==================== design 1
**Design 1: placement view**

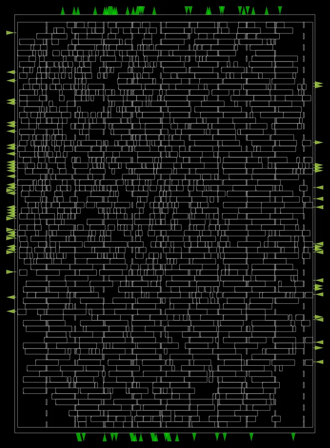

==> config.mk <==
export PLATFORM = sky130hd
export DESIGN_NAME = pipeline_sim_monitor
export DESIGN_NICKNAME = d
export VERILOG_FILES = /design/src/rtl/pipeline_sim_monitor.sv
export SDC_FILE = /design/constraint.sdc
export NUM_CORES = 1
export LEC_CHECK = 0
export CAP_MARGIN = 0
export CORE_ASPECT_RATIO = 1.4
export CORE_UTILIZATION = 50
export DETAILED_ROUTE_END_ITERATION = 10
export GPL_TIMING_DRIVEN = 0
export PLACE_DENSITY_LB_ADDON = 0.08
export SLEW_MARGIN = 20
export SYNTH_ARGS = -nofsm -noshare
export SYNTH_HDL_FRONTEND = slang
export SYNTH_SLANG_ARGS = --single-unit
==> constraint.sdc <==
create_clock -name clock -period 6.7 [get_ports clock]
set_input_delay 1.675 -clock clock [delete_from_list [all_inputs] [get_ports clock]]
set_output_delay 1.675 -clock clock [all_outputs]
set_load 0.05 [all_outputs]
==> src/rtl/pipeline_sim_monitor.sv <==
// pipeline_sim_monitor
//
// Run controller and PC-trace monitor for the pipeline CPU top. It holds the
// CPU in reset for a fixed number of cycles, then counts run cycles and
// records the most recent distinct final_address values in a circular
// buffer. The run ends on a PC halt (one address repeated STALL_LIMIT times)
// or on a cycle timeout, and pass is raised when the halt address matches
// HALT_ADDR.
//
// Ports:
//   clock          - single clock, rising edge
//   reset          - synchronous, active-high; restarts the whole sequence
//   final_address  - CPU PC/address being monitored
//   trace_rd_idx   - trace read index, 0 is the oldest retained entry
//   cpu_reset      - registered reset driven into the CPU
//   cycle_count    - RUN cycles elapsed (never exceeds MAX_CYCLES)
//   trace_count    - number of valid trace entries, saturates at DEPTH
//   trace_rd_data  - combinational read of entry trace_rd_idx (0 if invalid)
//   done           - sticky, run finished
//   pass           - sticky, halted at HALT_ADDR
//   timeout        - sticky, cycle budget exhausted without a halt

module pipeline_sim_monitor #(
    parameter int                ADDR_W       = 32,
    parameter int                RESET_CYCLES = 2,
    parameter int                MAX_CYCLES   = 50,
    parameter int                STALL_LIMIT  = 4,
    parameter int                DEPTH        = 8,
    parameter logic [ADDR_W-1:0] HALT_ADDR    = 32'h0000_0040
) (
    input  logic                       clock,
    input  logic                       reset,
    input  logic [ADDR_W-1:0]          final_address,
    input  logic [$clog2(DEPTH)-1:0]   trace_rd_idx,
    output logic                       cpu_reset,
    output logic [31:0]                cycle_count,
    output logic [$clog2(DEPTH):0]     trace_count,
    output logic [ADDR_W-1:0]          trace_rd_data,
    output logic                       done,
    output logic                       pass,
    output logic                       timeout
);

    localparam int PTR_W   = $clog2(DEPTH);
    localparam int CNT_W   = PTR_W + 1;
    localparam int HOLD_W  = $clog2(RESET_CYCLES + 1);
    localparam int STALL_W = $clog2(STALL_LIMIT + 1);

    localparam logic [HOLD_W-1:0]  HOLD_LAST   = HOLD_W'(RESET_CYCLES - 1);
    localparam logic [STALL_W-1:0] STALL_MAX   = STALL_W'(STALL_LIMIT);
    localparam logic [CNT_W-1:0]   COUNT_FULL  = CNT_W'(DEPTH);
    localparam logic [31:0]        CYCLE_LIMIT = 32'(MAX_CYCLES);

    typedef enum logic [1:0] {
        S_RESET_HOLD,
        S_RUN,
        S_DONE
    } state_t;

    state_t              state;
    logic [HOLD_W-1:0]   hold_cnt;
    logic [STALL_W-1:0]  stall_cnt;
    logic [PTR_W-1:0]    wr_ptr;
    logic [ADDR_W-1:0]   last_addr;
    logic                first_seen;
    logic [ADDR_W-1:0]   trace_buf [DEPTH];

    logic                is_new;
    logic [31:0]         cycle_next;
    logic [STALL_W-1:0]  stall_next;
    logic                halt_hit;
    logic                timeout_hit;
    logic                buf_we;
    logic [PTR_W-1:0]    rd_ptr;

    // Decisions for the current RUN sample. The very first sample after
    // cpu_reset falls is always recorded, whatever last_addr holds.
    always_comb begin
        is_new      = !first_seen || (final_address != last_addr);
        cycle_next  = cycle_count + 32'd1;
        stall_next  = is_new ? '0 : stall_cnt + STALL_W'(1);
        halt_hit    = !is_new && (stall_next == STALL_MAX);
        timeout_hit = (cycle_next == CYCLE_LIMIT);
        buf_we      = !reset && (state == S_RUN) && is_new;
    end

    // Controller: reset hold, run accounting and sticky status. A halt on
    // the same edge as the timeout takes priority, so timeout stays 0.
    always_ff @(posedge clock) begin
        if (reset) begin
            state       <= S_RESET_HOLD;
            cpu_reset   <= 1'b1;
            hold_cnt    <= '0;
            cycle_count <= '0;
            trace_count <= '0;
            wr_ptr      <= '0;
            stall_cnt   <= '0;
            last_addr   <= '0;
            first_seen  <= 1'b0;
            done        <= 1'b0;
            pass        <= 1'b0;
            timeout     <= 1'b0;
        end else begin
            case (state)
                S_RESET_HOLD: begin
                    hold_cnt <= hold_cnt + HOLD_W'(1);
                    if (hold_cnt == HOLD_LAST) begin
                        state     <= S_RUN;
                        cpu_reset <= 1'b0;
                    end
                end
                S_RUN: begin
                    cycle_count <= cycle_next;
                    stall_cnt   <= stall_next;
                    if (is_new) begin
                        wr_ptr     <= wr_ptr + PTR_W'(1);
                        last_addr  <= final_address;
                        first_seen <= 1'b1;
                        if (trace_count != COUNT_FULL) begin
                            trace_count <= trace_count + CNT_W'(1);
                        end
                    end
                    if (halt_hit) begin
                        state   <= S_DONE;
                        done    <= 1'b1;
                        pass    <= (last_addr == HALT_ADDR);
                        timeout <= 1'b0;
                    end else if (timeout_hit) begin
                        state   <= S_DONE;
                        done    <= 1'b1;
                        pass    <= 1'b0;
                        timeout <= 1'b1;
                    end
                end
                S_DONE: begin
                    cpu_reset <= 1'b0;
                end
                default: begin
                    state <= S_RESET_HOLD;
                end
            endcase
        end
    end

    // Trace storage has no reset; entries beyond trace_count are never read.
    always_ff @(posedge clock) begin
        if (buf_we) begin
            trace_buf[wr_ptr] <= final_address;
        end
    end

    // Index 0 maps to the oldest retained entry; the subtraction wraps
    // naturally in PTR_W bits, including when the buffer is full.
    always_comb begin
        rd_ptr        = wr_ptr - trace_count[PTR_W-1:0] + trace_rd_idx;
        trace_rd_data = '0;
        if ({1'b0, trace_rd_idx} < trace_count) begin
            trace_rd_data = trace_buf[rd_ptr];
        end
    end

endmodule

==================== design 2
==> config.mk <==
export PLATFORM = sky130hd
export DESIGN_NAME = alu_slice_sequencer_flat
export DESIGN_NICKNAME = d
export VERILOG_FILES = /design/src/rtl/alu_pkg.sv /design/src/rtl/alu_slice_sequencer_if.sv /design/src/rtl/cla_4_bit.sv /design/src/rtl/alu_slice_sequencer.sv /design/src/flat_wrapper.sv
export SDC_FILE = /design/constraint.sdc
export NUM_CORES = 1
export LEC_CHECK = 0
export ABC_AREA = 1
export CORE_ASPECT_RATIO = 2
export CORE_UTILIZATION = 40
export CTS_CLUSTER_DIAMETER = 150
export DETAILED_ROUTE_END_ITERATION = 10
export HOLD_SLACK_MARGIN = 0.1
export PLACE_DENSITY = 0.76
export SLEW_MARGIN = 5
export SYNTH_ARGS = -nofsm -noshare
export SYNTH_HDL_FRONTEND = slang
export SYNTH_SLANG_ARGS = --single-unit
==> constraint.sdc <==
create_clock -name clk -period 6.7 [get_ports clk]
set_input_delay 1.005 -clock clk [delete_from_list [all_inputs] [get_ports clk]]
set_output_delay 1.005 -clock clk [all_outputs]
set_load 0.01 [all_outputs]
==> src/rtl/alu_pkg.sv <==
// Shared ALU definitions: opcode encoding of the cla_4_bit slice, slice width
// and the sequencer state type.
package alu_pkg;

  localparam int ALUOP_W = 3;
  localparam int SLICE_W = 4;

  localparam logic [ALUOP_W-1:0] ALU_AND = 3'd0;
  localparam logic [ALUOP_W-1:0] ALU_OR  = 3'd1;
  localparam logic [ALUOP_W-1:0] ALU_ADD = 3'd2;
  localparam logic [ALUOP_W-1:0] ALU_SUB = 3'd3;
  localparam logic [ALUOP_W-1:0] ALU_XOR = 3'd4;
  localparam logic [ALUOP_W-1:0] ALU_NOR = 3'd5;

  typedef enum logic [1:0] {
    IDLE = 2'd0,
    RUN  = 2'd1,
    DONE = 2'd2
  } seq_state_e;

endpackage

==> src/rtl/alu_slice_sequencer_if.sv <==
// Request/response bus of alu_slice_sequencer. The rsp_zero signal exists only
// when ALU_SEQ_ZERO_FLAG_EN is defined.
interface alu_slice_sequencer_if #(
  parameter int WIDTH = 16
) ();
  import alu_pkg::*;

  logic               req_valid;
  logic               req_ready;
  logic [ALUOP_W-1:0] req_op;
  logic [WIDTH-1:0]   req_a;
  logic [WIDTH-1:0]   req_b;
  logic               req_cin;
  logic               rsp_valid;
  logic               rsp_ready;
  logic [WIDTH-1:0]   rsp_result;
  logic               rsp_cout;
`ifdef ALU_SEQ_ZERO_FLAG_EN
  logic               rsp_zero;

  modport master (
    output req_valid, req_op, req_a, req_b, req_cin, rsp_ready,
    input  req_ready, rsp_valid, rsp_result, rsp_cout, rsp_zero
  );
  modport slave (
    input  req_valid, req_op, req_a, req_b, req_cin, rsp_ready,
    output req_ready, rsp_valid, rsp_result, rsp_cout, rsp_zero
  );
`else
  modport master (
    output req_valid, req_op, req_a, req_b, req_cin, rsp_ready,
    input  req_ready, rsp_valid, rsp_result, rsp_cout
  );
  modport slave (
    input  req_valid, req_op, req_a, req_b, req_cin, rsp_ready,
    output req_ready, rsp_valid, rsp_result, rsp_cout
  );
`endif

endinterface

==> src/rtl/cla_4_bit.sv <==
// 4-bit carry-lookahead ALU slice. Logic ops report c_out=0; SUB inverts b and
// relies on the caller to supply c_in=1 for two's complement.
module cla_4_bit
  import alu_pkg::*;
(
  input  logic [ALUOP_W-1:0] ALUop,
  input  logic [3:0]         a,
  input  logic [3:0]         b,
  input  logic               c_in,
  output logic [3:0]         result,
  output logic               c_out
);

  logic [3:0] bb, p, g, c;
  logic       c4;

  always_comb begin
    bb = (ALUop == ALU_SUB) ? ~b : b;
    p  = a ^ bb;
    g  = a & bb;
    c[0] = c_in;
    c[1] = g[0] | (p[0] & c_in);
    c[2] = g[1] | (p[1] & g[0]) | (p[1] & p[0] & c_in);
    c[3] = g[2] | (p[2] & g[1]) | (p[2] & p[1] & g[0]) | (p[2] & p[1] & p[0] & c_in);
    c4   = g[3] | (p[3] & g[2]) | (p[3] & p[2] & g[1]) | (p[3] & p[2] & p[1] & g[0])
         | (p[3] & p[2] & p[1] & p[0] & c_in);

    result = 4'h0;
    c_out  = 1'b0;
    case (ALUop)
      ALU_AND: result = a & b;
      ALU_OR:  result = a | b;
      ALU_XOR: result = a ^ b;
      ALU_NOR: result = ~(a | b);
      ALU_ADD, ALU_SUB: begin
        result = p ^ c;
        c_out  = c4;
      end
      default: begin
        result = 4'h0;
        c_out  = 1'b0;
      end
    endcase
  end

endmodule

==> src/rtl/alu_slice_sequencer.sv <==
// Feeds one WIDTH-bit operation through a single cla_4_bit, one slice per cycle
// LSB first, chaining the carry in a register. Optional ALU_SEQ_ZERO_FLAG_EN adds rsp_zero.
module alu_slice_sequencer
  import alu_pkg::*;
#(
  parameter int WIDTH = 16
) (
  input  logic                 clk,
  input  logic                 rst_n,
  alu_slice_sequencer_if.slave bus
);

  localparam int N_SLICES = WIDTH / SLICE_W;
  localparam int IDXW     = (N_SLICES > 1) ? $clog2(N_SLICES) : 1;
  localparam logic [IDXW-1:0] IDX_LAST = IDXW'(N_SLICES - 1);

  seq_state_e         state_q;
  logic [IDXW-1:0]    idx_q;
  logic [ALUOP_W-1:0] op_q;
  logic [WIDTH-1:0]   a_q, b_q, res_q;
  logic               carry_q;
  logic               rsp_valid_q;

  logic [SLICE_W-1:0] slice_a, slice_b, slice_res;
  logic               slice_cout;

  assign slice_a = a_q[idx_q*SLICE_W +: SLICE_W];
  assign slice_b = b_q[idx_q*SLICE_W +: SLICE_W];

  cla_4_bit u_slice (
    .ALUop  (op_q),
    .a      (slice_a),
    .b      (slice_b),
    .c_in   (carry_q),
    .result (slice_res),
    .c_out  (slice_cout)
  );

`ifdef ALU_SEQ_ZERO_FLAG_EN
  logic zacc_q;
  assign bus.rsp_zero = zacc_q;

  // Zero flag accumulates alongside the slices, so no WIDTH-wide reduction is needed.
  always_ff @(posedge clk or negedge rst_n) begin
    if (!rst_n) begin
      zacc_q <= 1'b0;
    end else if (state_q == IDLE && bus.req_valid) begin
      zacc_q <= 1'b1;
    end else if (state_q == RUN) begin
      zacc_q <= zacc_q & (slice_res == '0);
    end
  end
`endif

  always_ff @(posedge clk or negedge rst_n) begin
    if (!rst_n) begin
      state_q     <= IDLE;
      idx_q       <= '0;
      op_q        <= '0;
      a_q         <= '0;
      b_q         <= '0;
      res_q       <= '0;
      carry_q     <= 1'b0;
      rsp_valid_q <= 1'b0;
    end else begin
      case (state_q)
        IDLE: begin
          if (bus.req_valid) begin
            op_q    <= bus.req_op;
            a_q     <= bus.req_a;
            b_q     <= bus.req_b;
            carry_q <= bus.req_cin;
            idx_q   <= '0;
            res_q   <= '0;
            state_q <= RUN;
          end
        end
        RUN: begin
          res_q[idx_q*SLICE_W +: SLICE_W] <= slice_res;
          carry_q <= slice_cout;
          idx_q   <= idx_q + 1'b1;
          if (idx_q == IDX_LAST) begin
            state_q     <= DONE;
            rsp_valid_q <= 1'b1;
          end
        end
        DONE: begin
          // Result and carry simply stay put until the consumer takes them.
          if (bus.rsp_ready) begin
            state_q     <= IDLE;
            rsp_valid_q <= 1'b0;
          end
        end
        default: begin
          state_q     <= IDLE;
          rsp_valid_q <= 1'b0;
        end
      endcase
    end
  end

  // Gated by rst_n so nothing is accepted while reset is held.
  assign bus.req_ready  = rst_n & (state_q == IDLE);
  assign bus.rsp_valid  = rsp_valid_q;
  assign bus.rsp_result = res_q;
  assign bus.rsp_cout   = carry_q;

endmodule

==> src/flat_wrapper.sv <==
// flat-port wrapper written by rule: the top's interface ports become plain ports
module alu_slice_sequencer_flat import alu_pkg::*;
#(
  parameter int WIDTH = 16
)
  (clk, rst_n, bus_req_valid, bus_req_op, bus_req_a, bus_req_b, bus_req_cin, bus_rsp_ready, bus_req_ready, bus_rsp_valid, bus_rsp_result, bus_rsp_cout);
  alu_slice_sequencer_if #(.WIDTH(WIDTH)) bus_i ();
  input  logic clk;
  input  logic rst_n;
  input wire logic [$bits(bus_i.req_valid)-1:0] bus_req_valid;
  input wire logic [$bits(bus_i.req_op)-1:0] bus_req_op;
  input wire logic [$bits(bus_i.req_a)-1:0] bus_req_a;
  input wire logic [$bits(bus_i.req_b)-1:0] bus_req_b;
  input wire logic [$bits(bus_i.req_cin)-1:0] bus_req_cin;
  input wire logic [$bits(bus_i.rsp_ready)-1:0] bus_rsp_ready;
  output wire logic [$bits(bus_i.req_ready)-1:0] bus_req_ready;
  output wire logic [$bits(bus_i.rsp_valid)-1:0] bus_rsp_valid;
  output wire logic [$bits(bus_i.rsp_result)-1:0] bus_rsp_result;
  output wire logic [$bits(bus_i.rsp_cout)-1:0] bus_rsp_cout;
  assign bus_i.req_valid = bus_req_valid;
  assign bus_i.req_op = bus_req_op;
  assign bus_i.req_a = bus_req_a;
  assign bus_i.req_b = bus_req_b;
  assign bus_i.req_cin = bus_req_cin;
  assign bus_i.rsp_ready = bus_rsp_ready;
  assign bus_req_ready = bus_i.req_ready;
  assign bus_rsp_valid = bus_i.rsp_valid;
  assign bus_rsp_result = bus_i.rsp_result;
  assign bus_rsp_cout = bus_i.rsp_cout;
  alu_slice_sequencer #(.WIDTH(WIDTH)) u_core (.clk(clk), .rst_n(rst_n), .bus(bus_i));
endmodule
==================== design 3
==> src/rtl/mseq_pkg.sv <==
// -----------------------------------------------------------------------------
// mseq_pkg
// Shared types and helpers for the parametrised M-sequence generator.
//   state_t      : generator FSM states (IDLE, ALIGN, RUN)
//   lfsr_step()  : one Fibonacci LFSR step on a width-generic vector
//   code_period(): code period N = 2^length - 1
// -----------------------------------------------------------------------------
package mseq_pkg;

   // Widest LFSR the generic step function supports.
   localparam int unsigned MAX_W = 32;

   typedef enum logic [1:0] {
      IDLE,
      ALIGN,
      RUN
   } state_t;

   // state/poly are zero-extended to MAX_W by the caller, so the unused upper
   // bits never contribute to the feedback parity.
   function automatic logic [MAX_W-1:0] lfsr_step(input logic [MAX_W-1:0] state,
                                                  input logic [MAX_W-1:0] poly,
                                                  input int unsigned      length);
      logic fb;
      fb = ^(poly & state);
      return (state >> 1) | (MAX_W'(fb) << (length - 1));
   endfunction

   function automatic int unsigned code_period(input int unsigned length);
      return (32'd1 << length) - 32'd1;
   endfunction

endpackage

==> src/rtl/mseq_lfsr_core.sv <==
// -----------------------------------------------------------------------------
// mseq_lfsr_core
// LENGTH-bit Fibonacci LFSR with synchronous load of SEED and step enable.
// Ports:
//   clkin        in   clock
//   rstn         in   synchronous active-low reset (state <= SEED)
//   load_i       in   load SEED (has priority over step_i)
//   step_i       in   advance the LFSR by one step
//   chip_o       out  current chip, state[0]
//   chip_next_o  out  chip that appears after the next step
// -----------------------------------------------------------------------------
module mseq_lfsr_core
   import mseq_pkg::*;
#(
   parameter int unsigned       LENGTH = 6,
   parameter logic [LENGTH-1:0] POLY   = 6'b100111,
   parameter logic [LENGTH-1:0] SEED   = LENGTH'(1)
) (
   input  logic clkin,
   input  logic rstn,
   input  logic load_i,
   input  logic step_i,
   output logic chip_o,
   output logic chip_next_o
);

   logic [LENGTH-1:0] state_q;
   logic [LENGTH-1:0] state_d;
   logic [LENGTH-1:0] step_val;

   always_comb begin
      step_val = LENGTH'(lfsr_step(MAX_W'(state_q), MAX_W'(POLY), LENGTH));
   end

   always_comb begin
      state_d = state_q;
      if (load_i) begin
         state_d = SEED;
      end else if (step_i) begin
         state_d = step_val;
      end
   end

   always_ff @(posedge clkin) begin
      if (!rstn) begin
         state_q <= SEED;
      end else begin
         state_q <= state_d;
      end
   end

   assign chip_o      = state_q[0];
   assign chip_next_o = step_val[0];

endmodule

==> src/rtl/mseq_gen_param.sv <==
// -----------------------------------------------------------------------------
// mseq_gen_param
// Parametrised maximal-length PN code generator. A configuration (phase, chip
// hold, period count) is accepted over a valid/ready port; the code phase is
// reached by stepping the LFSR in ALIGN, then chips are emitted in RUN.
// Ports:
//   clkin         in   clock
//   rstn          in   synchronous active-low reset
//   cfg_valid     in   configuration request
//   cfg_ready     out  idle, configuration can be accepted
//   cfg_shift     in   code phase offset in chips (N treated as 0)
//   cfg_hold      in   extra cycles per chip (chip lasts cfg_hold+1 cycles)
//   cfg_periods   in   full periods to emit, 0 = continuous
//   stop          in   synchronous abort (ignored in IDLE)
//   chip_o        out  current chip
//   chip_valid_o  out  chip_o meaningful
//   chip_stb_o    out  pulse on first cycle of every chip
//   strobe_o      out  pulse on first cycle of chip 0 of each period
//   done_o        out  pulse when the final period completes
// All outputs are registered.
// -----------------------------------------------------------------------------
module mseq_gen_param
   import mseq_pkg::*;
#(
   parameter int unsigned       LENGTH = 6,
   parameter logic [LENGTH-1:0] POLY   = 6'b100111,
   parameter logic [LENGTH-1:0] SEED   = LENGTH'(1),
   parameter int unsigned       HOLD_W = 4,
   parameter int unsigned       PER_W  = 8
) (
   input  logic              clkin,
   input  logic              rstn,
   input  logic              cfg_valid,
   output logic              cfg_ready,
   input  logic [LENGTH-1:0] cfg_shift,
   input  logic [HOLD_W-1:0] cfg_hold,
   input  logic [PER_W-1:0]  cfg_periods,
   input  logic              stop,
   output logic              chip_o,
   output logic              chip_valid_o,
   output logic              chip_stb_o,
   output logic              strobe_o,
   output logic              done_o
);

   localparam logic [LENGTH-1:0] LAST_CHIP = LENGTH'(code_period(LENGTH) - 1);
   localparam logic [LENGTH-1:0] FULL_PER  = LENGTH'(code_period(LENGTH));

   state_t            state_q;
   logic [LENGTH-1:0] align_cnt_q;
   logic [LENGTH-1:0] chip_cnt_q;
   logic [HOLD_W-1:0] hold_q;
   logic [HOLD_W-1:0] hold_cnt_q;
   logic [PER_W-1:0]  periods_q;
   logic [PER_W-1:0]  per_cnt_q;

   logic ready_q;
   logic chip_q;
   logic valid_q;
   logic stb_q;
   logic strobe_q;
   logic done_q;

   logic lfsr_chip;
   logic lfsr_chip_next;
   logic load_lfsr;
   logic step_lfsr;
   logic last_chip;
   logic hold_exp;
   logic final_chip;

   // In RUN the LFSR holds the state of the chip currently on chip_o; it steps
   // on the edge that puts the next chip on the output.
   always_comb begin
      last_chip  = (chip_cnt_q == LAST_CHIP);
      hold_exp   = (state_q == RUN) && valid_q && (hold_cnt_q == '0);
      final_chip = hold_exp && last_chip && (periods_q != '0) &&
                   (per_cnt_q == periods_q - PER_W'(1));
      load_lfsr  = (state_q == IDLE) && cfg_valid;
      step_lfsr  = !stop && ((state_q == ALIGN) || (hold_exp && !final_chip));
   end

   mseq_lfsr_core #(
      .LENGTH (LENGTH),
      .POLY   (POLY),
      .SEED   (SEED)
   ) u_lfsr (
      .clkin       (clkin),
      .rstn        (rstn),
      .load_i      (load_lfsr),
      .step_i      (step_lfsr),
      .chip_o      (lfsr_chip),
      .chip_next_o (lfsr_chip_next)
   );

   always_ff @(posedge clkin) begin
      if (!rstn) begin
         state_q     <= IDLE;
         align_cnt_q <= '0;
         chip_cnt_q  <= '0;
         hold_q      <= '0;
         hold_cnt_q  <= '0;
         periods_q   <= '0;
         per_cnt_q   <= '0;
         ready_q     <= 1'b1;
         chip_q      <= 1'b0;
         valid_q     <= 1'b0;
         stb_q       <= 1'b0;
         strobe_q    <= 1'b0;
         done_q      <= 1'b0;
      end else begin
         stb_q    <= 1'b0;
         strobe_q <= 1'b0;
         done_q   <= 1'b0;
         case (state_q)
            IDLE: begin
               ready_q <= 1'b1;
               chip_q  <= 1'b0;
               valid_q <= 1'b0;
               if (cfg_valid) begin
                  ready_q     <= 1'b0;
                  hold_q      <= cfg_hold;
                  periods_q   <= cfg_periods;
                  align_cnt_q <= cfg_shift;
                  if ((cfg_shift == '0) || (cfg_shift == FULL_PER)) begin
                     state_q <= RUN;
                  end else begin
                     state_q <= ALIGN;
                  end
               end
            end

            ALIGN: begin
               if (stop) begin
                  state_q <= IDLE;
                  ready_q <= 1'b1;
               end else if (align_cnt_q == LENGTH'(1)) begin
                  state_q <= RUN;
               end else begin
                  align_cnt_q <= align_cnt_q - LENGTH'(1);
               end
            end

            RUN: begin
               if (stop) begin
                  state_q <= IDLE;
                  ready_q <= 1'b1;
                  chip_q  <= 1'b0;
                  valid_q <= 1'b0;
               end else if (!valid_q) begin
                  // First RUN cycle: present chip 0 of the first period.
                  valid_q    <= 1'b1;
                  chip_q     <= lfsr_chip;
                  stb_q      <= 1'b1;
                  strobe_q   <= 1'b1;
                  hold_cnt_q <= hold_q;
                  chip_cnt_q <= '0;
                  per_cnt_q  <= '0;
               end else if (hold_cnt_q != '0) begin
                  hold_cnt_q <= hold_cnt_q - HOLD_W'(1);
               end else if (final_chip) begin
                  state_q <= IDLE;
                  ready_q <= 1'b1;
                  chip_q  <= 1'b0;
                  valid_q <= 1'b0;
                  done_q  <= 1'b1;
               end else begin
                  chip_q     <= lfsr_chip_next;
                  stb_q      <= 1'b1;
                  strobe_q   <= last_chip;
                  hold_cnt_q <= hold_q;
                  chip_cnt_q <= last_chip ? '0 : chip_cnt_q + LENGTH'(1);
                  if (last_chip && (periods_q != '0)) begin
                     per_cnt_q <= per_cnt_q + PER_W'(1);
                  end
               end
            end

            default: begin
               state_q <= IDLE;
               ready_q <= 1'b1;
               chip_q  <= 1'b0;
               valid_q <= 1'b0;
            end
         endcase
      end
   end

   assign cfg_ready    = ready_q;
   assign chip_o       = chip_q;
   assign chip_valid_o = valid_q;
   assign chip_stb_o   = stb_q;
   assign strobe_o     = strobe_q;
   assign done_o       = done_q;

endmodule

==> config.mk <==
export PLATFORM = sky130hd
export DESIGN_NAME = mseq_gen_param
export DESIGN_NICKNAME = d
export VERILOG_FILES = /design/src/rtl/mseq_pkg.sv /design/src/rtl/mseq_lfsr_core.sv /design/src/rtl/mseq_gen_param.sv
export SDC_FILE = /design/constraint.sdc
export NUM_CORES = 1
export LEC_CHECK = 0
export CAP_MARGIN = 30
export CORE_ASPECT_RATIO = 0.6
export CORE_MARGIN = 2
export CORE_UTILIZATION = 35
export DETAILED_ROUTE_END_ITERATION = 10
export GPL_ROUTABILITY_DRIVEN = 0
export GPL_TIMING_DRIVEN = 0
export PLACE_DENSITY_LB_ADDON = 0.12
export SLEW_MARGIN = 0
export SYNTH_ARGS = -nofsm -noshare
export SYNTH_HDL_FRONTEND = slang
export SYNTH_SLANG_ARGS = --single-unit
==> constraint.sdc <==
create_clock -name clkin -period 2.62 [get_ports clkin]
set_clock_uncertainty 0.2 [all_clocks]
set_input_delay 0.262 -clock clkin [delete_from_list [all_inputs] [get_ports clkin]]
set_output_delay 0.262 -clock clkin [all_outputs]
set_load 0.02 [all_outputs]
==================== design 4
===== src/rtl/if_fetch_unit.sv =====
// Instruction-fetch stage: PC owner, imem req/ready master, IF/ID output latch with one-entry skid.
// Optional build macro MISALIGN_CHECK_EN rejects redirects to non-word-aligned targets.
module if_fetch_unit #(
    parameter logic [31:0] RESET_PC  = 32'h0000_0000,
    parameter logic [31:0] NOP_INSTR = 32'h0000_0000
) (
    input  logic        clk,
    input  logic        rst,
    input  logic        pc_write,
    input  logic        pc_src,
    input  logic [31:0] redirect_pc,
    output logic        imem_req,
    output logic [31:0] imem_addr,
    input  logic        imem_ready,
    input  logic [31:0] imem_rdata,
    output logic [31:0] instruction_out,
    output logic [31:0] npc_out,
    output logic        if_valid,
    output logic        misaligned_out
);

    typedef enum logic [1:0] {ST_IDLE, ST_FETCH, ST_HOLD, ST_DRAIN} state_t;

    state_t      r_state, w_state_nxt;
    logic [31:0] r_pc, w_pc_nxt;
    logic        r_req, w_req_nxt;
    logic [31:0] r_instr, w_instr_nxt;
    logic [31:0] r_npc, w_npc_nxt;
    logic        r_valid, w_valid_nxt;
    logic [31:0] r_skid_instr, w_skid_instr_nxt;
    logic [31:0] r_skid_npc, w_skid_npc_nxt;
    logic [31:0] r_pend, w_pend_nxt;
    logic        w_hs;
    logic [31:0] w_pc_inc;
    logic [31:0] w_redir;
`ifdef MISALIGN_CHECK_EN
    logic        r_mis, w_mis_nxt;
    logic        r_halt, w_halt_nxt;
`endif

    assign w_hs     = r_req & imem_ready;
    assign w_pc_inc = r_pc + 32'd4;
`ifdef MISALIGN_CHECK_EN
    assign w_redir  = redirect_pc;
`else
    assign w_redir  = redirect_pc & ~32'd3;
`endif

    // Next-state and next-value logic; redirect outranks stall and returning data
    always_comb begin
        w_state_nxt      = r_state;
        w_pc_nxt         = r_pc;
        w_instr_nxt      = r_instr;
        w_npc_nxt        = r_npc;
        w_valid_nxt      = r_valid;
        w_skid_instr_nxt = r_skid_instr;
        w_skid_npc_nxt   = r_skid_npc;
        w_pend_nxt       = r_pend;
`ifdef MISALIGN_CHECK_EN
        w_mis_nxt        = 1'b0;
        w_halt_nxt       = r_halt;
`endif
        if (pc_src) begin
            w_instr_nxt = NOP_INSTR;
            w_valid_nxt = 1'b0;
`ifdef MISALIGN_CHECK_EN
            if (w_redir[1:0] != 2'b00) begin
                w_mis_nxt   = 1'b1;
                w_halt_nxt  = 1'b1;
                w_state_nxt = ST_IDLE;
            end else
`endif
            if ((r_state == ST_FETCH || r_state == ST_DRAIN) && !w_hs) begin
                // Outstanding request must complete at its original address first
                w_pend_nxt  = w_redir;
                w_state_nxt = ST_DRAIN;
            end else begin
                w_pc_nxt    = w_redir;
                w_state_nxt = ST_FETCH;
`ifdef MISALIGN_CHECK_EN
                w_halt_nxt  = 1'b0;
`endif
            end
        end else begin
            case (r_state)
                ST_IDLE: begin
`ifdef MISALIGN_CHECK_EN
                    if (!r_halt)
`endif
                    w_state_nxt = ST_FETCH;
                end
                ST_FETCH: begin
                    if (w_hs) begin
                        w_pc_nxt = w_pc_inc;
                        if (pc_write) begin
                            w_instr_nxt = imem_rdata;
                            w_npc_nxt   = w_pc_inc;
                            w_valid_nxt = 1'b1;
                        end else begin
                            w_skid_instr_nxt = imem_rdata;
                            w_skid_npc_nxt   = w_pc_inc;
                            w_state_nxt      = ST_HOLD;
                        end
                    end else if (pc_write) begin
                        w_instr_nxt = NOP_INSTR;
                        w_valid_nxt = 1'b0;
                    end
                end
                ST_HOLD: begin
                    if (pc_write) begin
                        w_instr_nxt = r_skid_instr;
                        w_npc_nxt   = r_skid_npc;
                        w_valid_nxt = 1'b1;
                        w_state_nxt = ST_FETCH;
                    end
                end
                ST_DRAIN: begin
                    if (imem_ready) begin
                        w_pc_nxt    = r_pend;
                        w_state_nxt = ST_FETCH;
                    end
                end
                default: w_state_nxt = ST_IDLE;
            endcase
        end
        w_req_nxt = (w_state_nxt == ST_FETCH) || (w_state_nxt == ST_DRAIN);
    end

    always_ff @(posedge clk or negedge rst) begin
        if (!rst) begin
            r_state      <= ST_IDLE;
            r_pc         <= RESET_PC;
            r_req        <= 1'b0;
            r_instr      <= NOP_INSTR;
            r_npc        <= '0;
            r_valid      <= 1'b0;
            r_skid_instr <= '0;
            r_skid_npc   <= '0;
            r_pend       <= '0;
`ifdef MISALIGN_CHECK_EN
            r_mis        <= 1'b0;
            r_halt       <= 1'b0;
`endif
        end else begin
            r_state      <= w_state_nxt;
            r_pc         <= w_pc_nxt;
            r_req        <= w_req_nxt;
            r_instr      <= w_instr_nxt;
            r_npc        <= w_npc_nxt;
            r_valid      <= w_valid_nxt;
            r_skid_instr <= w_skid_instr_nxt;
            r_skid_npc   <= w_skid_npc_nxt;
            r_pend       <= w_pend_nxt;
`ifdef MISALIGN_CHECK_EN
            r_mis        <= w_mis_nxt;
            r_halt       <= w_halt_nxt;
`endif
        end
    end

    assign imem_req        = r_req;
    assign imem_addr       = r_pc;
    assign instruction_out = r_instr;
    assign npc_out         = r_npc;
    assign if_valid        = r_valid;
`ifdef MISALIGN_CHECK_EN
    assign misaligned_out  = r_mis;
`else
    assign misaligned_out  = 1'b0;
`endif

endmodule


===== config.mk =====
export PLATFORM = sky130hd
export DESIGN_NAME = if_fetch_unit
export DESIGN_NICKNAME = d
export VERILOG_FILES = /design/src/rtl/if_fetch_unit.sv
export SDC_FILE = /design/constraint.sdc
export NUM_CORES = 1
export LEC_CHECK = 0
export CAP_MARGIN = 20
export CORE_MARGIN = 2
export CORE_UTILIZATION = 55
export CTS_BUF_LIST = sky130_fd_sc_hd__clkbuf_4
export DETAILED_ROUTE_END_ITERATION = 8
export GPL_ROUTABILITY_DRIVEN = 0
export PLACE_DENSITY = 0.83
export SLEW_MARGIN = 20
export SYNTH_ARGS = -nofsm -noshare
export SYNTH_HDL_FRONTEND = slang
export SYNTH_SLANG_ARGS = --single-unit

===== constraint.sdc =====
create_clock -name clk -period 7.2 [get_ports clk]
set_input_delay 1.08 -clock clk [delete_from_list [all_inputs] [get_ports clk]]
set_output_delay 1.08 -clock clk [all_outputs]
set_load 0.01 [all_outputs]


==> layout pictures side by side <==
Placed cells, one color a class.
(a)
Scale: 2 px per um. Fill, decap, tap and diode cells in gray.
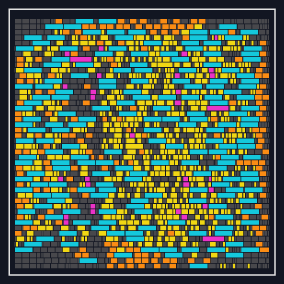
(b)
Scale: 1.5 px per um. Fill, decap, tap and diode cells in gray.
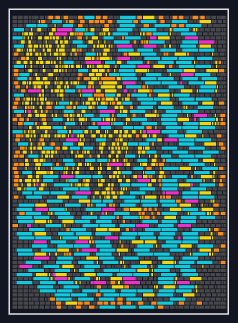
(c)
Scale: 3 px per um. Fill, decap, tap and diode cells in gray.
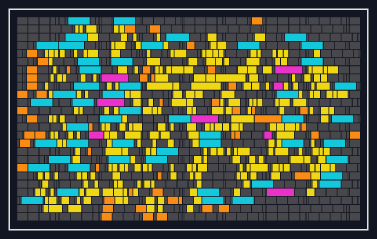
(d)
Scale: 3 px per um. Fill, decap, tap and diode cells in gray.
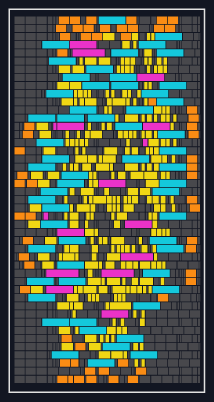
Of these, most cells: (b)
Of these, lowest utilization: (c)
- design 2 = (d)
- design 3 = (c)
- design 4 = (a)
- design 1 = (b)

**Design 3: clock wires, drivers and flops**

Scale: 6 px per um.
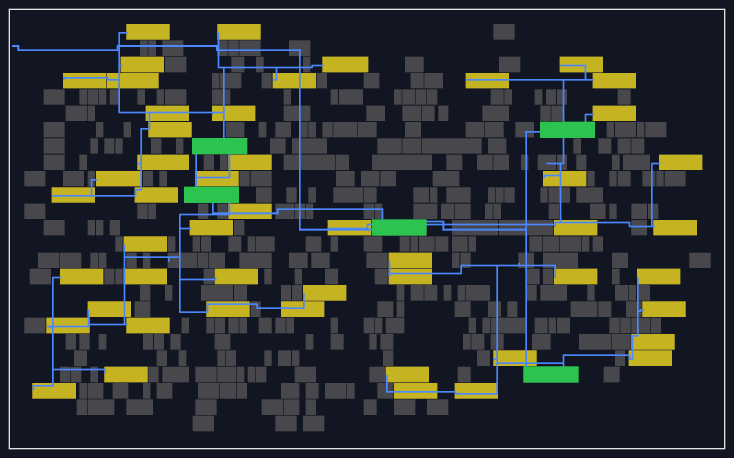
[yellow] flip-flops | count: 50
[blue] clock wires | length: 721 um
[green] clock-net drivers | count: 5
flops lie	widely spread

**Design 3: routed metal, one color a layer**

Scale: 4 px per um. Only two layers are drawn.
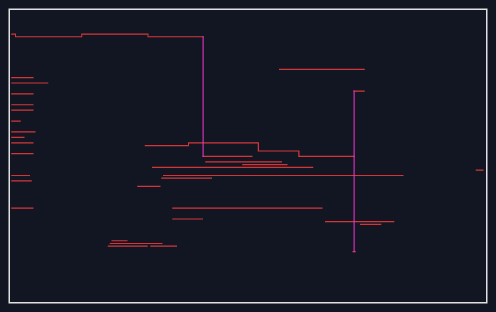
color	layer	wire length
red	M3	457 um
magenta	M4	70.0 um

==> impl_metrics.csv, design 3 <==
group,metric,value,unit
final_timing,min_period,2640,ps
final_timing,period_used_share,1.01,
clock_network,clk_latency,290,ps
layout,clkbuf_count,6,
run_status,violations,"negative setup slack",
pwr,p_clk,690,uW
synthesis,async_reset_ff_frac,0,
hold_path,hp-start,"hold_q[1]",
synthesis,ys_sh_aoi,0.216,
final_timing,fin_ws,-22.2,ps
final_timing,worst_pin_slew,660,ps
global_routing,met3_usage,0.0445,
global_routing,antenna_found_initial,0,
clock_network,numCtsBuffers,5,
synthesis,synth_top_cell_by_count,"nand2_1",
drt,wl_met2,2890,um
pwr,power_density,597,nW/um^2
drt,dr.pass1.iters,4,
synthesis,flop_cell,"dfxtp_1",
global_routing,grt_pass1_wl,12900,um
pwr,p_comb_frac,0.263,
clock_network,clkTransAtPathRegs,70,ps
setup_path,criticalPathCategory,"reg -> reg",
synthesis,xor_share,0.0315,
pwr,powerSeq,871,uW
setup_path,crit_path_end_kind,"flip-flop",
final_timing,final_max_slew_viol_count,0,
global_routing,busiest_layer,"met1",
synthesis,top_area_frac,0.361,
layout,final_cell_area,3550,um^2
synthesis,syn_nets,376,
drt,wl_met3,456,um
final_timing,setup_tns,-58.8,ps
layout,sh_seq_area,0.285,
clock_network,cts_sinks,50,
layout,lay_top_count,"nand2_1",
layout,syn_to_final_growth,27.8,%
synthesis,ys_sh_mux,0.0397,
synthesis,area_leaders,"dfxtp_1, nand2_1, a21oi_1",
layout,buffers,51,
final_timing,setup_viol_count_final,5,
setup_path,crit_path_end,"u_lfsr.state_q[4]",
run_status,status,"finished with violations",
synthesis,postSynthAreaPerCell,8.02,um^2
drt,wl_per_cell,16.1,um
synthesis,ys_warn_count,0,
clock_network,h-tree-depth,2,
placed_design,dp_hpwl,5970,um
setup_path,path_cells,"or4_4 > or3_4 > a21o_1 > o41ai_4 > buf_4 > mux2i_1 > nor2_1",
pwr,p_comb,556,uW
[design 3: critical path, delay by kind of cell, from the launching register on]
kind	cells	cell delay, ps
buffers and inverters	1	220
and+or+nand+nor	3	1050
muxes	1	200
DFF	1	350
AOI/OAI and AO/OA	2	510
[design 3: per-stage QoR]
step                      hold WS (ps)  total power, mW   util
final                              270             2.12  0.456
after global placement             253             1.38  0.409
after detailed placement           260             1.38  0.409
after global routing               299             2.24  0.456
after CTS                          270             2.11  0.440
after floorplan                    141             1.22      -
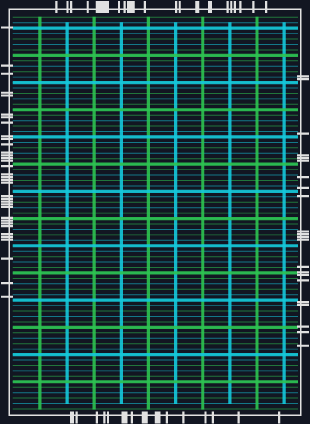
**Above:** design 1 (supply network).
Scale: 2 px per um. Pins as bars on the die edge.
color	net
green	VSS
cyan	VDD
met5 straps	14
rows	72
met1 rails	73
met4 straps	10

## Picture notes: 'placement view' of design 1
Core Util, Final: 0.624
num rows: 72
Tap Count: 370
flop count: 339
sequential share of cell area: 0.536

==> impl_metrics.csv, design 1 <==
group,metric,value,unit
run_status,status,"finished clean",
layout,syn_to_final_growth,21.8,%
layout,final_cell_area,17400,um^2
layout,final-clk-cell-share,0.0659,
pwr,power_top_consumer,"combinational logic",
synthesis,yosys_area,14300,um^2
drt,dr.pass1.iters,5,
global_routing,grt_max_degree,18,
layout,largest_reg_flops,256,
synthesis,fa_ha_area_frac,0.0124,
layout,clkbuf_count,38,
setup_path,critPathSlowestCell,"fa_2",
drt,routed.top_layer,"met4",
layout,drive_above_1_share,0.209,
pwr,powerSeq,2.42,mW
setup_path,critPathLaunch,"trace_rd_idx[1]",
pwr,p_seq_frac,0.348,
layout,final_cell_mix,"edfxtp_1, nand2_1, dfxtp_1, nor2_1, clkdlybuf4s50_1",
placed_design,dp_hpwl,23000,um
global_routing,busiest_layer,"met2",
setup_path,crit_path_end_kind,"output port",
setup_path,r2r_cells,12,
setup_path,rrSetupSlack,2860,ps
clock_network,clkTransAtPathRegs,70,ps
pwr,leakage,5.92,nW
layout,comb_area_frac,0.273,
setup_path,crit_path_end,"trace_rd_data[31]",
drt,vias,8784,
drt,wl_per_cell,21.2,um
synthesis,area_leaders,"edfxtp_1, dfxtp_1, mux4_2",
placed_design,gp_congestion,0.868,
synthesis,ys_sh_aoi,0.0373,
global_routing,grt.total_usage,0.233,
synthesis,syn-cell-area,14300,um^2
synthesis,top_area_frac,0.537,
setup_path,path_cells,"clkdlybuf4s50_1 > inv_1 > fa_1 > inv_1 > fa_2 > clkbuf_4 > mux4_2 > nand2_1 > a21oi_1 > clkdlybuf4s15_2",
-- design 1: metrics by stage --
stage / std cells / total power, mW / hold WS [ps]
final: 1567 / 6.97 / 463
after global routing: 1567 / 7.29 / 479
after floorplan: 995 / 4.26 / 436
after detailed placement: 1508 / 5.04 / 453
after CTS: 1567 / 7.04 / 462
after global placement: 1472 / 4.99 / 443
-- design 1: timing repair --
action | 4_1_cts | 5_1_grt
setup endpoints to repair | 32 | 23
gates resized | 120 | 13
pin swaps | 0 | 0
setup buffers | 2 | 0
hold buffers | 0 | 0
hold endpoints to repair | 0 | 0
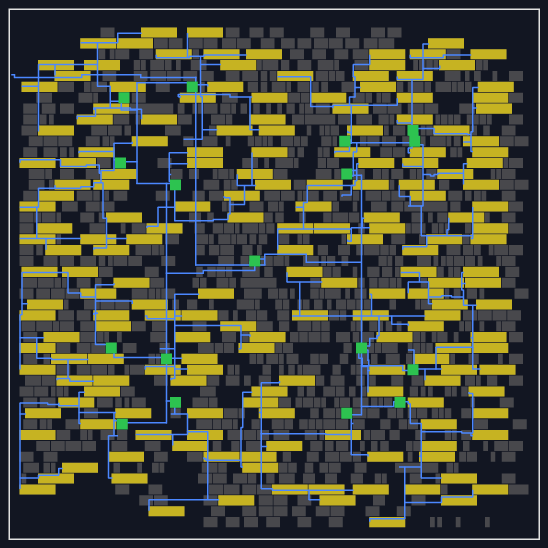
**Above:** design 4 (clock wires, drivers and flops).
Scale: 4 px per um.
[blue] clock wires | length: 2000 um
[yellow] flip-flops | count: 187
[green] clock-net drivers | count: 17
flops lie	widely spread

**Design 4: routed metal, one color a layer**

Scale: 3 px per um. Only two layers are drawn.
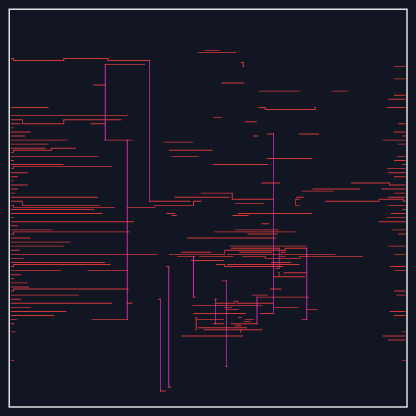
color	layer	wire length
magenta	M4	352 um
red	M3	2050 um

==> impl_metrics.csv, design 4 <==
group,metric,value,unit
run_status,status,"finished clean",
layout,buffers,171,
final_timing,fin_hold_ws,491,ps
hold_path,holdPathStages,1,
setup_path,path_max_fanout,48,
pwr,leakage,4.42,nW
final_timing,setup_viol_count_final,0,
layout,lay_top_count,"dfrtp_1",
synthesis,top_area_frac,0.518,
drt,ant_nets,0,
layout,final_cell_mix,"dfrtp_1, clkdlybuf4s50_1, nand2_1, mux2_2, o21ai_0",
clock_network,cts_resized,0,
synthesis,yosys.area_share.simple,0.128,
pwr,swShare,0.394,
layout,flop-count,187,
synthesis,xor_share,0.0213,
clock_network,clkTransAtPathRegs,140,ps
die,die-area,17500,um^2
synthesis,syn-cell-area,9030,um^2
setup_path,criticalPathCategory,"in -> reg",
final_timing,worst_pin_slew,1000,ps
synthesis,yosys-top-cells-count,"dfrtp_1, nand2_1, mux2_2",
setup_path,critPathSlowestCell,"nor2_4",
setup_path,crit_path_start_kind,"input pin",
clock_network,cts_tree,"done",
final_timing,setup_tns,0,ps
pwr,switchingPower,1.83,mW
setup_path,critPathLaunch,"pc_write",
final_timing,slew-limit-headroom,0.332,
synthesis,ys_seq_share,0.518,
layout,largest_cell_class,"registers",
synthesis,ys_cells,870,
final_timing,finalHoldViolations,0,
layout,diodes,1,
die,rows,46,
hold_path,hp-class,"reg -> reg",
synthesis,synth_top_cell_by_count,"dfrtp_1",
placed_design,place_inst,1192,
setup_path,r2r_cells,10,
-- design 4: per-layer routing --
metal	vias up	global-route usage	share of wire
met2	272	0.437	0.48
met5	-	0	0
met3	33	0.0804	0.091
met4	0	0.0725	0.016
met1	3585	0.335	0.41
li1	3399	-	-
-- design 4: registers in the layout, summed over array words and instances, names as in the netlist --
signal / cells
instruction_out: 32
r_skid_instr: 32
imem_addr: 30
npc_out: 30
r_pend: 30
r_skid_npc: 30
r_state: 2
if_valid: 1
**Design 2: routed metal, one color a layer**

Scale: 4 px per um. Only two layers are drawn.
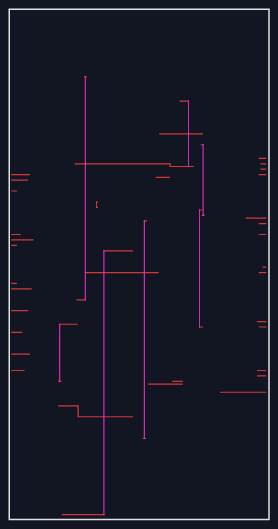
color	layer	wire length
magenta	M4	254 um
red	M3	197 um

==> impl_metrics.csv, design 2 <==
group,metric,value,unit
layout,sh_seq_area,0.345,
final_timing,slew-limit-headroom,0.359,
placed_design,portBuffers,58,
synthesis,yosys-top-cells-count,"nand2_1, dfrtp_1, inv_1",
synthesis,syn_nets,393,
drt,wl_per_cell,13.6,um
hold_path,holdPathStages,2,
global_routing,grt.overflow.total,0,
pwr,power_top_consumer,"combinational logic",
setup_path,r2r-start,"u_core.idx_q[1]",
layout,comb_area_frac,0.357,
global_routing,met2_usage,0.350,
flow_run,cap_violations,0,
pwr,p_comb,1.19,mW
pwr,p_clk_frac,0.235,
layout,syn_to_final_growth,31.9,%
drt,drt-met1-wl,2360,um
setup_path,crit_path_end,"bus_req_ready",
setup_path,crit_path_end_kind,"output port",
run_status,status,"finished clean",
pwr,leakage,1.89,nW
synthesis,flop_cell,"dfrtp_1",
die,die-area,8210,um^2
synthesis,ys_warn_count,0,
drt,postRouteWirelength,6710,um
synthesis,ys_cells,335,
global_routing,busiest_layer,"met2",
placed_design,gp_congestion,0.884,
synthesis,syn-instance-count,335,
clock_network,numCtsBuffers,9,
layout,diodes,0,
layout,area.sequential,1430,um^2
synthesis,area_leaders,"dfrtp_1, nand2_1, mux2_2",
pwr,p_comb_frac,0.506,
clock_network,post-cts-setup-buffers,0,
final_timing,worst_pin_slew,957,ps
hold_path,hp-start,"u_core.bus.rsp_result[4]",
setup_path,rrSetupSlack,3960,ps
synthesis,synth_top_cell_by_count,"nand2_1",
setup_path,critical_path_arrival,2510,ps
global_routing,grt_util_met1,0.187,
synthesis,xor_share,0.0140,
final_timing,min_period,3520,ps
final_timing,fmax,284,MHz
die,fp_util,0.412,
drt,via_per_inst,5.02,
synthesis,postSynthAreaPerCell,9.36,um^2
setup_path,critPathLaunch,"rst_n",
flow_run,tool_warnings,34,
pwr,p_clk,553,uW
layout,nNonClkInverters,44,
synthesis,ys_seq_share,0.455,
drt,drt_iter0_markers,105,
die,fp.dieW,64.6,um
setup_path,path_max_fanout,58,
drt,ant_nets,0,
pwr,switchingPower,956,uW
clock_network,clock_path_buffers,2,
synthesis,ys_types,30,
die,rows,45,
final_timing,finalHoldViolations,0,
global_routing,grt_pass1_vias,2589,
final_timing,setup_viol_count_final,0,
setup_path,cp_top_family,"buffers and inverters",
-- design 2: worst register-to-register path: cells and delay by family (launching register included) --
family                     cells  cell delay (ps)
AOI/OAI and AO/OA              1               80
xor gates and xnor gates       1              290
adders and majority gates      1              480
buffers and inverters          3              570
DFF                            1              470
and+or+nand+nor                7              740
-- design 2: sequential cells by signal (all words and copies together), names as in the netlist --
| name | count |
|---|---|
| u_core.bus.rsp_cout | 1 |
| u_core.op_q | 3 |
| u_core.a_q | 16 |
| u_core.bus.rsp_valid | 1 |
| u_core.b_q | 16 |
| u_core.bus.rsp_result | 16 |
| u_core.idx_q | 2 |
| u_core.state_q | 2 |

==================== design 5
**Design 5: supply network**

Scale: 3 px per um. Pins as bars on the die edge.
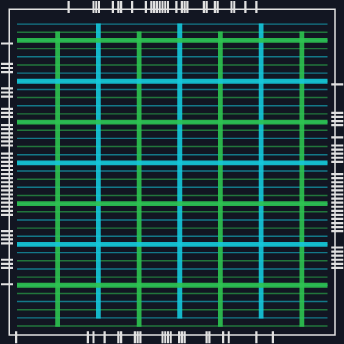

File: src/rtl/arith_writeback.sv
`default_nettype none
// ============================================================================
// Module   : arith_writeback
// Purpose  : Writeback stage after the arithmetic block. Buffers up to two
//            results in order, retires them to the register-file write port
//            with a valid/ready handshake, commits add/sub flags on retire,
//            and exposes the youngest in-flight result for forwarding.
// Ports    : clk, rst_n (synchronous, active-low)
//            in_valid/in_ready, in_data, in_flags {carry,overflow},
//            in_ctrl, in_addr                      - upstream result
//            wb_valid/wb_ready, wb_addr, wb_data   - register-file port
//            flag_reg                              - committed flags
//            fwd_valid, fwd_addr, fwd_data         - youngest entry
// Revision : 1.0  initial release
// ============================================================================
module arith_writeback #(
    parameter int DATA_W = 32,
    parameter int ADDR_W = 4
) (
    input  logic              clk,
    input  logic              rst_n,
    input  logic              in_valid,
    output logic              in_ready,
    input  logic [DATA_W-1:0] in_data,
    input  logic [1:0]        in_flags,
    input  logic [2:0]        in_ctrl,
    input  logic [ADDR_W-1:0] in_addr,
    output logic              wb_valid,
    input  logic              wb_ready,
    output logic [ADDR_W-1:0] wb_addr,
    output logic [DATA_W-1:0] wb_data,
    output logic [1:0]        flag_reg,
    output logic              fwd_valid,
    output logic [ADDR_W-1:0] fwd_addr,
    output logic [DATA_W-1:0] fwd_data
);

    // Queue storage (contents are don't-care after reset, so no reset here)
    logic [DATA_W-1:0] data_q   [2];
    logic [DATA_W-1:0] data_d   [2];
    logic [1:0]        flags_q  [2];
    logic [1:0]        flags_d  [2];
    logic              addsub_q [2];
    logic              addsub_d [2];
    logic [ADDR_W-1:0] addr_q   [2];
    logic [ADDR_W-1:0] addr_d   [2];

    // Control state
    logic       head_q, head_d;
    logic       tail_q, tail_d;
    logic [1:0] count_q, count_d;
    logic [1:0] flag_reg_q, flag_reg_d;

    logic w_push;
    logic w_enq;
    logic w_pop;
    logic w_nonempty;
    logic w_youngest;

    always_comb begin
        w_nonempty = (count_q != 2'd0);
        in_ready   = (count_q != 2'd2);
        w_push     = in_valid && in_ready;
        // ctrl 3'b000/3'b001 complete the handshake but are dropped; all
        // other codes carry a result (bit 1 set marks the add/sub group).
        w_enq      = w_push && (in_ctrl[2] || in_ctrl[1]);
        w_pop      = w_nonempty && wb_ready;
        w_youngest = tail_q - 1'b1;

        wb_valid  = w_nonempty;
        fwd_valid = w_nonempty;
        wb_addr   = w_nonempty ? addr_q[head_q]     : '0;
        wb_data   = w_nonempty ? data_q[head_q]     : '0;
        fwd_addr  = w_nonempty ? addr_q[w_youngest] : '0;
        fwd_data  = w_nonempty ? data_q[w_youngest] : '0;
        flag_reg  = flag_reg_q;
    end

    always_comb begin
        data_d     = data_q;
        flags_d    = flags_q;
        addsub_d   = addsub_q;
        addr_d     = addr_q;
        head_d     = head_q;
        tail_d     = tail_q;
        count_d    = count_q;
        flag_reg_d = flag_reg_q;

        if (w_enq) begin
            data_d[tail_q]   = in_data;
            flags_d[tail_q]  = in_flags;
            addsub_d[tail_q] = in_ctrl[1];
            addr_d[tail_q]   = in_addr;
            tail_d           = tail_q + 1'b1;
        end

        if (w_pop) begin
            head_d = head_q + 1'b1;
            if (addsub_q[head_q]) begin
                flag_reg_d = flags_q[head_q];
            end
        end

        // Simultaneous enqueue and pop leaves the occupancy unchanged
        count_d = count_q + {1'b0, w_enq} - {1'b0, w_pop};
    end

    always_ff @(posedge clk) begin
        if (!rst_n) begin
            head_q     <= 1'b0;
            tail_q     <= 1'b0;
            count_q    <= 2'd0;
            flag_reg_q <= 2'b00;
        end else begin
            head_q     <= head_d;
            tail_q     <= tail_d;
            count_q    <= count_d;
            flag_reg_q <= flag_reg_d;
        end
    end

    always_ff @(posedge clk) begin
        data_q   <= data_d;
        flags_q  <= flags_d;
        addsub_q <= addsub_d;
        addr_q   <= addr_d;
    end

endmodule
`default_nettype wire

File: config.mk
export PLATFORM = sky130hd
export DESIGN_NAME = arith_writeback
export DESIGN_NICKNAME = d
export VERILOG_FILES = /design/src/rtl/arith_writeback.sv
export SDC_FILE = /design/constraint.sdc
export NUM_CORES = 1
export LEC_CHECK = 0
export ABC_AREA = 1
export CAP_MARGIN = 20
export CORE_MARGIN = 2
export CORE_UTILIZATION = 37
export CTS_BUF_LIST = sky130_fd_sc_hd__clkbuf_8
export DETAILED_ROUTE_END_ITERATION = 7
export DONT_BUFFER_PORTS = 1
export GPL_ROUTABILITY_DRIVEN = 0
export PLACE_DENSITY_LB_ADDON = 0.15
export SETUP_SLACK_MARGIN = 0.15
export SLEW_MARGIN = 20
export SYNTH_ARGS = -nofsm -noshare
export SYNTH_HDL_FRONTEND = slang
export SYNTH_SLANG_ARGS = --single-unit
File: constraint.sdc
create_clock -name clk -period 2.6 [get_ports clk]
set_input_delay 0.52 -clock clk [delete_from_list [all_inputs] [get_ports clk]]
set_output_delay 0.52 -clock clk [all_outputs]
set_load 0.005 [all_outputs]
==================== design 6
File: src/rtl/cu_pkg.sv
// Shared definitions for the multicycle control sequencer: opcodes, the
// step/state encoding, instruction classes and the datapath strobe bundle.
// Optional feature macro: CU_MULDIV_EN (enables mul/div decode and their E6 step).
package cu_pkg;

    localparam logic [4:0] OP_LD   = 5'b00000;
    localparam logic [4:0] OP_LDI  = 5'b00001;
    localparam logic [4:0] OP_ST   = 5'b00010;
    localparam logic [4:0] OP_ADD  = 5'b00011;
    localparam logic [4:0] OP_SUB  = 5'b00100;
    localparam logic [4:0] OP_AND  = 5'b00101;
    localparam logic [4:0] OP_OR   = 5'b00110;
    localparam logic [4:0] OP_SHR  = 5'b00111;
    localparam logic [4:0] OP_SHL  = 5'b01001;
    localparam logic [4:0] OP_ROR  = 5'b01010;
    localparam logic [4:0] OP_ROL  = 5'b01011;
    localparam logic [4:0] OP_ADDI = 5'b01100;
    localparam logic [4:0] OP_ANDI = 5'b01101;
    localparam logic [4:0] OP_ORI  = 5'b01110;
    localparam logic [4:0] OP_MUL  = 5'b01111;
    localparam logic [4:0] OP_DIV  = 5'b10000;
    localparam logic [4:0] OP_NEG  = 5'b10001;
    localparam logic [4:0] OP_NOT  = 5'b10010;
    localparam logic [4:0] OP_BR   = 5'b10011;
    localparam logic [4:0] OP_JR   = 5'b10100;
    localparam logic [4:0] OP_JAL  = 5'b10101;
    localparam logic [4:0] OP_IN   = 5'b10110;
    localparam logic [4:0] OP_OUT  = 5'b10111;
    localparam logic [4:0] OP_MFHI = 5'b11000;
    localparam logic [4:0] OP_MFLO = 5'b11001;
    localparam logic [4:0] OP_NOP  = 5'b11010;
    localparam logic [4:0] OP_HALT = 5'b11011;

    typedef enum logic [3:0] {
        S_RESET, S_F0, S_F1, S_F2, S_E3, S_E4, S_E5, S_E6, S_E7, S_HALT, S_TRAP
    } cu_state_e;

    typedef enum logic [3:0] {
        C_RALU, C_IALU, C_NEGNOT, C_MULDIV, C_LD, C_LDI, C_ST, C_BR,
        C_JR, C_JAL, C_IN, C_OUT, C_MFHI, C_MFLO, C_NOP, C_HALT
    } cu_class_e;

    typedef struct packed {
        logic PCout, PCin, IncPC, MARin, MDRin, MDRout, IRin, Read, ramWE;
        logic Yin, ZLowIn, ZHighIn, ZLowout, ZHighout, HIin, LOin, HIout, LOout;
        logic Gra, Grb, Grc, Rin, Rout, BAout, Cout, CONin, InPortout, OutPort_enable;
    } cu_strobes_t;

    // Sequential successor of an execute step (the FSM decides whether to take it).
    function automatic cu_state_e next_exec(input cu_state_e s);
        case (s)
            S_E3:    return S_E4;
            S_E4:    return S_E5;
            S_E5:    return S_E6;
            S_E6:    return S_E7;
            default: return S_F0;
        endcase
    endfunction

endpackage

File: src/rtl/mc_sequencer_if.sv
// Sequencer <-> datapath bundle. The master side is the sequencer (drives the
// strobes), the slave side is the datapath / memory / control inputs.
interface mc_sequencer_if #(
    parameter int REG_COUNT = 16,
    parameter int IR_W      = 32
);
    logic [IR_W-1:0]      IR;
    logic                 con_ff;
    logic                 mem_ack;
    logic                 stop;
    logic                 resume;

    logic PCout, PCin, IncPC, MARin, MDRin, MDRout, IRin, Read, ramWE;
    logic Yin, ZLowIn, ZHighIn, ZLowout, ZHighout, HIin, LOin, HIout, LOout;
    logic Gra, Grb, Grc, Rin, Rout, BAout, Cout, CONin, InPortout, OutPort_enable;
    logic [REG_COUNT-1:0] r_force_in;
    logic [4:0]           alu_op;
    logic                 Run;
    logic                 illegal_op;

    modport master (
        input  IR, con_ff, mem_ack, stop, resume,
        output PCout, PCin, IncPC, MARin, MDRin, MDRout, IRin, Read, ramWE,
        output Yin, ZLowIn, ZHighIn, ZLowout, ZHighout, HIin, LOin, HIout, LOout,
        output Gra, Grb, Grc, Rin, Rout, BAout, Cout, CONin, InPortout, OutPort_enable,
        output r_force_in, alu_op, Run, illegal_op
    );

    modport slave (
        output IR, con_ff, mem_ack, stop, resume,
        input  PCout, PCin, IncPC, MARin, MDRin, MDRout, IRin, Read, ramWE,
        input  Yin, ZLowIn, ZHighIn, ZLowout, ZHighout, HIin, LOin, HIout, LOout,
        input  Gra, Grb, Grc, Rin, Rout, BAout, Cout, CONin, InPortout, OutPort_enable,
        input  r_force_in, alu_op, Run, illegal_op
    );
endinterface

File: src/rtl/cu_decode.sv
// Opcode -> instruction class decode. Unlisted opcodes flag illegal.
// mul/div are legal only when CU_MULDIV_EN is defined.
module cu_decode
    import cu_pkg::*;
(
    input  logic [4:0] opcode_i,
    output cu_class_e  cls_o,
    output logic       illegal_o
);

    // Pure table lookup; class defaults to NOP so illegal codes carry no strobes.
    always_comb begin
        cls_o     = C_NOP;
        illegal_o = 1'b0;
        case (opcode_i)
            OP_LD:   cls_o = C_LD;
            OP_LDI:  cls_o = C_LDI;
            OP_ST:   cls_o = C_ST;
            OP_ADD, OP_SUB, OP_AND, OP_OR, OP_SHR, OP_SHL, OP_ROR, OP_ROL:
                     cls_o = C_RALU;
            OP_ADDI, OP_ANDI, OP_ORI:
                     cls_o = C_IALU;
`ifdef CU_MULDIV_EN
            OP_MUL, OP_DIV:
                     cls_o = C_MULDIV;
`else
            OP_MUL, OP_DIV:
                     illegal_o = 1'b1;
`endif
            OP_NEG, OP_NOT:
                     cls_o = C_NEGNOT;
            OP_BR:   cls_o = C_BR;
            OP_JR:   cls_o = C_JR;
            OP_JAL:  cls_o = C_JAL;
            OP_IN:   cls_o = C_IN;
            OP_OUT:  cls_o = C_OUT;
            OP_MFHI: cls_o = C_MFHI;
            OP_MFLO: cls_o = C_MFLO;
            OP_NOP:  cls_o = C_NOP;
            OP_HALT: cls_o = C_HALT;
            default: illegal_o = 1'b1;
        endcase
    end

endmodule

File: src/rtl/mc_sequencer.sv
// Multicycle control sequencer: fetch/decode/execute strobes for the 32-bit
// register-file datapath with ack-based memory waits, stop/resume at
// instruction boundaries and illegal-opcode trapping.
// Optional feature macro: CU_MULDIV_EN (mul/div support, E6 HI write step).
module mc_sequencer
    import cu_pkg::*;
#(
    parameter int REG_COUNT = 16,
    parameter int LINK_REG  = 15,
    parameter int IR_W      = 32
)(
    input  logic          clk,
    input  logic          rst,
    mc_sequencer_if.master bus
);

    cu_state_e   state_q;
    cu_class_e   cls_q;
    logic        illegal_q;

    cu_class_e   dec_cls;
    logic        dec_ill;
    logic        last_step;
    logic        hold_step;
    logic        force_link;
    cu_strobes_t st;
    logic [4:0]  opcode;
    logic [REG_COUNT-1:0] force_vec;
    logic        unused_ir;

    assign opcode    = bus.IR[IR_W-1 -: 5];
    assign unused_ir = ^bus.IR[IR_W-6:0];

    cu_decode u_decode (
        .opcode_i  (opcode),
        .cls_o     (dec_cls),
        .illegal_o (dec_ill)
    );

    // Is the current execute step the instruction's final one, or is it stalled on memory?
    always_comb begin
        last_step = 1'b0;
        hold_step = 1'b0;
        case (state_q)
            S_E3: last_step = cls_q inside {C_JR, C_IN, C_OUT, C_MFHI, C_MFLO, C_NOP};
            S_E4: last_step = cls_q inside {C_NEGNOT, C_JAL};
            S_E5: last_step = (cls_q inside {C_RALU, C_IALU, C_LDI}) ||
                              (cls_q == C_BR && !bus.con_ff);
            S_E6: begin
                if (cls_q == C_BR) last_step = 1'b1;
`ifdef CU_MULDIV_EN
                if (cls_q == C_MULDIV) last_step = 1'b1;
`endif
                if (cls_q == C_LD) hold_step = !bus.mem_ack;
            end
            S_E7: begin
                if (cls_q == C_ST) begin
                    last_step = bus.mem_ack;
                    hold_step = !bus.mem_ack;
                end else begin
                    last_step = 1'b1;
                end
            end
            default: ;
        endcase
    end

    // Step sequencing, class latch at decode and the sticky illegal flag.
    always_ff @(posedge clk or negedge rst) begin
        if (!rst) begin
            state_q   <= S_RESET;
            cls_q     <= C_NOP;
            illegal_q <= 1'b0;
        end else begin
            case (state_q)
                S_RESET: state_q <= S_F0;
                S_F0:    state_q <= S_F1;
                S_F1:    if (bus.mem_ack) state_q <= S_F2;
                S_F2: begin
                    cls_q <= dec_cls;
                    if (dec_ill) begin
                        state_q   <= S_TRAP;
                        illegal_q <= 1'b1;
                    end else if (dec_cls == C_HALT) begin
                        state_q <= S_HALT;
                    end else begin
                        state_q <= S_E3;
                    end
                end
                S_TRAP:  state_q <= S_HALT;
                S_HALT: begin
                    if (bus.resume) begin
                        state_q   <= S_F0;
                        illegal_q <= 1'b0;
                    end
                end
                default: begin
                    // stop only takes effect once the instruction's last step completes
                    if (last_step)       state_q <= bus.stop ? S_HALT : S_F0;
                    else if (!hold_step) state_q <= next_exec(state_q);
                end
            endcase
        end
    end

    // Strobes decoded from the current step and latched instruction class.
    always_comb begin
        st         = '0;
        force_link = 1'b0;
        case (state_q)
            S_F0: begin st.PCout = 1'b1; st.MARin = 1'b1; st.IncPC = 1'b1; st.ZLowIn = 1'b1; end
            S_F1: begin
                st.ZLowout = 1'b1; st.Read = 1'b1; st.MDRin = 1'b1;
                st.PCin    = bus.mem_ack;   // PC commits only once the fetch completes
            end
            S_F2: begin st.MDRout = 1'b1; st.IRin = 1'b1; end
            S_E3: case (cls_q)
                C_RALU, C_IALU: begin st.Grb = 1'b1; st.Rout = 1'b1; st.Yin = 1'b1; end
                C_NEGNOT: begin st.Grb = 1'b1; st.Rout = 1'b1; st.ZLowIn = 1'b1; st.ZHighIn = 1'b1; end
`ifdef CU_MULDIV_EN
                C_MULDIV: begin st.Gra = 1'b1; st.Rout = 1'b1; st.Yin = 1'b1; end
`endif
                C_LD, C_LDI, C_ST: begin st.Grb = 1'b1; st.BAout = 1'b1; st.Yin = 1'b1; end
                C_BR:   begin st.Gra = 1'b1; st.Rout = 1'b1; st.CONin = 1'b1; end
                C_JR:   begin st.Gra = 1'b1; st.Rout = 1'b1; st.PCin = 1'b1; end
                C_JAL:  begin st.PCout = 1'b1; force_link = 1'b1; end
                C_IN:   begin st.Gra = 1'b1; st.Rin = 1'b1; st.InPortout = 1'b1; end
                C_OUT:  begin st.Gra = 1'b1; st.Rout = 1'b1; st.OutPort_enable = 1'b1; end
                C_MFHI: begin st.Gra = 1'b1; st.Rin = 1'b1; st.HIout = 1'b1; end
                C_MFLO: begin st.Gra = 1'b1; st.Rin = 1'b1; st.LOout = 1'b1; end
                default: ;
            endcase
            S_E4: case (cls_q)
                C_RALU: begin st.Grc = 1'b1; st.Rout = 1'b1; st.ZLowIn = 1'b1; st.ZHighIn = 1'b1; end
                C_IALU, C_LD, C_LDI, C_ST:
                        begin st.Cout = 1'b1; st.ZLowIn = 1'b1; st.ZHighIn = 1'b1; end
                C_NEGNOT: begin st.ZLowout = 1'b1; st.Gra = 1'b1; st.Rin = 1'b1; end
`ifdef CU_MULDIV_EN
                C_MULDIV: begin st.Grb = 1'b1; st.Rout = 1'b1; st.ZLowIn = 1'b1; st.ZHighIn = 1'b1; end
`endif
                C_BR:   begin st.PCout = 1'b1; st.Yin = 1'b1; end
                C_JAL:  begin st.Gra = 1'b1; st.Rout = 1'b1; st.PCin = 1'b1; end
                default: ;
            endcase
            S_E5: case (cls_q)
                C_RALU, C_IALU, C_LDI: begin st.ZLowout = 1'b1; st.Gra = 1'b1; st.Rin = 1'b1; end
`ifdef CU_MULDIV_EN
                C_MULDIV: begin st.ZLowout = 1'b1; st.LOin = 1'b1; end
`endif
                C_LD, C_ST: begin st.ZLowout = 1'b1; st.MARin = 1'b1; end
                C_BR:   begin st.Cout = 1'b1; st.ZLowIn = 1'b1; st.ZHighIn = 1'b1; end
                default: ;
            endcase
            S_E6: case (cls_q)
`ifdef CU_MULDIV_EN
                C_MULDIV: begin st.ZHighout = 1'b1; st.HIin = 1'b1; end
`endif
                C_LD:   begin st.Read = 1'b1; st.MDRin = 1'b1; end
                C_ST:   begin st.Gra = 1'b1; st.Rout = 1'b1; st.MDRin = 1'b1; end
                C_BR:   begin st.ZLowout = 1'b1; st.PCin = 1'b1; end
                default: ;
            endcase
            S_E7: case (cls_q)
                C_LD:   begin st.MDRout = 1'b1; st.Gra = 1'b1; st.Rin = 1'b1; end
                C_ST:   begin st.MDRout = 1'b1; st.ramWE = 1'b1; end
                default: ;
            endcase
            default: ;
        endcase
    end

    // One-hot link-register write for jal.
    always_comb begin
        force_vec = '0;
        if (force_link) force_vec[LINK_REG] = 1'b1;
    end

    assign bus.PCout          = st.PCout;
    assign bus.PCin           = st.PCin;
    assign bus.IncPC          = st.IncPC;
    assign bus.MARin          = st.MARin;
    assign bus.MDRin          = st.MDRin;
    assign bus.MDRout         = st.MDRout;
    assign bus.IRin           = st.IRin;
    assign bus.Read           = st.Read;
    assign bus.ramWE          = st.ramWE;
    assign bus.Yin            = st.Yin;
    assign bus.ZLowIn         = st.ZLowIn;
    assign bus.ZHighIn        = st.ZHighIn;
    assign bus.ZLowout        = st.ZLowout;
    assign bus.ZHighout       = st.ZHighout;
    assign bus.HIin           = st.HIin;
    assign bus.LOin           = st.LOin;
    assign bus.HIout          = st.HIout;
    assign bus.LOout          = st.LOout;
    assign bus.Gra            = st.Gra;
    assign bus.Grb            = st.Grb;
    assign bus.Grc            = st.Grc;
    assign bus.Rin            = st.Rin;
    assign bus.Rout           = st.Rout;
    assign bus.BAout          = st.BAout;
    assign bus.Cout           = st.Cout;
    assign bus.CONin          = st.CONin;
    assign bus.InPortout      = st.InPortout;
    assign bus.OutPort_enable = st.OutPort_enable;
    assign bus.r_force_in     = force_vec;
    // The ALU sees the opcode only while Z is being loaded.
    assign bus.alu_op         = (st.ZLowIn && st.ZHighIn) ? opcode : 5'b00000;
    assign bus.Run            = state_q inside {S_F0, S_F1, S_F2, S_E3, S_E4, S_E5, S_E6, S_E7};
    assign bus.illegal_op     = illegal_q;

endmodule
File: src/flat_wrapper.sv
// flat-port wrapper written by rule: the top's interface ports become plain ports
module mc_sequencer_flat import cu_pkg::*;
#(
    parameter int REG_COUNT = 16,
    parameter int LINK_REG  = 15,
    parameter int IR_W      = 32
)
  (clk, rst, bus_IR, bus_con_ff, bus_mem_ack, bus_stop, bus_resume, bus_PCout, bus_PCin, bus_IncPC, bus_MARin, bus_MDRin, bus_MDRout, bus_IRin, bus_Read, bus_ramWE, bus_Yin, bus_ZLowIn, bus_ZHighIn, bus_ZLowout, bus_ZHighout, bus_HIin, bus_LOin, bus_HIout, bus_LOout, bus_Gra, bus_Grb, bus_Grc, bus_Rin, bus_Rout, bus_BAout, bus_Cout, bus_CONin, bus_InPortout, bus_OutPort_enable, bus_r_force_in, bus_alu_op, bus_Run, bus_illegal_op);
  mc_sequencer_if #(.REG_COUNT(REG_COUNT), .IR_W(IR_W)) bus_i ();
  input  logic clk;
  input  logic rst;
  input wire logic [$bits(bus_i.IR)-1:0] bus_IR;
  input wire logic [$bits(bus_i.con_ff)-1:0] bus_con_ff;
  input wire logic [$bits(bus_i.mem_ack)-1:0] bus_mem_ack;
  input wire logic [$bits(bus_i.stop)-1:0] bus_stop;
  input wire logic [$bits(bus_i.resume)-1:0] bus_resume;
  output wire logic [$bits(bus_i.PCout)-1:0] bus_PCout;
  output wire logic [$bits(bus_i.PCin)-1:0] bus_PCin;
  output wire logic [$bits(bus_i.IncPC)-1:0] bus_IncPC;
  output wire logic [$bits(bus_i.MARin)-1:0] bus_MARin;
  output wire logic [$bits(bus_i.MDRin)-1:0] bus_MDRin;
  output wire logic [$bits(bus_i.MDRout)-1:0] bus_MDRout;
  output wire logic [$bits(bus_i.IRin)-1:0] bus_IRin;
  output wire logic [$bits(bus_i.Read)-1:0] bus_Read;
  output wire logic [$bits(bus_i.ramWE)-1:0] bus_ramWE;
  output wire logic [$bits(bus_i.Yin)-1:0] bus_Yin;
  output wire logic [$bits(bus_i.ZLowIn)-1:0] bus_ZLowIn;
  output wire logic [$bits(bus_i.ZHighIn)-1:0] bus_ZHighIn;
  output wire logic [$bits(bus_i.ZLowout)-1:0] bus_ZLowout;
  output wire logic [$bits(bus_i.ZHighout)-1:0] bus_ZHighout;
  output wire logic [$bits(bus_i.HIin)-1:0] bus_HIin;
  output wire logic [$bits(bus_i.LOin)-1:0] bus_LOin;
  output wire logic [$bits(bus_i.HIout)-1:0] bus_HIout;
  output wire logic [$bits(bus_i.LOout)-1:0] bus_LOout;
  output wire logic [$bits(bus_i.Gra)-1:0] bus_Gra;
  output wire logic [$bits(bus_i.Grb)-1:0] bus_Grb;
  output wire logic [$bits(bus_i.Grc)-1:0] bus_Grc;
  output wire logic [$bits(bus_i.Rin)-1:0] bus_Rin;
  output wire logic [$bits(bus_i.Rout)-1:0] bus_Rout;
  output wire logic [$bits(bus_i.BAout)-1:0] bus_BAout;
  output wire logic [$bits(bus_i.Cout)-1:0] bus_Cout;
  output wire logic [$bits(bus_i.CONin)-1:0] bus_CONin;
  output wire logic [$bits(bus_i.InPortout)-1:0] bus_InPortout;
  output wire logic [$bits(bus_i.OutPort_enable)-1:0] bus_OutPort_enable;
  output wire logic [$bits(bus_i.r_force_in)-1:0] bus_r_force_in;
  output wire logic [$bits(bus_i.alu_op)-1:0] bus_alu_op;
  output wire logic [$bits(bus_i.Run)-1:0] bus_Run;
  output wire logic [$bits(bus_i.illegal_op)-1:0] bus_illegal_op;
  assign bus_i.IR = bus_IR;
  assign bus_i.con_ff = bus_con_ff;
  assign bus_i.mem_ack = bus_mem_ack;
  assign bus_i.stop = bus_stop;
  assign bus_i.resume = bus_resume;
  assign bus_PCout = bus_i.PCout;
  assign bus_PCin = bus_i.PCin;
  assign bus_IncPC = bus_i.IncPC;
  assign bus_MARin = bus_i.MARin;
  assign bus_MDRin = bus_i.MDRin;
  assign bus_MDRout = bus_i.MDRout;
  assign bus_IRin = bus_i.IRin;
  assign bus_Read = bus_i.Read;
  assign bus_ramWE = bus_i.ramWE;
  assign bus_Yin = bus_i.Yin;
  assign bus_ZLowIn = bus_i.ZLowIn;
  assign bus_ZHighIn = bus_i.ZHighIn;
  assign bus_ZLowout = bus_i.ZLowout;
  assign bus_ZHighout = bus_i.ZHighout;
  assign bus_HIin = bus_i.HIin;
  assign bus_LOin = bus_i.LOin;
  assign bus_HIout = bus_i.HIout;
  assign bus_LOout = bus_i.LOout;
  assign bus_Gra = bus_i.Gra;
  assign bus_Grb = bus_i.Grb;
  assign bus_Grc = bus_i.Grc;
  assign bus_Rin = bus_i.Rin;
  assign bus_Rout = bus_i.Rout;
  assign bus_BAout = bus_i.BAout;
  assign bus_Cout = bus_i.Cout;
  assign bus_CONin = bus_i.CONin;
  assign bus_InPortout = bus_i.InPortout;
  assign bus_OutPort_enable = bus_i.OutPort_enable;
  assign bus_r_force_in = bus_i.r_force_in;
  assign bus_alu_op = bus_i.alu_op;
  assign bus_Run = bus_i.Run;
  assign bus_illegal_op = bus_i.illegal_op;
  mc_sequencer #(.REG_COUNT(REG_COUNT), .LINK_REG(LINK_REG), .IR_W(IR_W)) u_core (.clk(clk), .rst(rst), .bus(bus_i));
endmodule
File: config.mk
export PLATFORM = sky130hd
export DESIGN_NAME = mc_sequencer_flat
export DESIGN_NICKNAME = d
export VERILOG_FILES = /design/src/rtl/cu_pkg.sv /design/src/rtl/mc_sequencer_if.sv /design/src/rtl/cu_decode.sv /design/src/rtl/mc_sequencer.sv /design/src/flat_wrapper.sv
export SDC_FILE = /design/constraint.sdc
export NUM_CORES = 1
export LEC_CHECK = 0
export CORE_MARGIN = 2
export CORE_UTILIZATION = 39
export CTS_CLUSTER_DIAMETER = 50
export DETAILED_ROUTE_END_ITERATION = 10
export PLACE_DENSITY = 0.81
export SLEW_MARGIN = 10
export SYNTH_ARGS = -nofsm -noshare
export SYNTH_HDL_FRONTEND = slang
export SYNTH_SLANG_ARGS = --single-unit
File: constraint.sdc
create_clock -name clk -period 3.1 [get_ports clk]
set_clock_uncertainty 0.2 [all_clocks]
set_input_delay 0.93 -clock clk [delete_from_list [all_inputs] [get_ports clk]]
set_output_delay 0.93 -clock clk [all_outputs]
set_load 0.005 [all_outputs]
==================== design 7
[config.mk]
export PLATFORM = sky130hd
export DESIGN_NAME = hsid_job_sequencer
export DESIGN_NICKNAME = d
export VERILOG_FILES = /design/src/rtl/hsid_pkg.sv /design/src/rtl/hsid_watchdog.sv /design/src/rtl/hsid_job_sequencer.sv
export SDC_FILE = /design/constraint.sdc
export NUM_CORES = 1
export LEC_CHECK = 0
export ABC_AREA = 1
export CAP_MARGIN = 30
export CORE_MARGIN = 5
export CORE_UTILIZATION = 40
export CTS_BUF_LIST = sky130_fd_sc_hd__clkbuf_4
export CTS_CLUSTER_DIAMETER = 100
export DETAILED_ROUTE_END_ITERATION = 10
export PLACE_DENSITY = 0.69
export SYNTH_ARGS = -nofsm -noshare
export SYNTH_HDL_FRONTEND = slang
export SYNTH_HIERARCHICAL = 1
export SYNTH_SLANG_ARGS = --single-unit
[constraint.sdc]
create_clock -name clk -period 5.2 [get_ports clk]
set_clock_uncertainty 0.2 [all_clocks]
set_input_delay 0.52 -clock clk [delete_from_list [all_inputs] [get_ports clk]]
set_output_delay 0.52 -clock clk [all_outputs]
set_load 0.1 [all_outputs]
[src/rtl/hsid_pkg.sv]
// hsid_pkg: shared widths and the job sequencer state type for the HSI identification block.
// No ports; imported by hsid_watchdog and hsid_job_sequencer.
package hsid_pkg;
   localparam int HSID_HSP_BANDS_WIDTH   = 6;
   localparam int HSID_HSP_LIBRARY_WIDTH = 8;
   localparam int HSID_MSE_WIDTH         = 24;
   localparam int HSID_SEQ_TIMEOUT_WIDTH = 20;

   typedef enum logic [2:0] {
      IDLE,
      LAUNCH,
      WAIT_DONE,
      EMIT,
      FINISH,
      KILL
   } hsid_seq_state_t;
endpackage

[src/rtl/hsid_watchdog.sv]
// hsid_watchdog: run-supervision counter for the job sequencer.
// Ports: clk, rst_n (async active-low), clr (zero the count, wins over en),
//        en (count one per cycle), expired (count reaches 2**WIDTH-1 on this edge).
module hsid_watchdog
   import hsid_pkg::*;
#(
   parameter int WIDTH = HSID_SEQ_TIMEOUT_WIDTH
) (
   input  logic clk,
   input  logic rst_n,
   input  logic clr,
   input  logic en,
   output logic expired
);
   localparam logic [WIDTH-1:0] LAST = {{(WIDTH-1){1'b1}}, 1'b0};

   logic [WIDTH-1:0] cnt;

   always_ff @(posedge clk or negedge rst_n)
      if (!rst_n)
         cnt <= '0;
      else if (clr)
         cnt <= '0;
      else if (en)
         cnt <= cnt + 1'b1;

   // Flags the cycle whose increment would land on the limit, so the run is
   // cut after exactly 2**WIDTH-1 supervised cycles.
   assign expired = en && !clr && (cnt == LAST);
endmodule

[src/rtl/hsid_job_sequencer.sv]
// hsid_job_sequencer: runs the HSI identification core once per pixel of a batch and
// streams the best-match reference/MSE of each pixel on a valid/ready interface.
// Ports: clk, rst_n (async active-low);
//        cfg_start/cfg_abort pulses and cfg_num_pixels/cfg_library_size/cfg_band_threshold;
//        core_library_size/core_band_threshold (latched batch config), core_start/core_clear pulses,
//        core_idle/core_done/core_min_ref/core_min_mse from the core;
//        res_valid/res_ready/res_pixel_idx/res_ref_idx/res_mse result stream;
//        busy, irq (one-cycle end-of-batch pulse), err_timeout/err_abort (sticky until next start).
module hsid_job_sequencer
   import hsid_pkg::*;
#(
   parameter int HSP_BANDS_WIDTH   = HSID_HSP_BANDS_WIDTH,
   parameter int HSP_LIBRARY_WIDTH = HSID_HSP_LIBRARY_WIDTH,
   parameter int MSE_WIDTH         = HSID_MSE_WIDTH,
   parameter int PIXEL_WIDTH       = 16,
   parameter int TIMEOUT_WIDTH     = HSID_SEQ_TIMEOUT_WIDTH
) (
   input  logic                         clk,
   input  logic                         rst_n,
   input  logic                         cfg_start,
   input  logic                         cfg_abort,
   input  logic [PIXEL_WIDTH-1:0]       cfg_num_pixels,
   input  logic [HSP_LIBRARY_WIDTH-1:0] cfg_library_size,
   input  logic [HSP_BANDS_WIDTH-1:0]   cfg_band_threshold,
   output logic [HSP_LIBRARY_WIDTH-1:0] core_library_size,
   output logic [HSP_BANDS_WIDTH-1:0]   core_band_threshold,
   output logic                         core_start,
   output logic                         core_clear,
   input  logic                         core_idle,
   input  logic                         core_done,
   input  logic [HSP_LIBRARY_WIDTH-1:0] core_min_ref,
   input  logic [MSE_WIDTH-1:0]         core_min_mse,
   output logic                         res_valid,
   input  logic                         res_ready,
   output logic [PIXEL_WIDTH-1:0]       res_pixel_idx,
   output logic [HSP_LIBRARY_WIDTH-1:0] res_ref_idx,
   output logic [MSE_WIDTH-1:0]         res_mse,
   output logic                         busy,
   output logic                         irq,
   output logic                         err_timeout,
   output logic                         err_abort
);
   hsid_seq_state_t        state;
   logic [PIXEL_WIDTH-1:0] num_pixels;
   logic [PIXEL_WIDTH-1:0] pixel_idx;
   logic                   launch;
   logic                   wd_en;
   logic                   wd_clr;
   logic                   wd_expired;
   logic                   abort_hit;
   logic                   timeout_hit;

   assign launch      = (state == LAUNCH) && core_idle;
   assign wd_en       = (state == LAUNCH) || (state == WAIT_DONE);
   // The count restarts on every core_start and idles at zero outside LAUNCH/WAIT_DONE.
   assign wd_clr      = launch || !wd_en;
   assign abort_hit   = cfg_abort && (state != IDLE) && (state != KILL);
   // A done arriving on the expiry cycle still counts as a completed run.
   assign timeout_hit = wd_expired && !((state == WAIT_DONE) && core_done);

   hsid_watchdog #(.WIDTH(TIMEOUT_WIDTH)) u_watchdog (
      .clk     (clk),
      .rst_n   (rst_n),
      .clr     (wd_clr),
      .en      (wd_en),
      .expired (wd_expired)
   );

   always_ff @(posedge clk or negedge rst_n)
      if (!rst_n) begin
         state               <= IDLE;
         num_pixels          <= '0;
         pixel_idx           <= '0;
         core_library_size   <= '0;
         core_band_threshold <= '0;
         core_start          <= 1'b0;
         core_clear          <= 1'b0;
         res_valid           <= 1'b0;
         res_pixel_idx       <= '0;
         res_ref_idx         <= '0;
         res_mse             <= '0;
         busy                <= 1'b0;
         irq                 <= 1'b0;
         err_timeout         <= 1'b0;
         err_abort           <= 1'b0;
      end else begin
         core_start <= 1'b0;
         core_clear <= 1'b0;
         irq        <= 1'b0;
         if (abort_hit || timeout_hit) begin
            // Abort outranks both a same-cycle done and the watchdog.
            if (abort_hit)
               err_abort <= 1'b1;
            else
               err_timeout <= 1'b1;
            core_clear <= 1'b1;
            irq        <= 1'b1;
            res_valid  <= 1'b0;
            state      <= KILL;
         end else
            case (state)
               IDLE:
                  if (cfg_start) begin
                     err_timeout <= 1'b0;
                     err_abort   <= 1'b0;
                     if (cfg_num_pixels != '0) begin
                        num_pixels          <= cfg_num_pixels;
                        core_library_size   <= cfg_library_size;
                        core_band_threshold <= cfg_band_threshold;
                        pixel_idx           <= '0;
                        busy                <= 1'b1;
                        state               <= LAUNCH;
                     end else
                        irq <= 1'b1;
                  end
               LAUNCH:
                  if (launch) begin
                     core_start <= 1'b1;
                     state      <= WAIT_DONE;
                  end
               WAIT_DONE:
                  if (core_done) begin
                     res_pixel_idx <= pixel_idx;
                     res_ref_idx   <= core_min_ref;
                     res_mse       <= core_min_mse;
                     res_valid     <= 1'b1;
                     state         <= EMIT;
                  end
               EMIT:
                  if (res_ready) begin
                     res_valid <= 1'b0;
                     if (pixel_idx == num_pixels - 1'b1) begin
                        irq   <= 1'b1;
                        state <= FINISH;
                     end else begin
                        pixel_idx <= pixel_idx + 1'b1;
                        state     <= LAUNCH;
                     end
                  end
               FINISH, KILL: begin
                  busy  <= 1'b0;
                  state <= IDLE;
               end
               default: begin
                  busy  <= 1'b0;
                  state <= IDLE;
               end
            endcase
      end
endmodule

**Design 6: placement view**

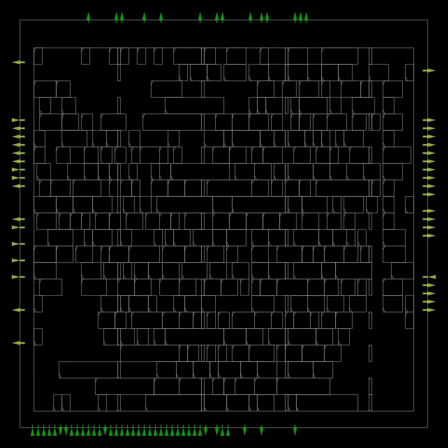
post-route insts no fill: 368
fillcell total: 334
sequential share of cell area: 0.0929
Tap Count: 48

==> impl_metrics.csv, design 6 <==
group,metric,value,unit
final_timing,fin_ws,-51.1,ps
synthesis,postSynthAreaPerCell,6.79,um^2
final_timing,period_used_share,1.02,
synthesis,syn-instance-count,229,
setup_path,criticalPathCategory,"reg -> out",
synthesis,largest_area_cell,"dfrtp_1",
synthesis,edf_count,0,
drt,route.detailed.drc,0,
clock_network,cts_sinks,9,
die,core,3740,um^2
setup_path,critPathLaunch,"u_core.state_q[1]",
pwr,power_top_consumer,"combinational logic",
final_timing,fmax,317,MHz
setup_path,path_max_fanout,7,
pwr,switchingPower,928,uW
pwr,power.total,1.99,mW
setup_path,critical_path_arrival,2020,ps
die,fp.dieW,67.2,um
placed_design,placed_area,2180,um^2
synthesis,syn-cell-area,1560,um^2
synthesis,ys_cells,229,
flow_run,cap_violations,0,
setup_path,crit_path_start_kind,"flip-flop",
hold_path,holdPathStages,2,
clock_network,clkTransAtPathRegs,50,ps
clock_network,cts_resized,56,
synthesis,ys_seq_share,0.147,
final_timing,setup_viol_count_final,2,
layout,area.sequential,234,um^2
placed_design,gp_congestion,0.906,
pwr,p_comb_frac,0.761,
hold_path,hp-class,"reg -> reg",
synthesis,async_reset_ff_frac,1.00,
synthesis,yosys_area,1560,um^2
global_routing,met3_usage,0.0183,
pwr,p_int,1.06,mW
die,die_h,67.2,um
layout,diodes,0,
pwr,p_comb,1.51,mW
layout,lay_top_count,"buf_4",
pwr,peakVddDrop,0.000479,V
placed_design,dp_slack,-246,ps
drt,drt_iter0_markers,193,
synthesis,flop_cell,"dfrtp_1",
run_status,status,"finished with violations",
drt,wl_met2,2950,um
pwr,leakage,1.18,nW
drt,drt-met1-wl,2240,um
setup_path,cp_slowest_stage_delay,470,ps
drt,ant_nets,0,
global_routing,grt.overflow.total,0,
synthesis,synth_top_cell_by_count,"nor2_1",
setup_path,path_cells,"buf_6 > nor4b_4 > buf_4 > a22oi_1 > o31a_1 > o311ai_1 > buf_2",
synthesis,area_leaders,"dfrtp_1, buf_4, nor2_1",
final_timing,min_period,3150,ps
run_status,violations,"negative setup slack",
final_timing,finalHoldViolations,0,
drt,postRouteWirelength,5890,um
global_routing,antenna_found_initial,0,
synthesis,xor_share,0.0113,
synthesis,ys_sh_mux,0.0137,
setup_path,r2r_cells,9,
synthesis,ys_warn_count,0,
-- design 6: worst max-delay path, delay by kind of cell (launching register included) --
kind | cells | cell delay, ps
AND-OR/OR-AND | 3 | 500
AND/OR/NAND/NOR | 1 | 330
buffers and inverters | 3 | 480
flip-flops | 1 | 470
-- design 6: flip-flops by register name (all words and copies together) (netlist names) --
name,flops
u_core.cls_q,4
u_core.bus.illegal_op,1
u_core.state_q,4
-- design 6: final cells by class --
type | instances | area share
flip-flops and latches | 9 | 0.0929
inverters | 9 | 0.0134
well taps | 48 | 0.0238
clock buffers | 4 | 0.0179
multi-input cells | 189 | 0.495
repair buffers | 109 | 0.357
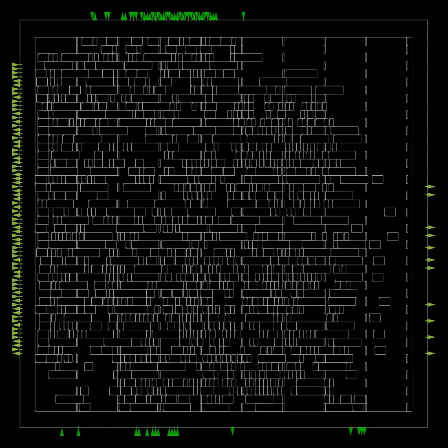
**Above:** design 7 (placement view).
fillcell total: 1589
Core Util, Final: 0.528
num rows: 46
flop count: 124
post-route insts no fill: 1217

**Design 7: routed metal, one color a layer**

Scale: 3 px per um. Only two layers are drawn.
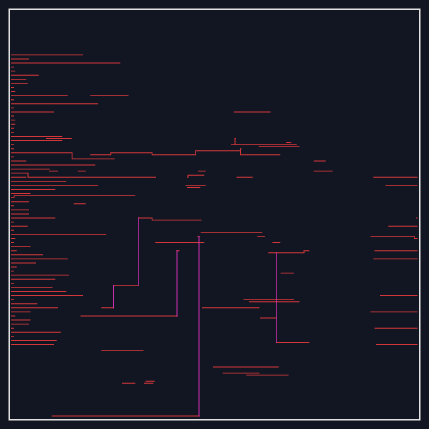
color	layer	wire length
red	M3	1370 um
magenta	M4	141 um

==> impl_metrics.csv, design 7 <==
group,metric,value,unit
global_routing,met2_usage,0.282,
global_routing,busiest_layer,"met2",
setup_path,critPathSlowestCell,"inv_1",
setup_path,crit_path_start_kind,"flip-flop",
pwr,swShare,0.562,
setup_path,r2r-end,"num_pixels[11]",
drt,route.detailed.drc,0,
die,fp.dieW,136,um
synthesis,largest_area_cell,"dfrtp_1",
pwr,p_comb_frac,0.597,
synthesis,ys_ff,124,
flow_run,tool_warnings,27,
setup_path,rrSetupSlack,1480,ps
drt,drt_iter0_markers,384,
drt,wl_met3,1370,um
synthesis,yosys.area_share.simple,0.362,
clock_network,cts_resized,0,
global_routing,grt_max_degree,62,
global_routing,antenna_found_initial,1,
drt,ant_nets,0,
hold_path,hp-class,"in -> async",
layout,logic_area,2900,um^2
drt,wl_met2,7280,um
run_status,status,"finished clean",
die,nWellTaps,216,
final_timing,setup_tns,0,ps
placed_design,dp_hpwl,12100,um
synthesis,fa_ha_area_frac,0.00784,
flow_run,cap_violations,0,
final_timing,period_used_share,0.715,
setup_path,cp.depth,18,
layout,regMostFlops,"res_mse",
global_routing,grt_util_met1,0.251,
synthesis,yosys-top-cells-count,"nand2_1, dfrtp_1, nor2_1",
pwr,switchingPower,3.23,mW
layout,sh_seq_area,0.372,
drt,vias,5714,
layout,syn_to_final_growth,30.5,%
final_timing,rsz0062_at_grt,"false",
setup_path,path_cells,"nor2_2 > nand2_1 > nand2_1 > nand2_1 > inv_1 > nand4_1 > nor3_1 > nand2_1 > nor2_1 > inv_1 > o21ai_1 > buf_4 > nor3_1 > nand2_1 > nor2_4 > buf_4 > nand2_1 > o21ai_0",
clock_network,cts_sinks,124,
layout,buf_share,0.176,
drt,routed.top_layer,"met4",
setup_path,required,5420,ps
setup_path,critPathLaunch,"state[1]",
synthesis,yosys_area,6380,um^2
final_timing,slew-limit-headroom,0.323,
setup_path,cp_slowest_stage_delay,490,ps
layout,clkbuf_count,19,
synthesis,async_reset_ff_frac,1.00,
setup_path,crit_path_end_kind,"flip-flop",
pwr,p_clk_frac,0.141,
synthesis,ys_types,34,
layout,largest_reg_flops,24,
==> design 7: repair_timing <==
action | CTS | global route
buffers inserted | 0 | 0
endpoints found under the hold margin | 38 | 0
hold buffers | 1 | 0
endpoints found under the setup margin | 0 | 0
==> design 7: stage by stage <==
step                cell area, um^2  hold slack, ps  std cells  utilization  worst slack, ps
floorplan                      6380            24.4        849            -             2680
global placement               7930             254       1181        0.503             1690
detailed placement             7950             262       1182        0.504             1560
CTS                            8300             246       1215        0.526             1510
global route                   8330             234       1217        0.528             1140
finish                         8330             288       1217        0.528             1480
**Design 5: routed metal, one color a layer**

Scale: 3 px per um. Only two layers are drawn.
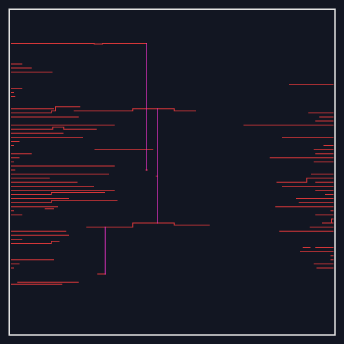
color	layer	wire length
red	M3	1040 um
magenta	M4	95.9 um

About 'supply network' of design 5:
color	net
cyan	VDD
green	VSS
rows	37
signal pins	122
met1 rails	38
met4 straps	7
met5 straps	7

==> impl_metrics.csv, design 5 <==
group,metric,value,unit
global_routing,grt_pass1_wl,13900,um
final_timing,final_max_slew_viol_count,0,
setup_path,r2r-end,"count_q[1]",
synthesis,ys_types,18,
drt,wl_per_cell,17.7,um
hold_path,holdPathStages,0,
synthesis,flop_cell,"edfxtp_1",
die,pin_count,122,
final_timing,rsz0062_at_grt,"false",
clock_network,clockRootBuffer,"clkbuf_8",
synthesis,syn_nets,422,
final_timing,fmax,461,MHz
pwr,p_clk_frac,0.189,
global_routing,grt.total_usage,0.161,
drt,wl_met2,4560,um
layout,syn_to_final_growth,7.87,%
layout,diodes,0,
clock_network,post-cts-setup-buffers,0,
pwr,powerSeq,1.78,mW
layout,num-fill-cells,986,
drt,postRouteWirelength,9110,um
final_timing,worst_pin_slew,551,ps
placed_design,placed_area,4150,um^2
die,die-area,11700,um^2
global_routing,met3_usage,0.0826,
final_timing,setup_viol_count_final,0,
synthesis,fa_ha_area_frac,0.00624,
run_status,status,"finished clean",
==> design 5: area by class of cell <==
class / instances / area [um^2] / area share
well taps: 136 / 170 / 0.0394
repair buffers: 12 / 140 / 0.0324
multi-input cells: 255 / 1330 / 0.308
clock inverters: 7 / 52.6 / 0.0122
inverters: 11 / 41.3 / 0.00955
clock buffers: 9 / 124 / 0.0287
flip-flops and latches: 84 / 2460 / 0.570

==> notes/layouts.md <==
Pictures saved along the way, in no particular order.

Clock wires, drivers and flops.
image #1
Scale: 4 px per um.
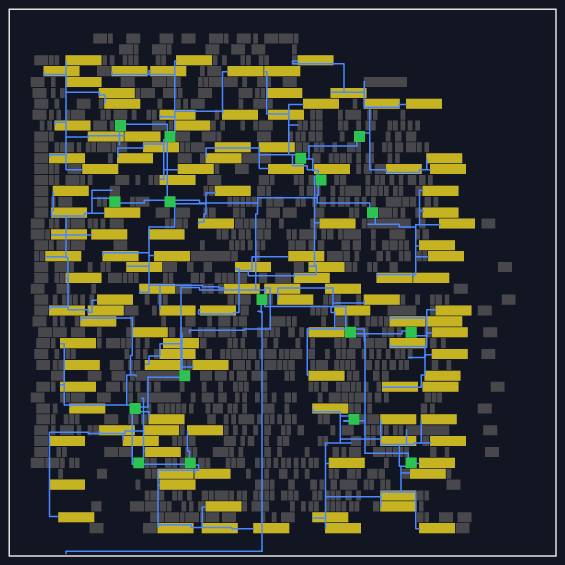
image #2
Scale: 8 px per um.
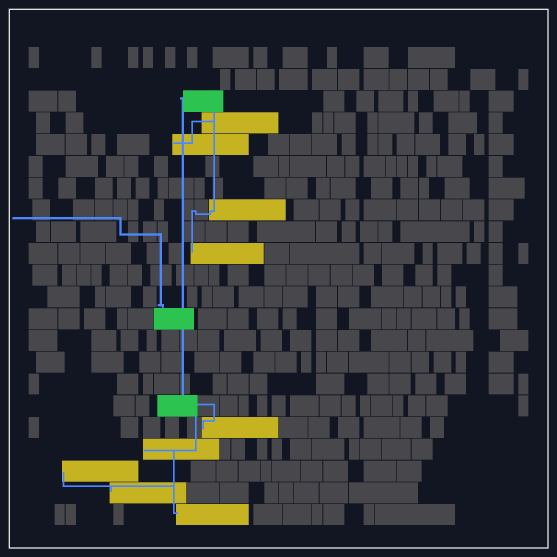
image #3
Scale: 6 px per um.
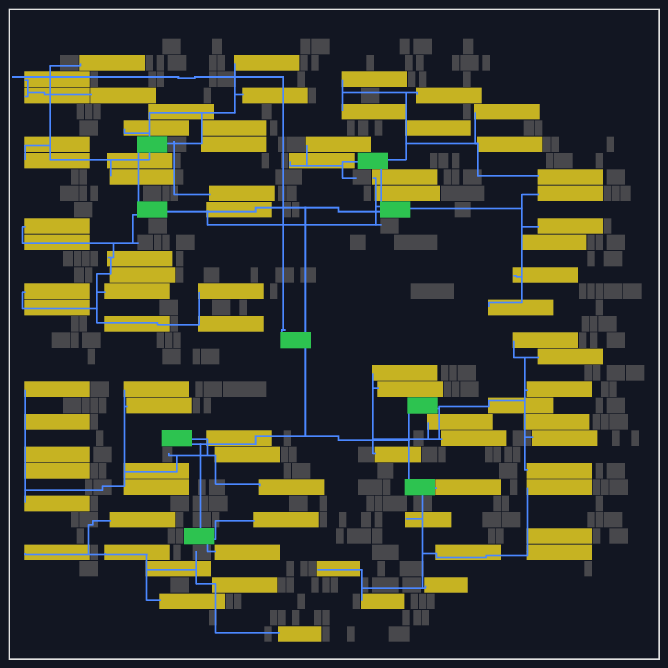
Design 5 is image #3.
Design 7 is image #1.
Design 6 is image #2.
- largest die: image #1
- fewest sequential cells: image #2


==================== design 8
**config.mk**
```make
export PLATFORM = sky130hd
export DESIGN_NAME = sr_pulse_driver
export DESIGN_NICKNAME = d
export VERILOG_FILES = /design/src/rtl/sr_pkg.sv /design/src/rtl/sync_2ff.sv /design/src/rtl/sr_pulse_driver.sv
export SDC_FILE = /design/constraint.sdc
export NUM_CORES = 1
export LEC_CHECK = 0
export CORE_MARGIN = 3
export CORE_UTILIZATION = 49
export DETAILED_ROUTE_END_ITERATION = 7
export MAX_ROUTING_LAYER = met4
export PLACE_DENSITY = 0.77
export SYNTH_ARGS = -nofsm -noshare
export SYNTH_HDL_FRONTEND = slang
export SYNTH_HIERARCHICAL = 1
export SYNTH_SLANG_ARGS = --single-unit
```
**constraint.sdc**
```tcl
create_clock -name clk -period 1.7 [get_ports clk]
set_input_delay 0.34 -clock clk [delete_from_list [all_inputs] [get_ports clk]]
set_output_delay 0.34 -clock clk [all_outputs]
set_load 0.02 [all_outputs]
```
**src/rtl/sr_pkg.sv**
```systemverilog
`default_nettype none
// ============================================================================
// Module      : sr_pkg
// Description : Shared types and constants for the SR latch pulse driver.
//               - state_t   : controller state encoding (IDLE, PULSE, DEAD)
//               - DEF_*     : default pulse width, dead time and timer width
//               - DIR_*     : request direction encoding
// Revision    : 1.0 - initial release
// ============================================================================
package sr_pkg;

    typedef enum logic [1:0] {
        ST_IDLE  = 2'd0,
        ST_PULSE = 2'd1,
        ST_DEAD  = 2'd2
    } state_t;

    localparam int DEF_PULSE_W = 4;
    localparam int DEF_DEAD_W  = 3;
    localparam int DEF_CNT_W   = 4;

    localparam logic DIR_SET   = 1'b1;
    localparam logic DIR_RESET = 1'b0;

endpackage
`default_nettype wire

```
**src/rtl/sync_2ff.sv**
```systemverilog
`default_nettype none
// ============================================================================
// Module      : sync_2ff
// Description : 1-bit two-flop synchronizer, async active-low reset to 0.
// Ports       : clk    - destination clock
//               rst_n  - asynchronous active-low reset
//               i_d    - asynchronous input
//               o_q    - synchronized output (two clk cycles of latency)
// Revision    : 1.0 - initial release
// ============================================================================
module sync_2ff (
    input  logic clk,
    input  logic rst_n,
    input  logic i_d,
    output logic o_q
);

    logic r_meta;
    logic r_sync;

    always_ff @(posedge clk or negedge rst_n) begin
        if (!rst_n) begin
            r_meta <= 1'b0;
            r_sync <= 1'b0;
        end else begin
            r_meta <= i_d;
            r_sync <= r_meta;
        end
    end

    assign o_q = r_sync;

endmodule
`default_nettype wire

```
**src/rtl/sr_pulse_driver.sv**
```systemverilog
`default_nettype none
// ============================================================================
// Module      : sr_pulse_driver
// Description : Turns a valid/ready request into a fixed-width set or reset
//               pulse for an SR latch, followed by a dead time in which both
//               drives are low. At the end of the dead time the synchronized
//               latch readback is compared with the requested direction and a
//               sticky error is raised on mismatch.
// Ports       : clk       - system clock, rising edge
//               rst_n     - asynchronous active-low reset
//               req_valid - request present
//               req_ready - request can be accepted (IDLE only)
//               req_set   - request direction: 1 = set, 0 = reset
//               q_fb      - latch output readback (asynchronous)
//               err_clr   - clears the sticky error flag
//               s, r      - registered set/reset pulses to the latch
//               busy      - pulse or dead time in progress
//               q_exp     - expected latch state
//               err       - sticky readback mismatch flag
// Revision    : 1.0 - initial release
// ============================================================================
module sr_pulse_driver
    import sr_pkg::*;
#(
    parameter int PULSE_W = DEF_PULSE_W,
    parameter int DEAD_W  = DEF_DEAD_W,
    parameter int CNT_W   = DEF_CNT_W
) (
    input  logic clk,
    input  logic rst_n,
    input  logic req_valid,
    output logic req_ready,
    input  logic req_set,
    input  logic q_fb,
    input  logic err_clr,
    output logic s,
    output logic r,
    output logic busy,
    output logic q_exp,
    output logic err
);

    localparam logic [CNT_W-1:0] C_PULSE_LOAD = CNT_W'(PULSE_W - 1);
    localparam logic [CNT_W-1:0] C_DEAD_LOAD  = CNT_W'(DEAD_W - 1);

    state_t           r_state;
    logic [CNT_W-1:0] r_timer;
    logic             r_dir;
    logic             w_q_sync;
    logic             w_mismatch;

    sync_2ff u_sync_q_fb (
        .clk   (clk),
        .rst_n (rst_n),
        .i_d   (q_fb),
        .o_q   (w_q_sync)
    );

    // Readback is judged only on the last dead-time cycle, by which point the
    // synchronizer has had at least DEAD_W cycles to settle on the new value.
    assign w_mismatch = (r_state == ST_DEAD) && (r_timer == '0) && (w_q_sync != r_dir);

    assign req_ready = (r_state == ST_IDLE);
    assign busy      = (r_state != ST_IDLE);

    always_ff @(posedge clk or negedge rst_n) begin
        if (!rst_n) begin
            r_state <= ST_IDLE;
            r_timer <= '0;
            r_dir   <= DIR_RESET;
            s       <= 1'b0;
            r       <= 1'b0;
            q_exp   <= 1'b0;
        end else begin
            case (r_state)
                ST_IDLE: begin
                    if (req_valid) begin
                        r_dir   <= req_set;
                        q_exp   <= req_set;
                        r_timer <= C_PULSE_LOAD;
                        // s and r come from one direction bit, so they can
                        // never be driven high together.
                        s       <= (req_set == DIR_SET);
                        r       <= (req_set != DIR_SET);
                        r_state <= ST_PULSE;
                    end
                end
                ST_PULSE: begin
                    if (r_timer == '0) begin
                        s       <= 1'b0;
                        r       <= 1'b0;
                        r_timer <= C_DEAD_LOAD;
                        r_state <= ST_DEAD;
                    end else begin
                        r_timer <= r_timer - 1'b1;
                    end
                end
                ST_DEAD: begin
                    if (r_timer == '0) begin
                        r_state <= ST_IDLE;
                    end else begin
                        r_timer <= r_timer - 1'b1;
                    end
                end
                default: begin
                    s       <= 1'b0;
                    r       <= 1'b0;
                    r_timer <= '0;
                    r_state <= ST_IDLE;
                end
            endcase
        end
    end

    // A fresh mismatch takes priority over a simultaneous clear.
    always_ff @(posedge clk or negedge rst_n) begin
        if (!rst_n) begin
            err <= 1'b0;
        end else if (w_mismatch) begin
            err <= 1'b1;
        end else if (err_clr) begin
            err <= 1'b0;
        end
    end

endmodule
`default_nettype wire
```
==================== design 9
### src/rtl/merge_stream_rx.sv
// Receiver for the 1-bit merged tracker event stream: frames events, checks the
// x^6+x+1 CRC and emits typed 12-bit words. Event-number checking is built only when
// MERGE_RX_SEQCHK_EN is defined.
module merge_stream_rx #(
  parameter int MAX_CHIPS = 6,
  parameter int ADDR_CHK  = 1
) (
  input  logic        Clock,
  input  logic        Reset,
  input  logic        DataIn,
  input  logic [3:0]  ExpAddr,
  output logic [11:0] WordOut,
  output logic [1:0]  WordType,
  output logic        WordValid,
  output logic [3:0]  BrdAddr,
  output logic        EvtDone,
  output logic        CrcErr,
  output logic        FrameErr,
  output logic        SeqErr,
  output logic [15:0] EvtCnt
);

  typedef enum logic [2:0] {
    S_IDLE, S_SB2, S_ADDR, S_HDR, S_CHPH, S_CLUS, S_CRC, S_DONE
  } state_e;

  localparam logic [3:0] MAX_CHIPS_L = 4'(MAX_CHIPS);
  localparam logic [1:0] TYPE_EVT  = 2'd0;
  localparam logic [1:0] TYPE_CHIP = 2'd1;
  localparam logic [1:0] TYPE_CLUS = 2'd2;

  state_e      state_q, state_d;
  logic [3:0]  bit_cnt_q, bit_cnt_d;
  logic [2:0]  chip_cnt_q, chip_cnt_d;
  logic [4:0]  clus_cnt_q, clus_cnt_d;
  logic [10:0] shift_q, shift_d;
  logic [5:0]  crc_q, crc_d;
  logic [11:0] word_out_q, word_out_d;
  logic [1:0]  word_type_q, word_type_d;
  logic        word_valid_q, word_valid_d;
  logic [3:0]  brd_addr_q, brd_addr_d;
  logic        evt_done_q, evt_done_d;
  logic        crc_err_q, crc_err_d;
  logic        frame_err_q, frame_err_d;
  logic [15:0] evt_cnt_q, evt_cnt_d;
`ifdef MERGE_RX_SEQCHK_EN
  logic [4:0]  evt_num_q, evt_num_d;
  logic [4:0]  seq_ref_q, seq_ref_d;
  logic        seq_valid_q, seq_valid_d;
  logic        seq_err_q, seq_err_d;
`endif

  logic [11:0] word_full;
  logic        word_last;
  logic        crc_bad;
  logic [5:0]  crc_next;

  function automatic logic [5:0] crc_step(input logic [5:0] c, input logic b);
    logic fb;
    fb = c[5] ^ b;
    return {c[4:0], 1'b0} ^ {4'b0000, fb, fb};
  endfunction

  // The word being completed this cycle is the 11 stored bits plus the live input bit.
  assign word_full = {shift_q, DataIn};
  assign word_last = (bit_cnt_q == 4'd11);
  assign crc_bad   = (word_full[5:0] != crc_q);
  assign crc_next  = crc_step(crc_q, DataIn);

  always_comb begin
    state_d      = state_q;
    bit_cnt_d    = bit_cnt_q;
    chip_cnt_d   = chip_cnt_q;
    clus_cnt_d   = clus_cnt_q;
    shift_d      = {shift_q[9:0], DataIn};
    crc_d        = crc_q;
    word_out_d   = word_out_q;
    word_type_d  = word_type_q;
    word_valid_d = 1'b0;
    brd_addr_d   = brd_addr_q;
    evt_done_d   = 1'b0;
    crc_err_d    = 1'b0;
    frame_err_d  = 1'b0;
    evt_cnt_d    = evt_cnt_q;
`ifdef MERGE_RX_SEQCHK_EN
    evt_num_d    = evt_num_q;
    seq_ref_d    = seq_ref_q;
    seq_valid_d  = seq_valid_q;
    seq_err_d    = 1'b0;
`endif

    case (state_q)
      S_IDLE: begin
        bit_cnt_d = 4'd0;
        crc_d     = 6'd0;
        if (DataIn) begin
          crc_d   = crc_step(6'd0, 1'b1);
          state_d = S_SB2;
        end
      end

      S_SB2: begin
        bit_cnt_d = 4'd0;
        if (DataIn) begin
          frame_err_d = 1'b1;
          state_d     = S_IDLE;
        end else begin
          crc_d   = crc_next;
          state_d = S_ADDR;
        end
      end

      S_ADDR: begin
        crc_d     = crc_next;
        bit_cnt_d = bit_cnt_q + 4'd1;
        if (bit_cnt_q == 4'd3) begin
          bit_cnt_d  = 4'd0;
          brd_addr_d = word_full[3:0];
          if ((ADDR_CHK != 0) && (word_full[3:0] != ExpAddr)) begin
            frame_err_d = 1'b1;
            state_d     = S_IDLE;
          end else begin
            state_d = S_HDR;
          end
        end
      end

      S_HDR: begin
        crc_d     = crc_next;
        bit_cnt_d = bit_cnt_q + 4'd1;
        if (word_last) begin
          bit_cnt_d = 4'd0;
          if (word_full[3:0] > MAX_CHIPS_L) begin
            frame_err_d = 1'b1;
            state_d     = S_IDLE;
          end else begin
            word_out_d   = word_full;
            word_type_d  = TYPE_EVT;
            word_valid_d = 1'b1;
            chip_cnt_d   = word_full[2:0];
`ifdef MERGE_RX_SEQCHK_EN
            evt_num_d    = word_full[11:7];
`endif
            state_d      = (word_full[3:0] == 4'd0) ? S_CRC : S_CHPH;
          end
        end
      end

      // The chip counter is consumed here, so zero at the end of a cluster run means no chips remain.
      S_CHPH: begin
        crc_d     = crc_next;
        bit_cnt_d = bit_cnt_q + 4'd1;
        if (word_last) begin
          bit_cnt_d = 4'd0;
          if (word_full[10:6] == 5'd0) begin
            frame_err_d = 1'b1;
            state_d     = S_IDLE;
          end else begin
            word_out_d   = word_full;
            word_type_d  = TYPE_CHIP;
            word_valid_d = 1'b1;
            clus_cnt_d   = word_full[10:6];
            chip_cnt_d   = chip_cnt_q - 3'd1;
            state_d      = S_CLUS;
          end
        end
      end

      S_CLUS: begin
        crc_d     = crc_next;
        bit_cnt_d = bit_cnt_q + 4'd1;
        if (word_last) begin
          bit_cnt_d    = 4'd0;
          word_out_d   = word_full;
          word_type_d  = TYPE_CLUS;
          word_valid_d = 1'b1;
          clus_cnt_d   = clus_cnt_q - 5'd1;
          if (clus_cnt_q == 5'd1) begin
            state_d = (chip_cnt_q == 3'd0) ? S_CRC : S_CHPH;
          end
        end
      end

      S_CRC: begin
        bit_cnt_d = bit_cnt_q + 4'd1;
        if (bit_cnt_q == 4'd5) begin
          bit_cnt_d  = 4'd0;
          evt_done_d = 1'b1;
          evt_cnt_d  = evt_cnt_q + 16'd1;
          crc_err_d  = crc_bad;
`ifdef MERGE_RX_SEQCHK_EN
          // A frame with a bad CRC neither flags nor moves the reference number.
          if (!crc_bad) begin
            seq_err_d   = seq_valid_q && (evt_num_q != (seq_ref_q + 5'd1));
            seq_ref_d   = evt_num_q;
            seq_valid_d = 1'b1;
          end
`endif
          state_d = S_DONE;
        end
      end

      S_DONE: begin
        bit_cnt_d = 4'd0;
        crc_d     = 6'd0;
        state_d   = S_IDLE;
      end

      default: begin
        bit_cnt_d = 4'd0;
        crc_d     = 6'd0;
        state_d   = S_IDLE;
      end
    endcase
  end

  always_ff @(posedge Clock or negedge Reset) begin
    if (!Reset) begin
      state_q      <= S_IDLE;
      bit_cnt_q    <= 4'd0;
      chip_cnt_q   <= 3'd0;
      clus_cnt_q   <= 5'd0;
      shift_q      <= 11'd0;
      crc_q        <= 6'd0;
      word_out_q   <= 12'd0;
      word_type_q  <= 2'd0;
      word_valid_q <= 1'b0;
      brd_addr_q   <= 4'd0;
      evt_done_q   <= 1'b0;
      crc_err_q    <= 1'b0;
      frame_err_q  <= 1'b0;
      evt_cnt_q    <= 16'd0;
`ifdef MERGE_RX_SEQCHK_EN
      evt_num_q    <= 5'd0;
      seq_ref_q    <= 5'd0;
      seq_valid_q  <= 1'b0;
      seq_err_q    <= 1'b0;
`endif
    end else begin
      state_q      <= state_d;
      bit_cnt_q    <= bit_cnt_d;
      chip_cnt_q   <= chip_cnt_d;
      clus_cnt_q   <= clus_cnt_d;
      shift_q      <= shift_d;
      crc_q        <= crc_d;
      word_out_q   <= word_out_d;
      word_type_q  <= word_type_d;
      word_valid_q <= word_valid_d;
      brd_addr_q   <= brd_addr_d;
      evt_done_q   <= evt_done_d;
      crc_err_q    <= crc_err_d;
      frame_err_q  <= frame_err_d;
      evt_cnt_q    <= evt_cnt_d;
`ifdef MERGE_RX_SEQCHK_EN
      evt_num_q    <= evt_num_d;
      seq_ref_q    <= seq_ref_d;
      seq_valid_q  <= seq_valid_d;
      seq_err_q    <= seq_err_d;
`endif
    end
  end

  assign WordOut   = word_out_q;
  assign WordType  = word_type_q;
  assign WordValid = word_valid_q;
  assign BrdAddr   = brd_addr_q;
  assign EvtDone   = evt_done_q;
  assign CrcErr    = crc_err_q;
  assign FrameErr  = frame_err_q;
  assign EvtCnt    = evt_cnt_q;
`ifdef MERGE_RX_SEQCHK_EN
  assign SeqErr    = seq_err_q;
`else
  assign SeqErr    = 1'b0;
`endif

endmodule

### config.mk
export PLATFORM = sky130hd
export DESIGN_NAME = merge_stream_rx
export DESIGN_NICKNAME = d
export VERILOG_FILES = /design/src/rtl/merge_stream_rx.sv
export SDC_FILE = /design/constraint.sdc
export NUM_CORES = 1
export LEC_CHECK = 0
export ABC_AREA = 1
export CORE_MARGIN = 2
export CORE_UTILIZATION = 40
export CTS_BUF_LIST = sky130_fd_sc_hd__clkbuf_4
export DETAILED_ROUTE_END_ITERATION = 8
export MAX_ROUTING_LAYER = met4
export PLACE_DENSITY_LB_ADDON = 0.15
export SKIP_LAST_GASP = 1
export SYNTH_ARGS = -nofsm -noshare
export SYNTH_HDL_FRONTEND = slang
export SYNTH_SLANG_ARGS = --single-unit
### constraint.sdc
create_clock -name Clock -period 2.35 [get_ports Clock]
set_input_delay 0.3525 -clock Clock [delete_from_list [all_inputs] [get_ports Clock]]
set_output_delay 0.3525 -clock Clock [all_outputs]
set_load 0.03 [all_outputs]
**Design 9: placed cells, one color a class**

Scale: 3 px per um. Fill, decap, tap and diode cells in gray.
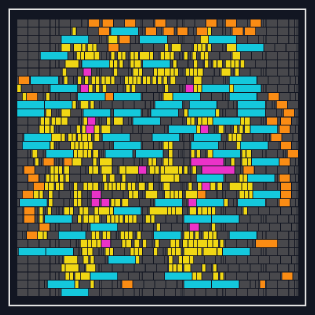
color	class	cells	share of their area
orange	remaining buffers and delay cells	49	12%
magenta	clock drivers and dummy loads	16	4.1%
cyan	sequential cells	70	43%
yellow	remaining logic cells	361	41%

==> impl_metrics.csv, design 9 <==
group,metric,value,unit
run_status,status,"finished clean",
setup_path,cp_top_family,"buffers and inverters",
setup_path,critPathLaunch,"EvtCnt[11]",
layout,num-fill-cells,867,
global_routing,grt_util_met1,0.245,
clock_network,numCtsBuffers,9,
final_timing,skew,15.0,ps
global_routing,grt.overflow.total,0,
clock_network,cts_tree,"done",
die,rows,34,
setup_path,crit_path_start_kind,"flip-flop",
setup_path,critical_path_arrival,1580,ps
clock_network,clock_path_buffers,2,
layout,final_cell_mix,"nand2_1, dfrtp_1, nand3_1, inv_1, clkdlybuf4s50_1",
final_timing,fmax,518,MHz
flow_run,cap_violations,0,
[design 9: power breakdown]
group | internal, mW | switching [mW] | leakage (nW)
clock network | 0.451 | 0.471 | 0.0872
registers | 1.35 | 0.143 | 0.923
logic | 0.302 | 0.528 | 1.14
[design 9: stage by stage]
stage	power [mW]	hold slack (ps)	std cells	setup WS, ps	util
2_1_floorplan	2.13	56.9	442	806	-
3_3_place_gp	2.34	336	587	533	0.469
3_5_place_dp	2.34	336	587	515	0.469
4_1_cts	3.27	429	604	388	0.490
5_1_grt	3.48	437	604	324	0.490
6_report	3.24	423	604	420	0.490
**Design 8: placed cells, one color a class**

Scale: 6 px per um. Fill, decap, tap and diode cells in gray.
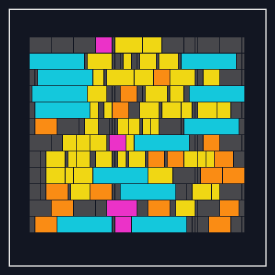
color	class	cells	share of their area
cyan	sequential cells	12	37%
magenta	clock drivers and dummy loads	4	4.4%
yellow	remaining logic cells	47	40%
orange	remaining buffers and delay cells	17	19%

**Design 8: clock wires, drivers and flops**

Scale: 12 px per um.
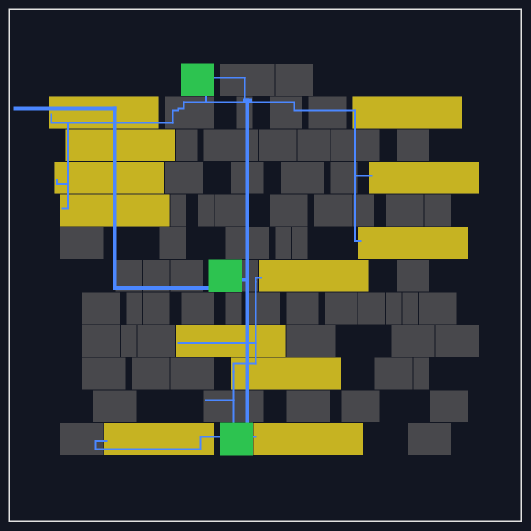
[yellow] flip-flops | count: 12
[green] clock-net drivers | count: 3
[blue] clock wires | length: 163 um
routed clock nets	4

==> impl_metrics.csv, design 8 <==
group,metric,value,unit
run_status,status,"finished clean",
drt,route.detailed.drc,0,
synthesis,xor_share,0.0402,
layout,clkbuf_count,4,
setup_path,critPathLaunch,"r_state[0]",
pwr,switchingPower,643,uW
setup_path,criticalPathCategory,"reg -> out",
synthesis,yosys_area,654,um^2
final_timing,finalHoldViolations,0,
clock_network,post-cts-setup-buffers,0,
final_timing,min_period,1650,ps
synthesis,ys_ff,12,
synthesis,flop_cell,"dfrtp_1",
clock_network,cts_resized,2,
synthesis,synth_top_cell_by_count,"dfrtp_1",
drt,dr.pass1.iters,6,
final_timing,period_used_share,0.970,
placed_design,dp_slack,72.0,ps
layout,flop-count,12,
drt,vias,539,
drt,routed.top_layer,"met4",
synthesis,ys_sh_mux,0.0172,
global_routing,met3_usage,0.0300,
synthesis,ys_types,33,
layout,buf_share,0.183,
global_routing,grt.total_usage,0.184,
final_timing,worst_pin_slew,532,ps
global_routing,grt_max_degree,13,
synthesis,ys_warn_count,6,
global_routing,grt_pass1_wl,2370,um
final_timing,rsz0062_at_grt,"false",
pwr,p_clk_frac,0.142,
synthesis,edf_count,0,
hold_path,hp-class,"reg -> reg",
layout,num-fill-cells,88,
pwr,swShare,0.400,
drt,wl_met2,556,um
global_routing,grt_pass1_vias,498,
clock_network,clkTransAtPathRegs,70,ps
global_routing,busiest_layer,"met1",
die,core,1170,um^2
die,die-area,1810,um^2
setup_path,r2r-start,"r_timer[1]",
placed_design,gp_congestion,0.804,
synthesis,area_leaders,"dfrtp_1, inv_1, xnor2_1",
final_timing,fin_ws,50.7,ps
layout,buffers,17,
synthesis,ys_cells,63,
## design 8: registers in the layout, indices dropped and copies added (netlist names)
signal	count
err	1
r	1
r_dir	1
r_state	2
r_timer	4
s	1
u_sync_q_fb/o_q	1
u_sync_q_fb/r_meta	1
## design 8: power groups by stage
stage,registers (mW),logic [mW],clock network [mW]
detailed placement,0.478,0.915,0
floorplan,0.518,0.569,0
finish,0.473,0.908,0.228
global route,0.489,1.00,0.245
global placement,0.471,0.895,0
CTS,0.473,0.902,0.232
## design 8: critical path, stage by stage (launching register included)
cell	delay [ps]
dfrtp_1	380
or2_1	260
inv_1	70
dlygate4sd2_1	330

## Gallery

Routed metal, one color a layer.
panel A
Scale: 10 px per um. Only two layers are drawn.
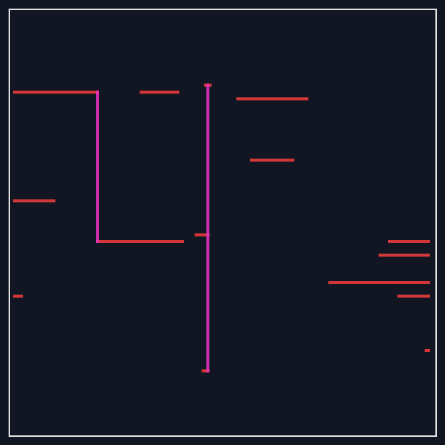
panel B
Scale: 4 px per um. Only two layers are drawn.
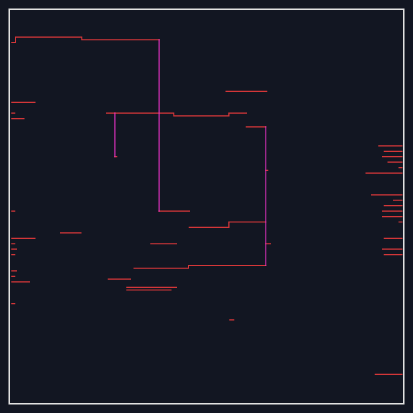
- most wire: panel B
- largest die: panel B
- panel B = design 9
- panel A = design 8

Key to panel B:
color	layer	wire length
magenta	M4	88.4 um
red	M3	293 um



==> gallery <==
Placed cells, one color a class.
Plate I
Scale: 2 px per um. Fill, decap, tap and diode cells in gray.
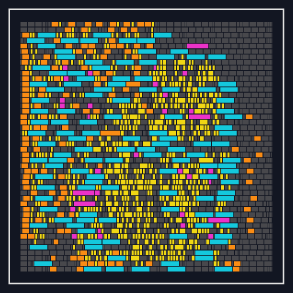
Plate II
Scale: 4 px per um. Fill, decap, tap and diode cells in gray.
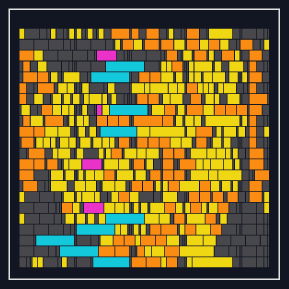
Plate III
Scale: 2 px per um. Fill, decap, tap and diode cells in gray.
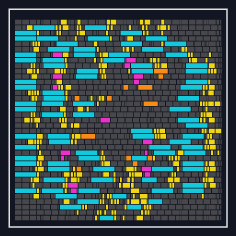
The one with the fewest sequential cells is Plate II.
The one with the smallest die is Plate II.
Design 7 is Plate I.
Design 6 is Plate II.
Design 5 is Plate III.

Key to Plate I:
color	class	cells	share of their area
cyan	sequential cells	124	39%
orange	remaining buffers and delay cells	145	18%
magenta	clock drivers and dummy loads	32	4.2%
yellow	remaining logic cells	699	39%


==> gallery <==
Placement view.
picture 1
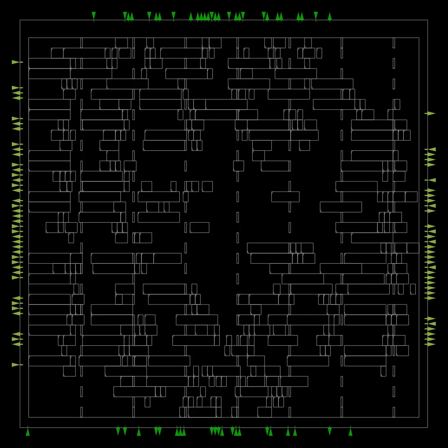
picture 2
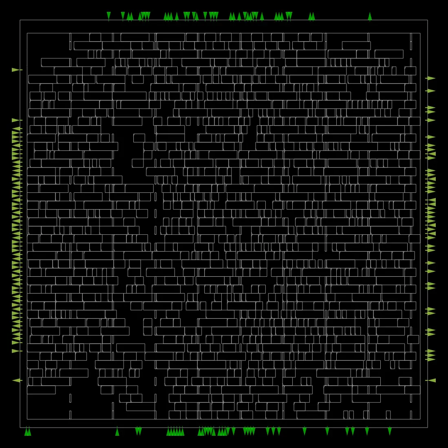
picture 3
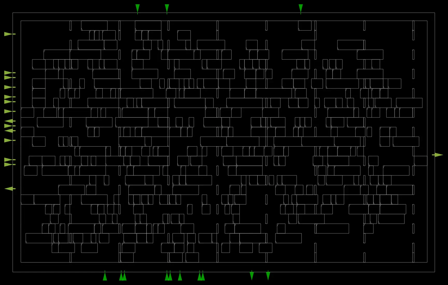
picture 4
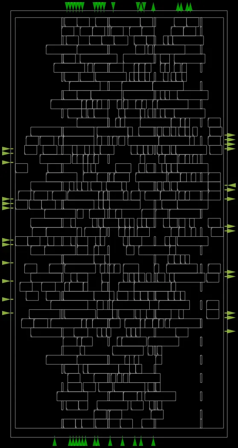
picture 5
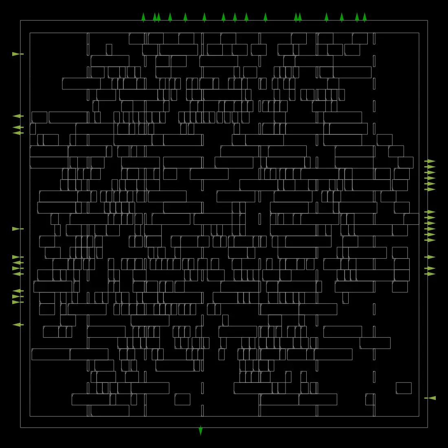
The one with the most sequential cells is picture 2.
The one with the most cells is picture 2.
- picture 2 = design 4
- picture 3 = design 3
- picture 4 = design 2
- picture 1 = design 5
- picture 5 = design 9

Power and IR drop assume default switching activity.
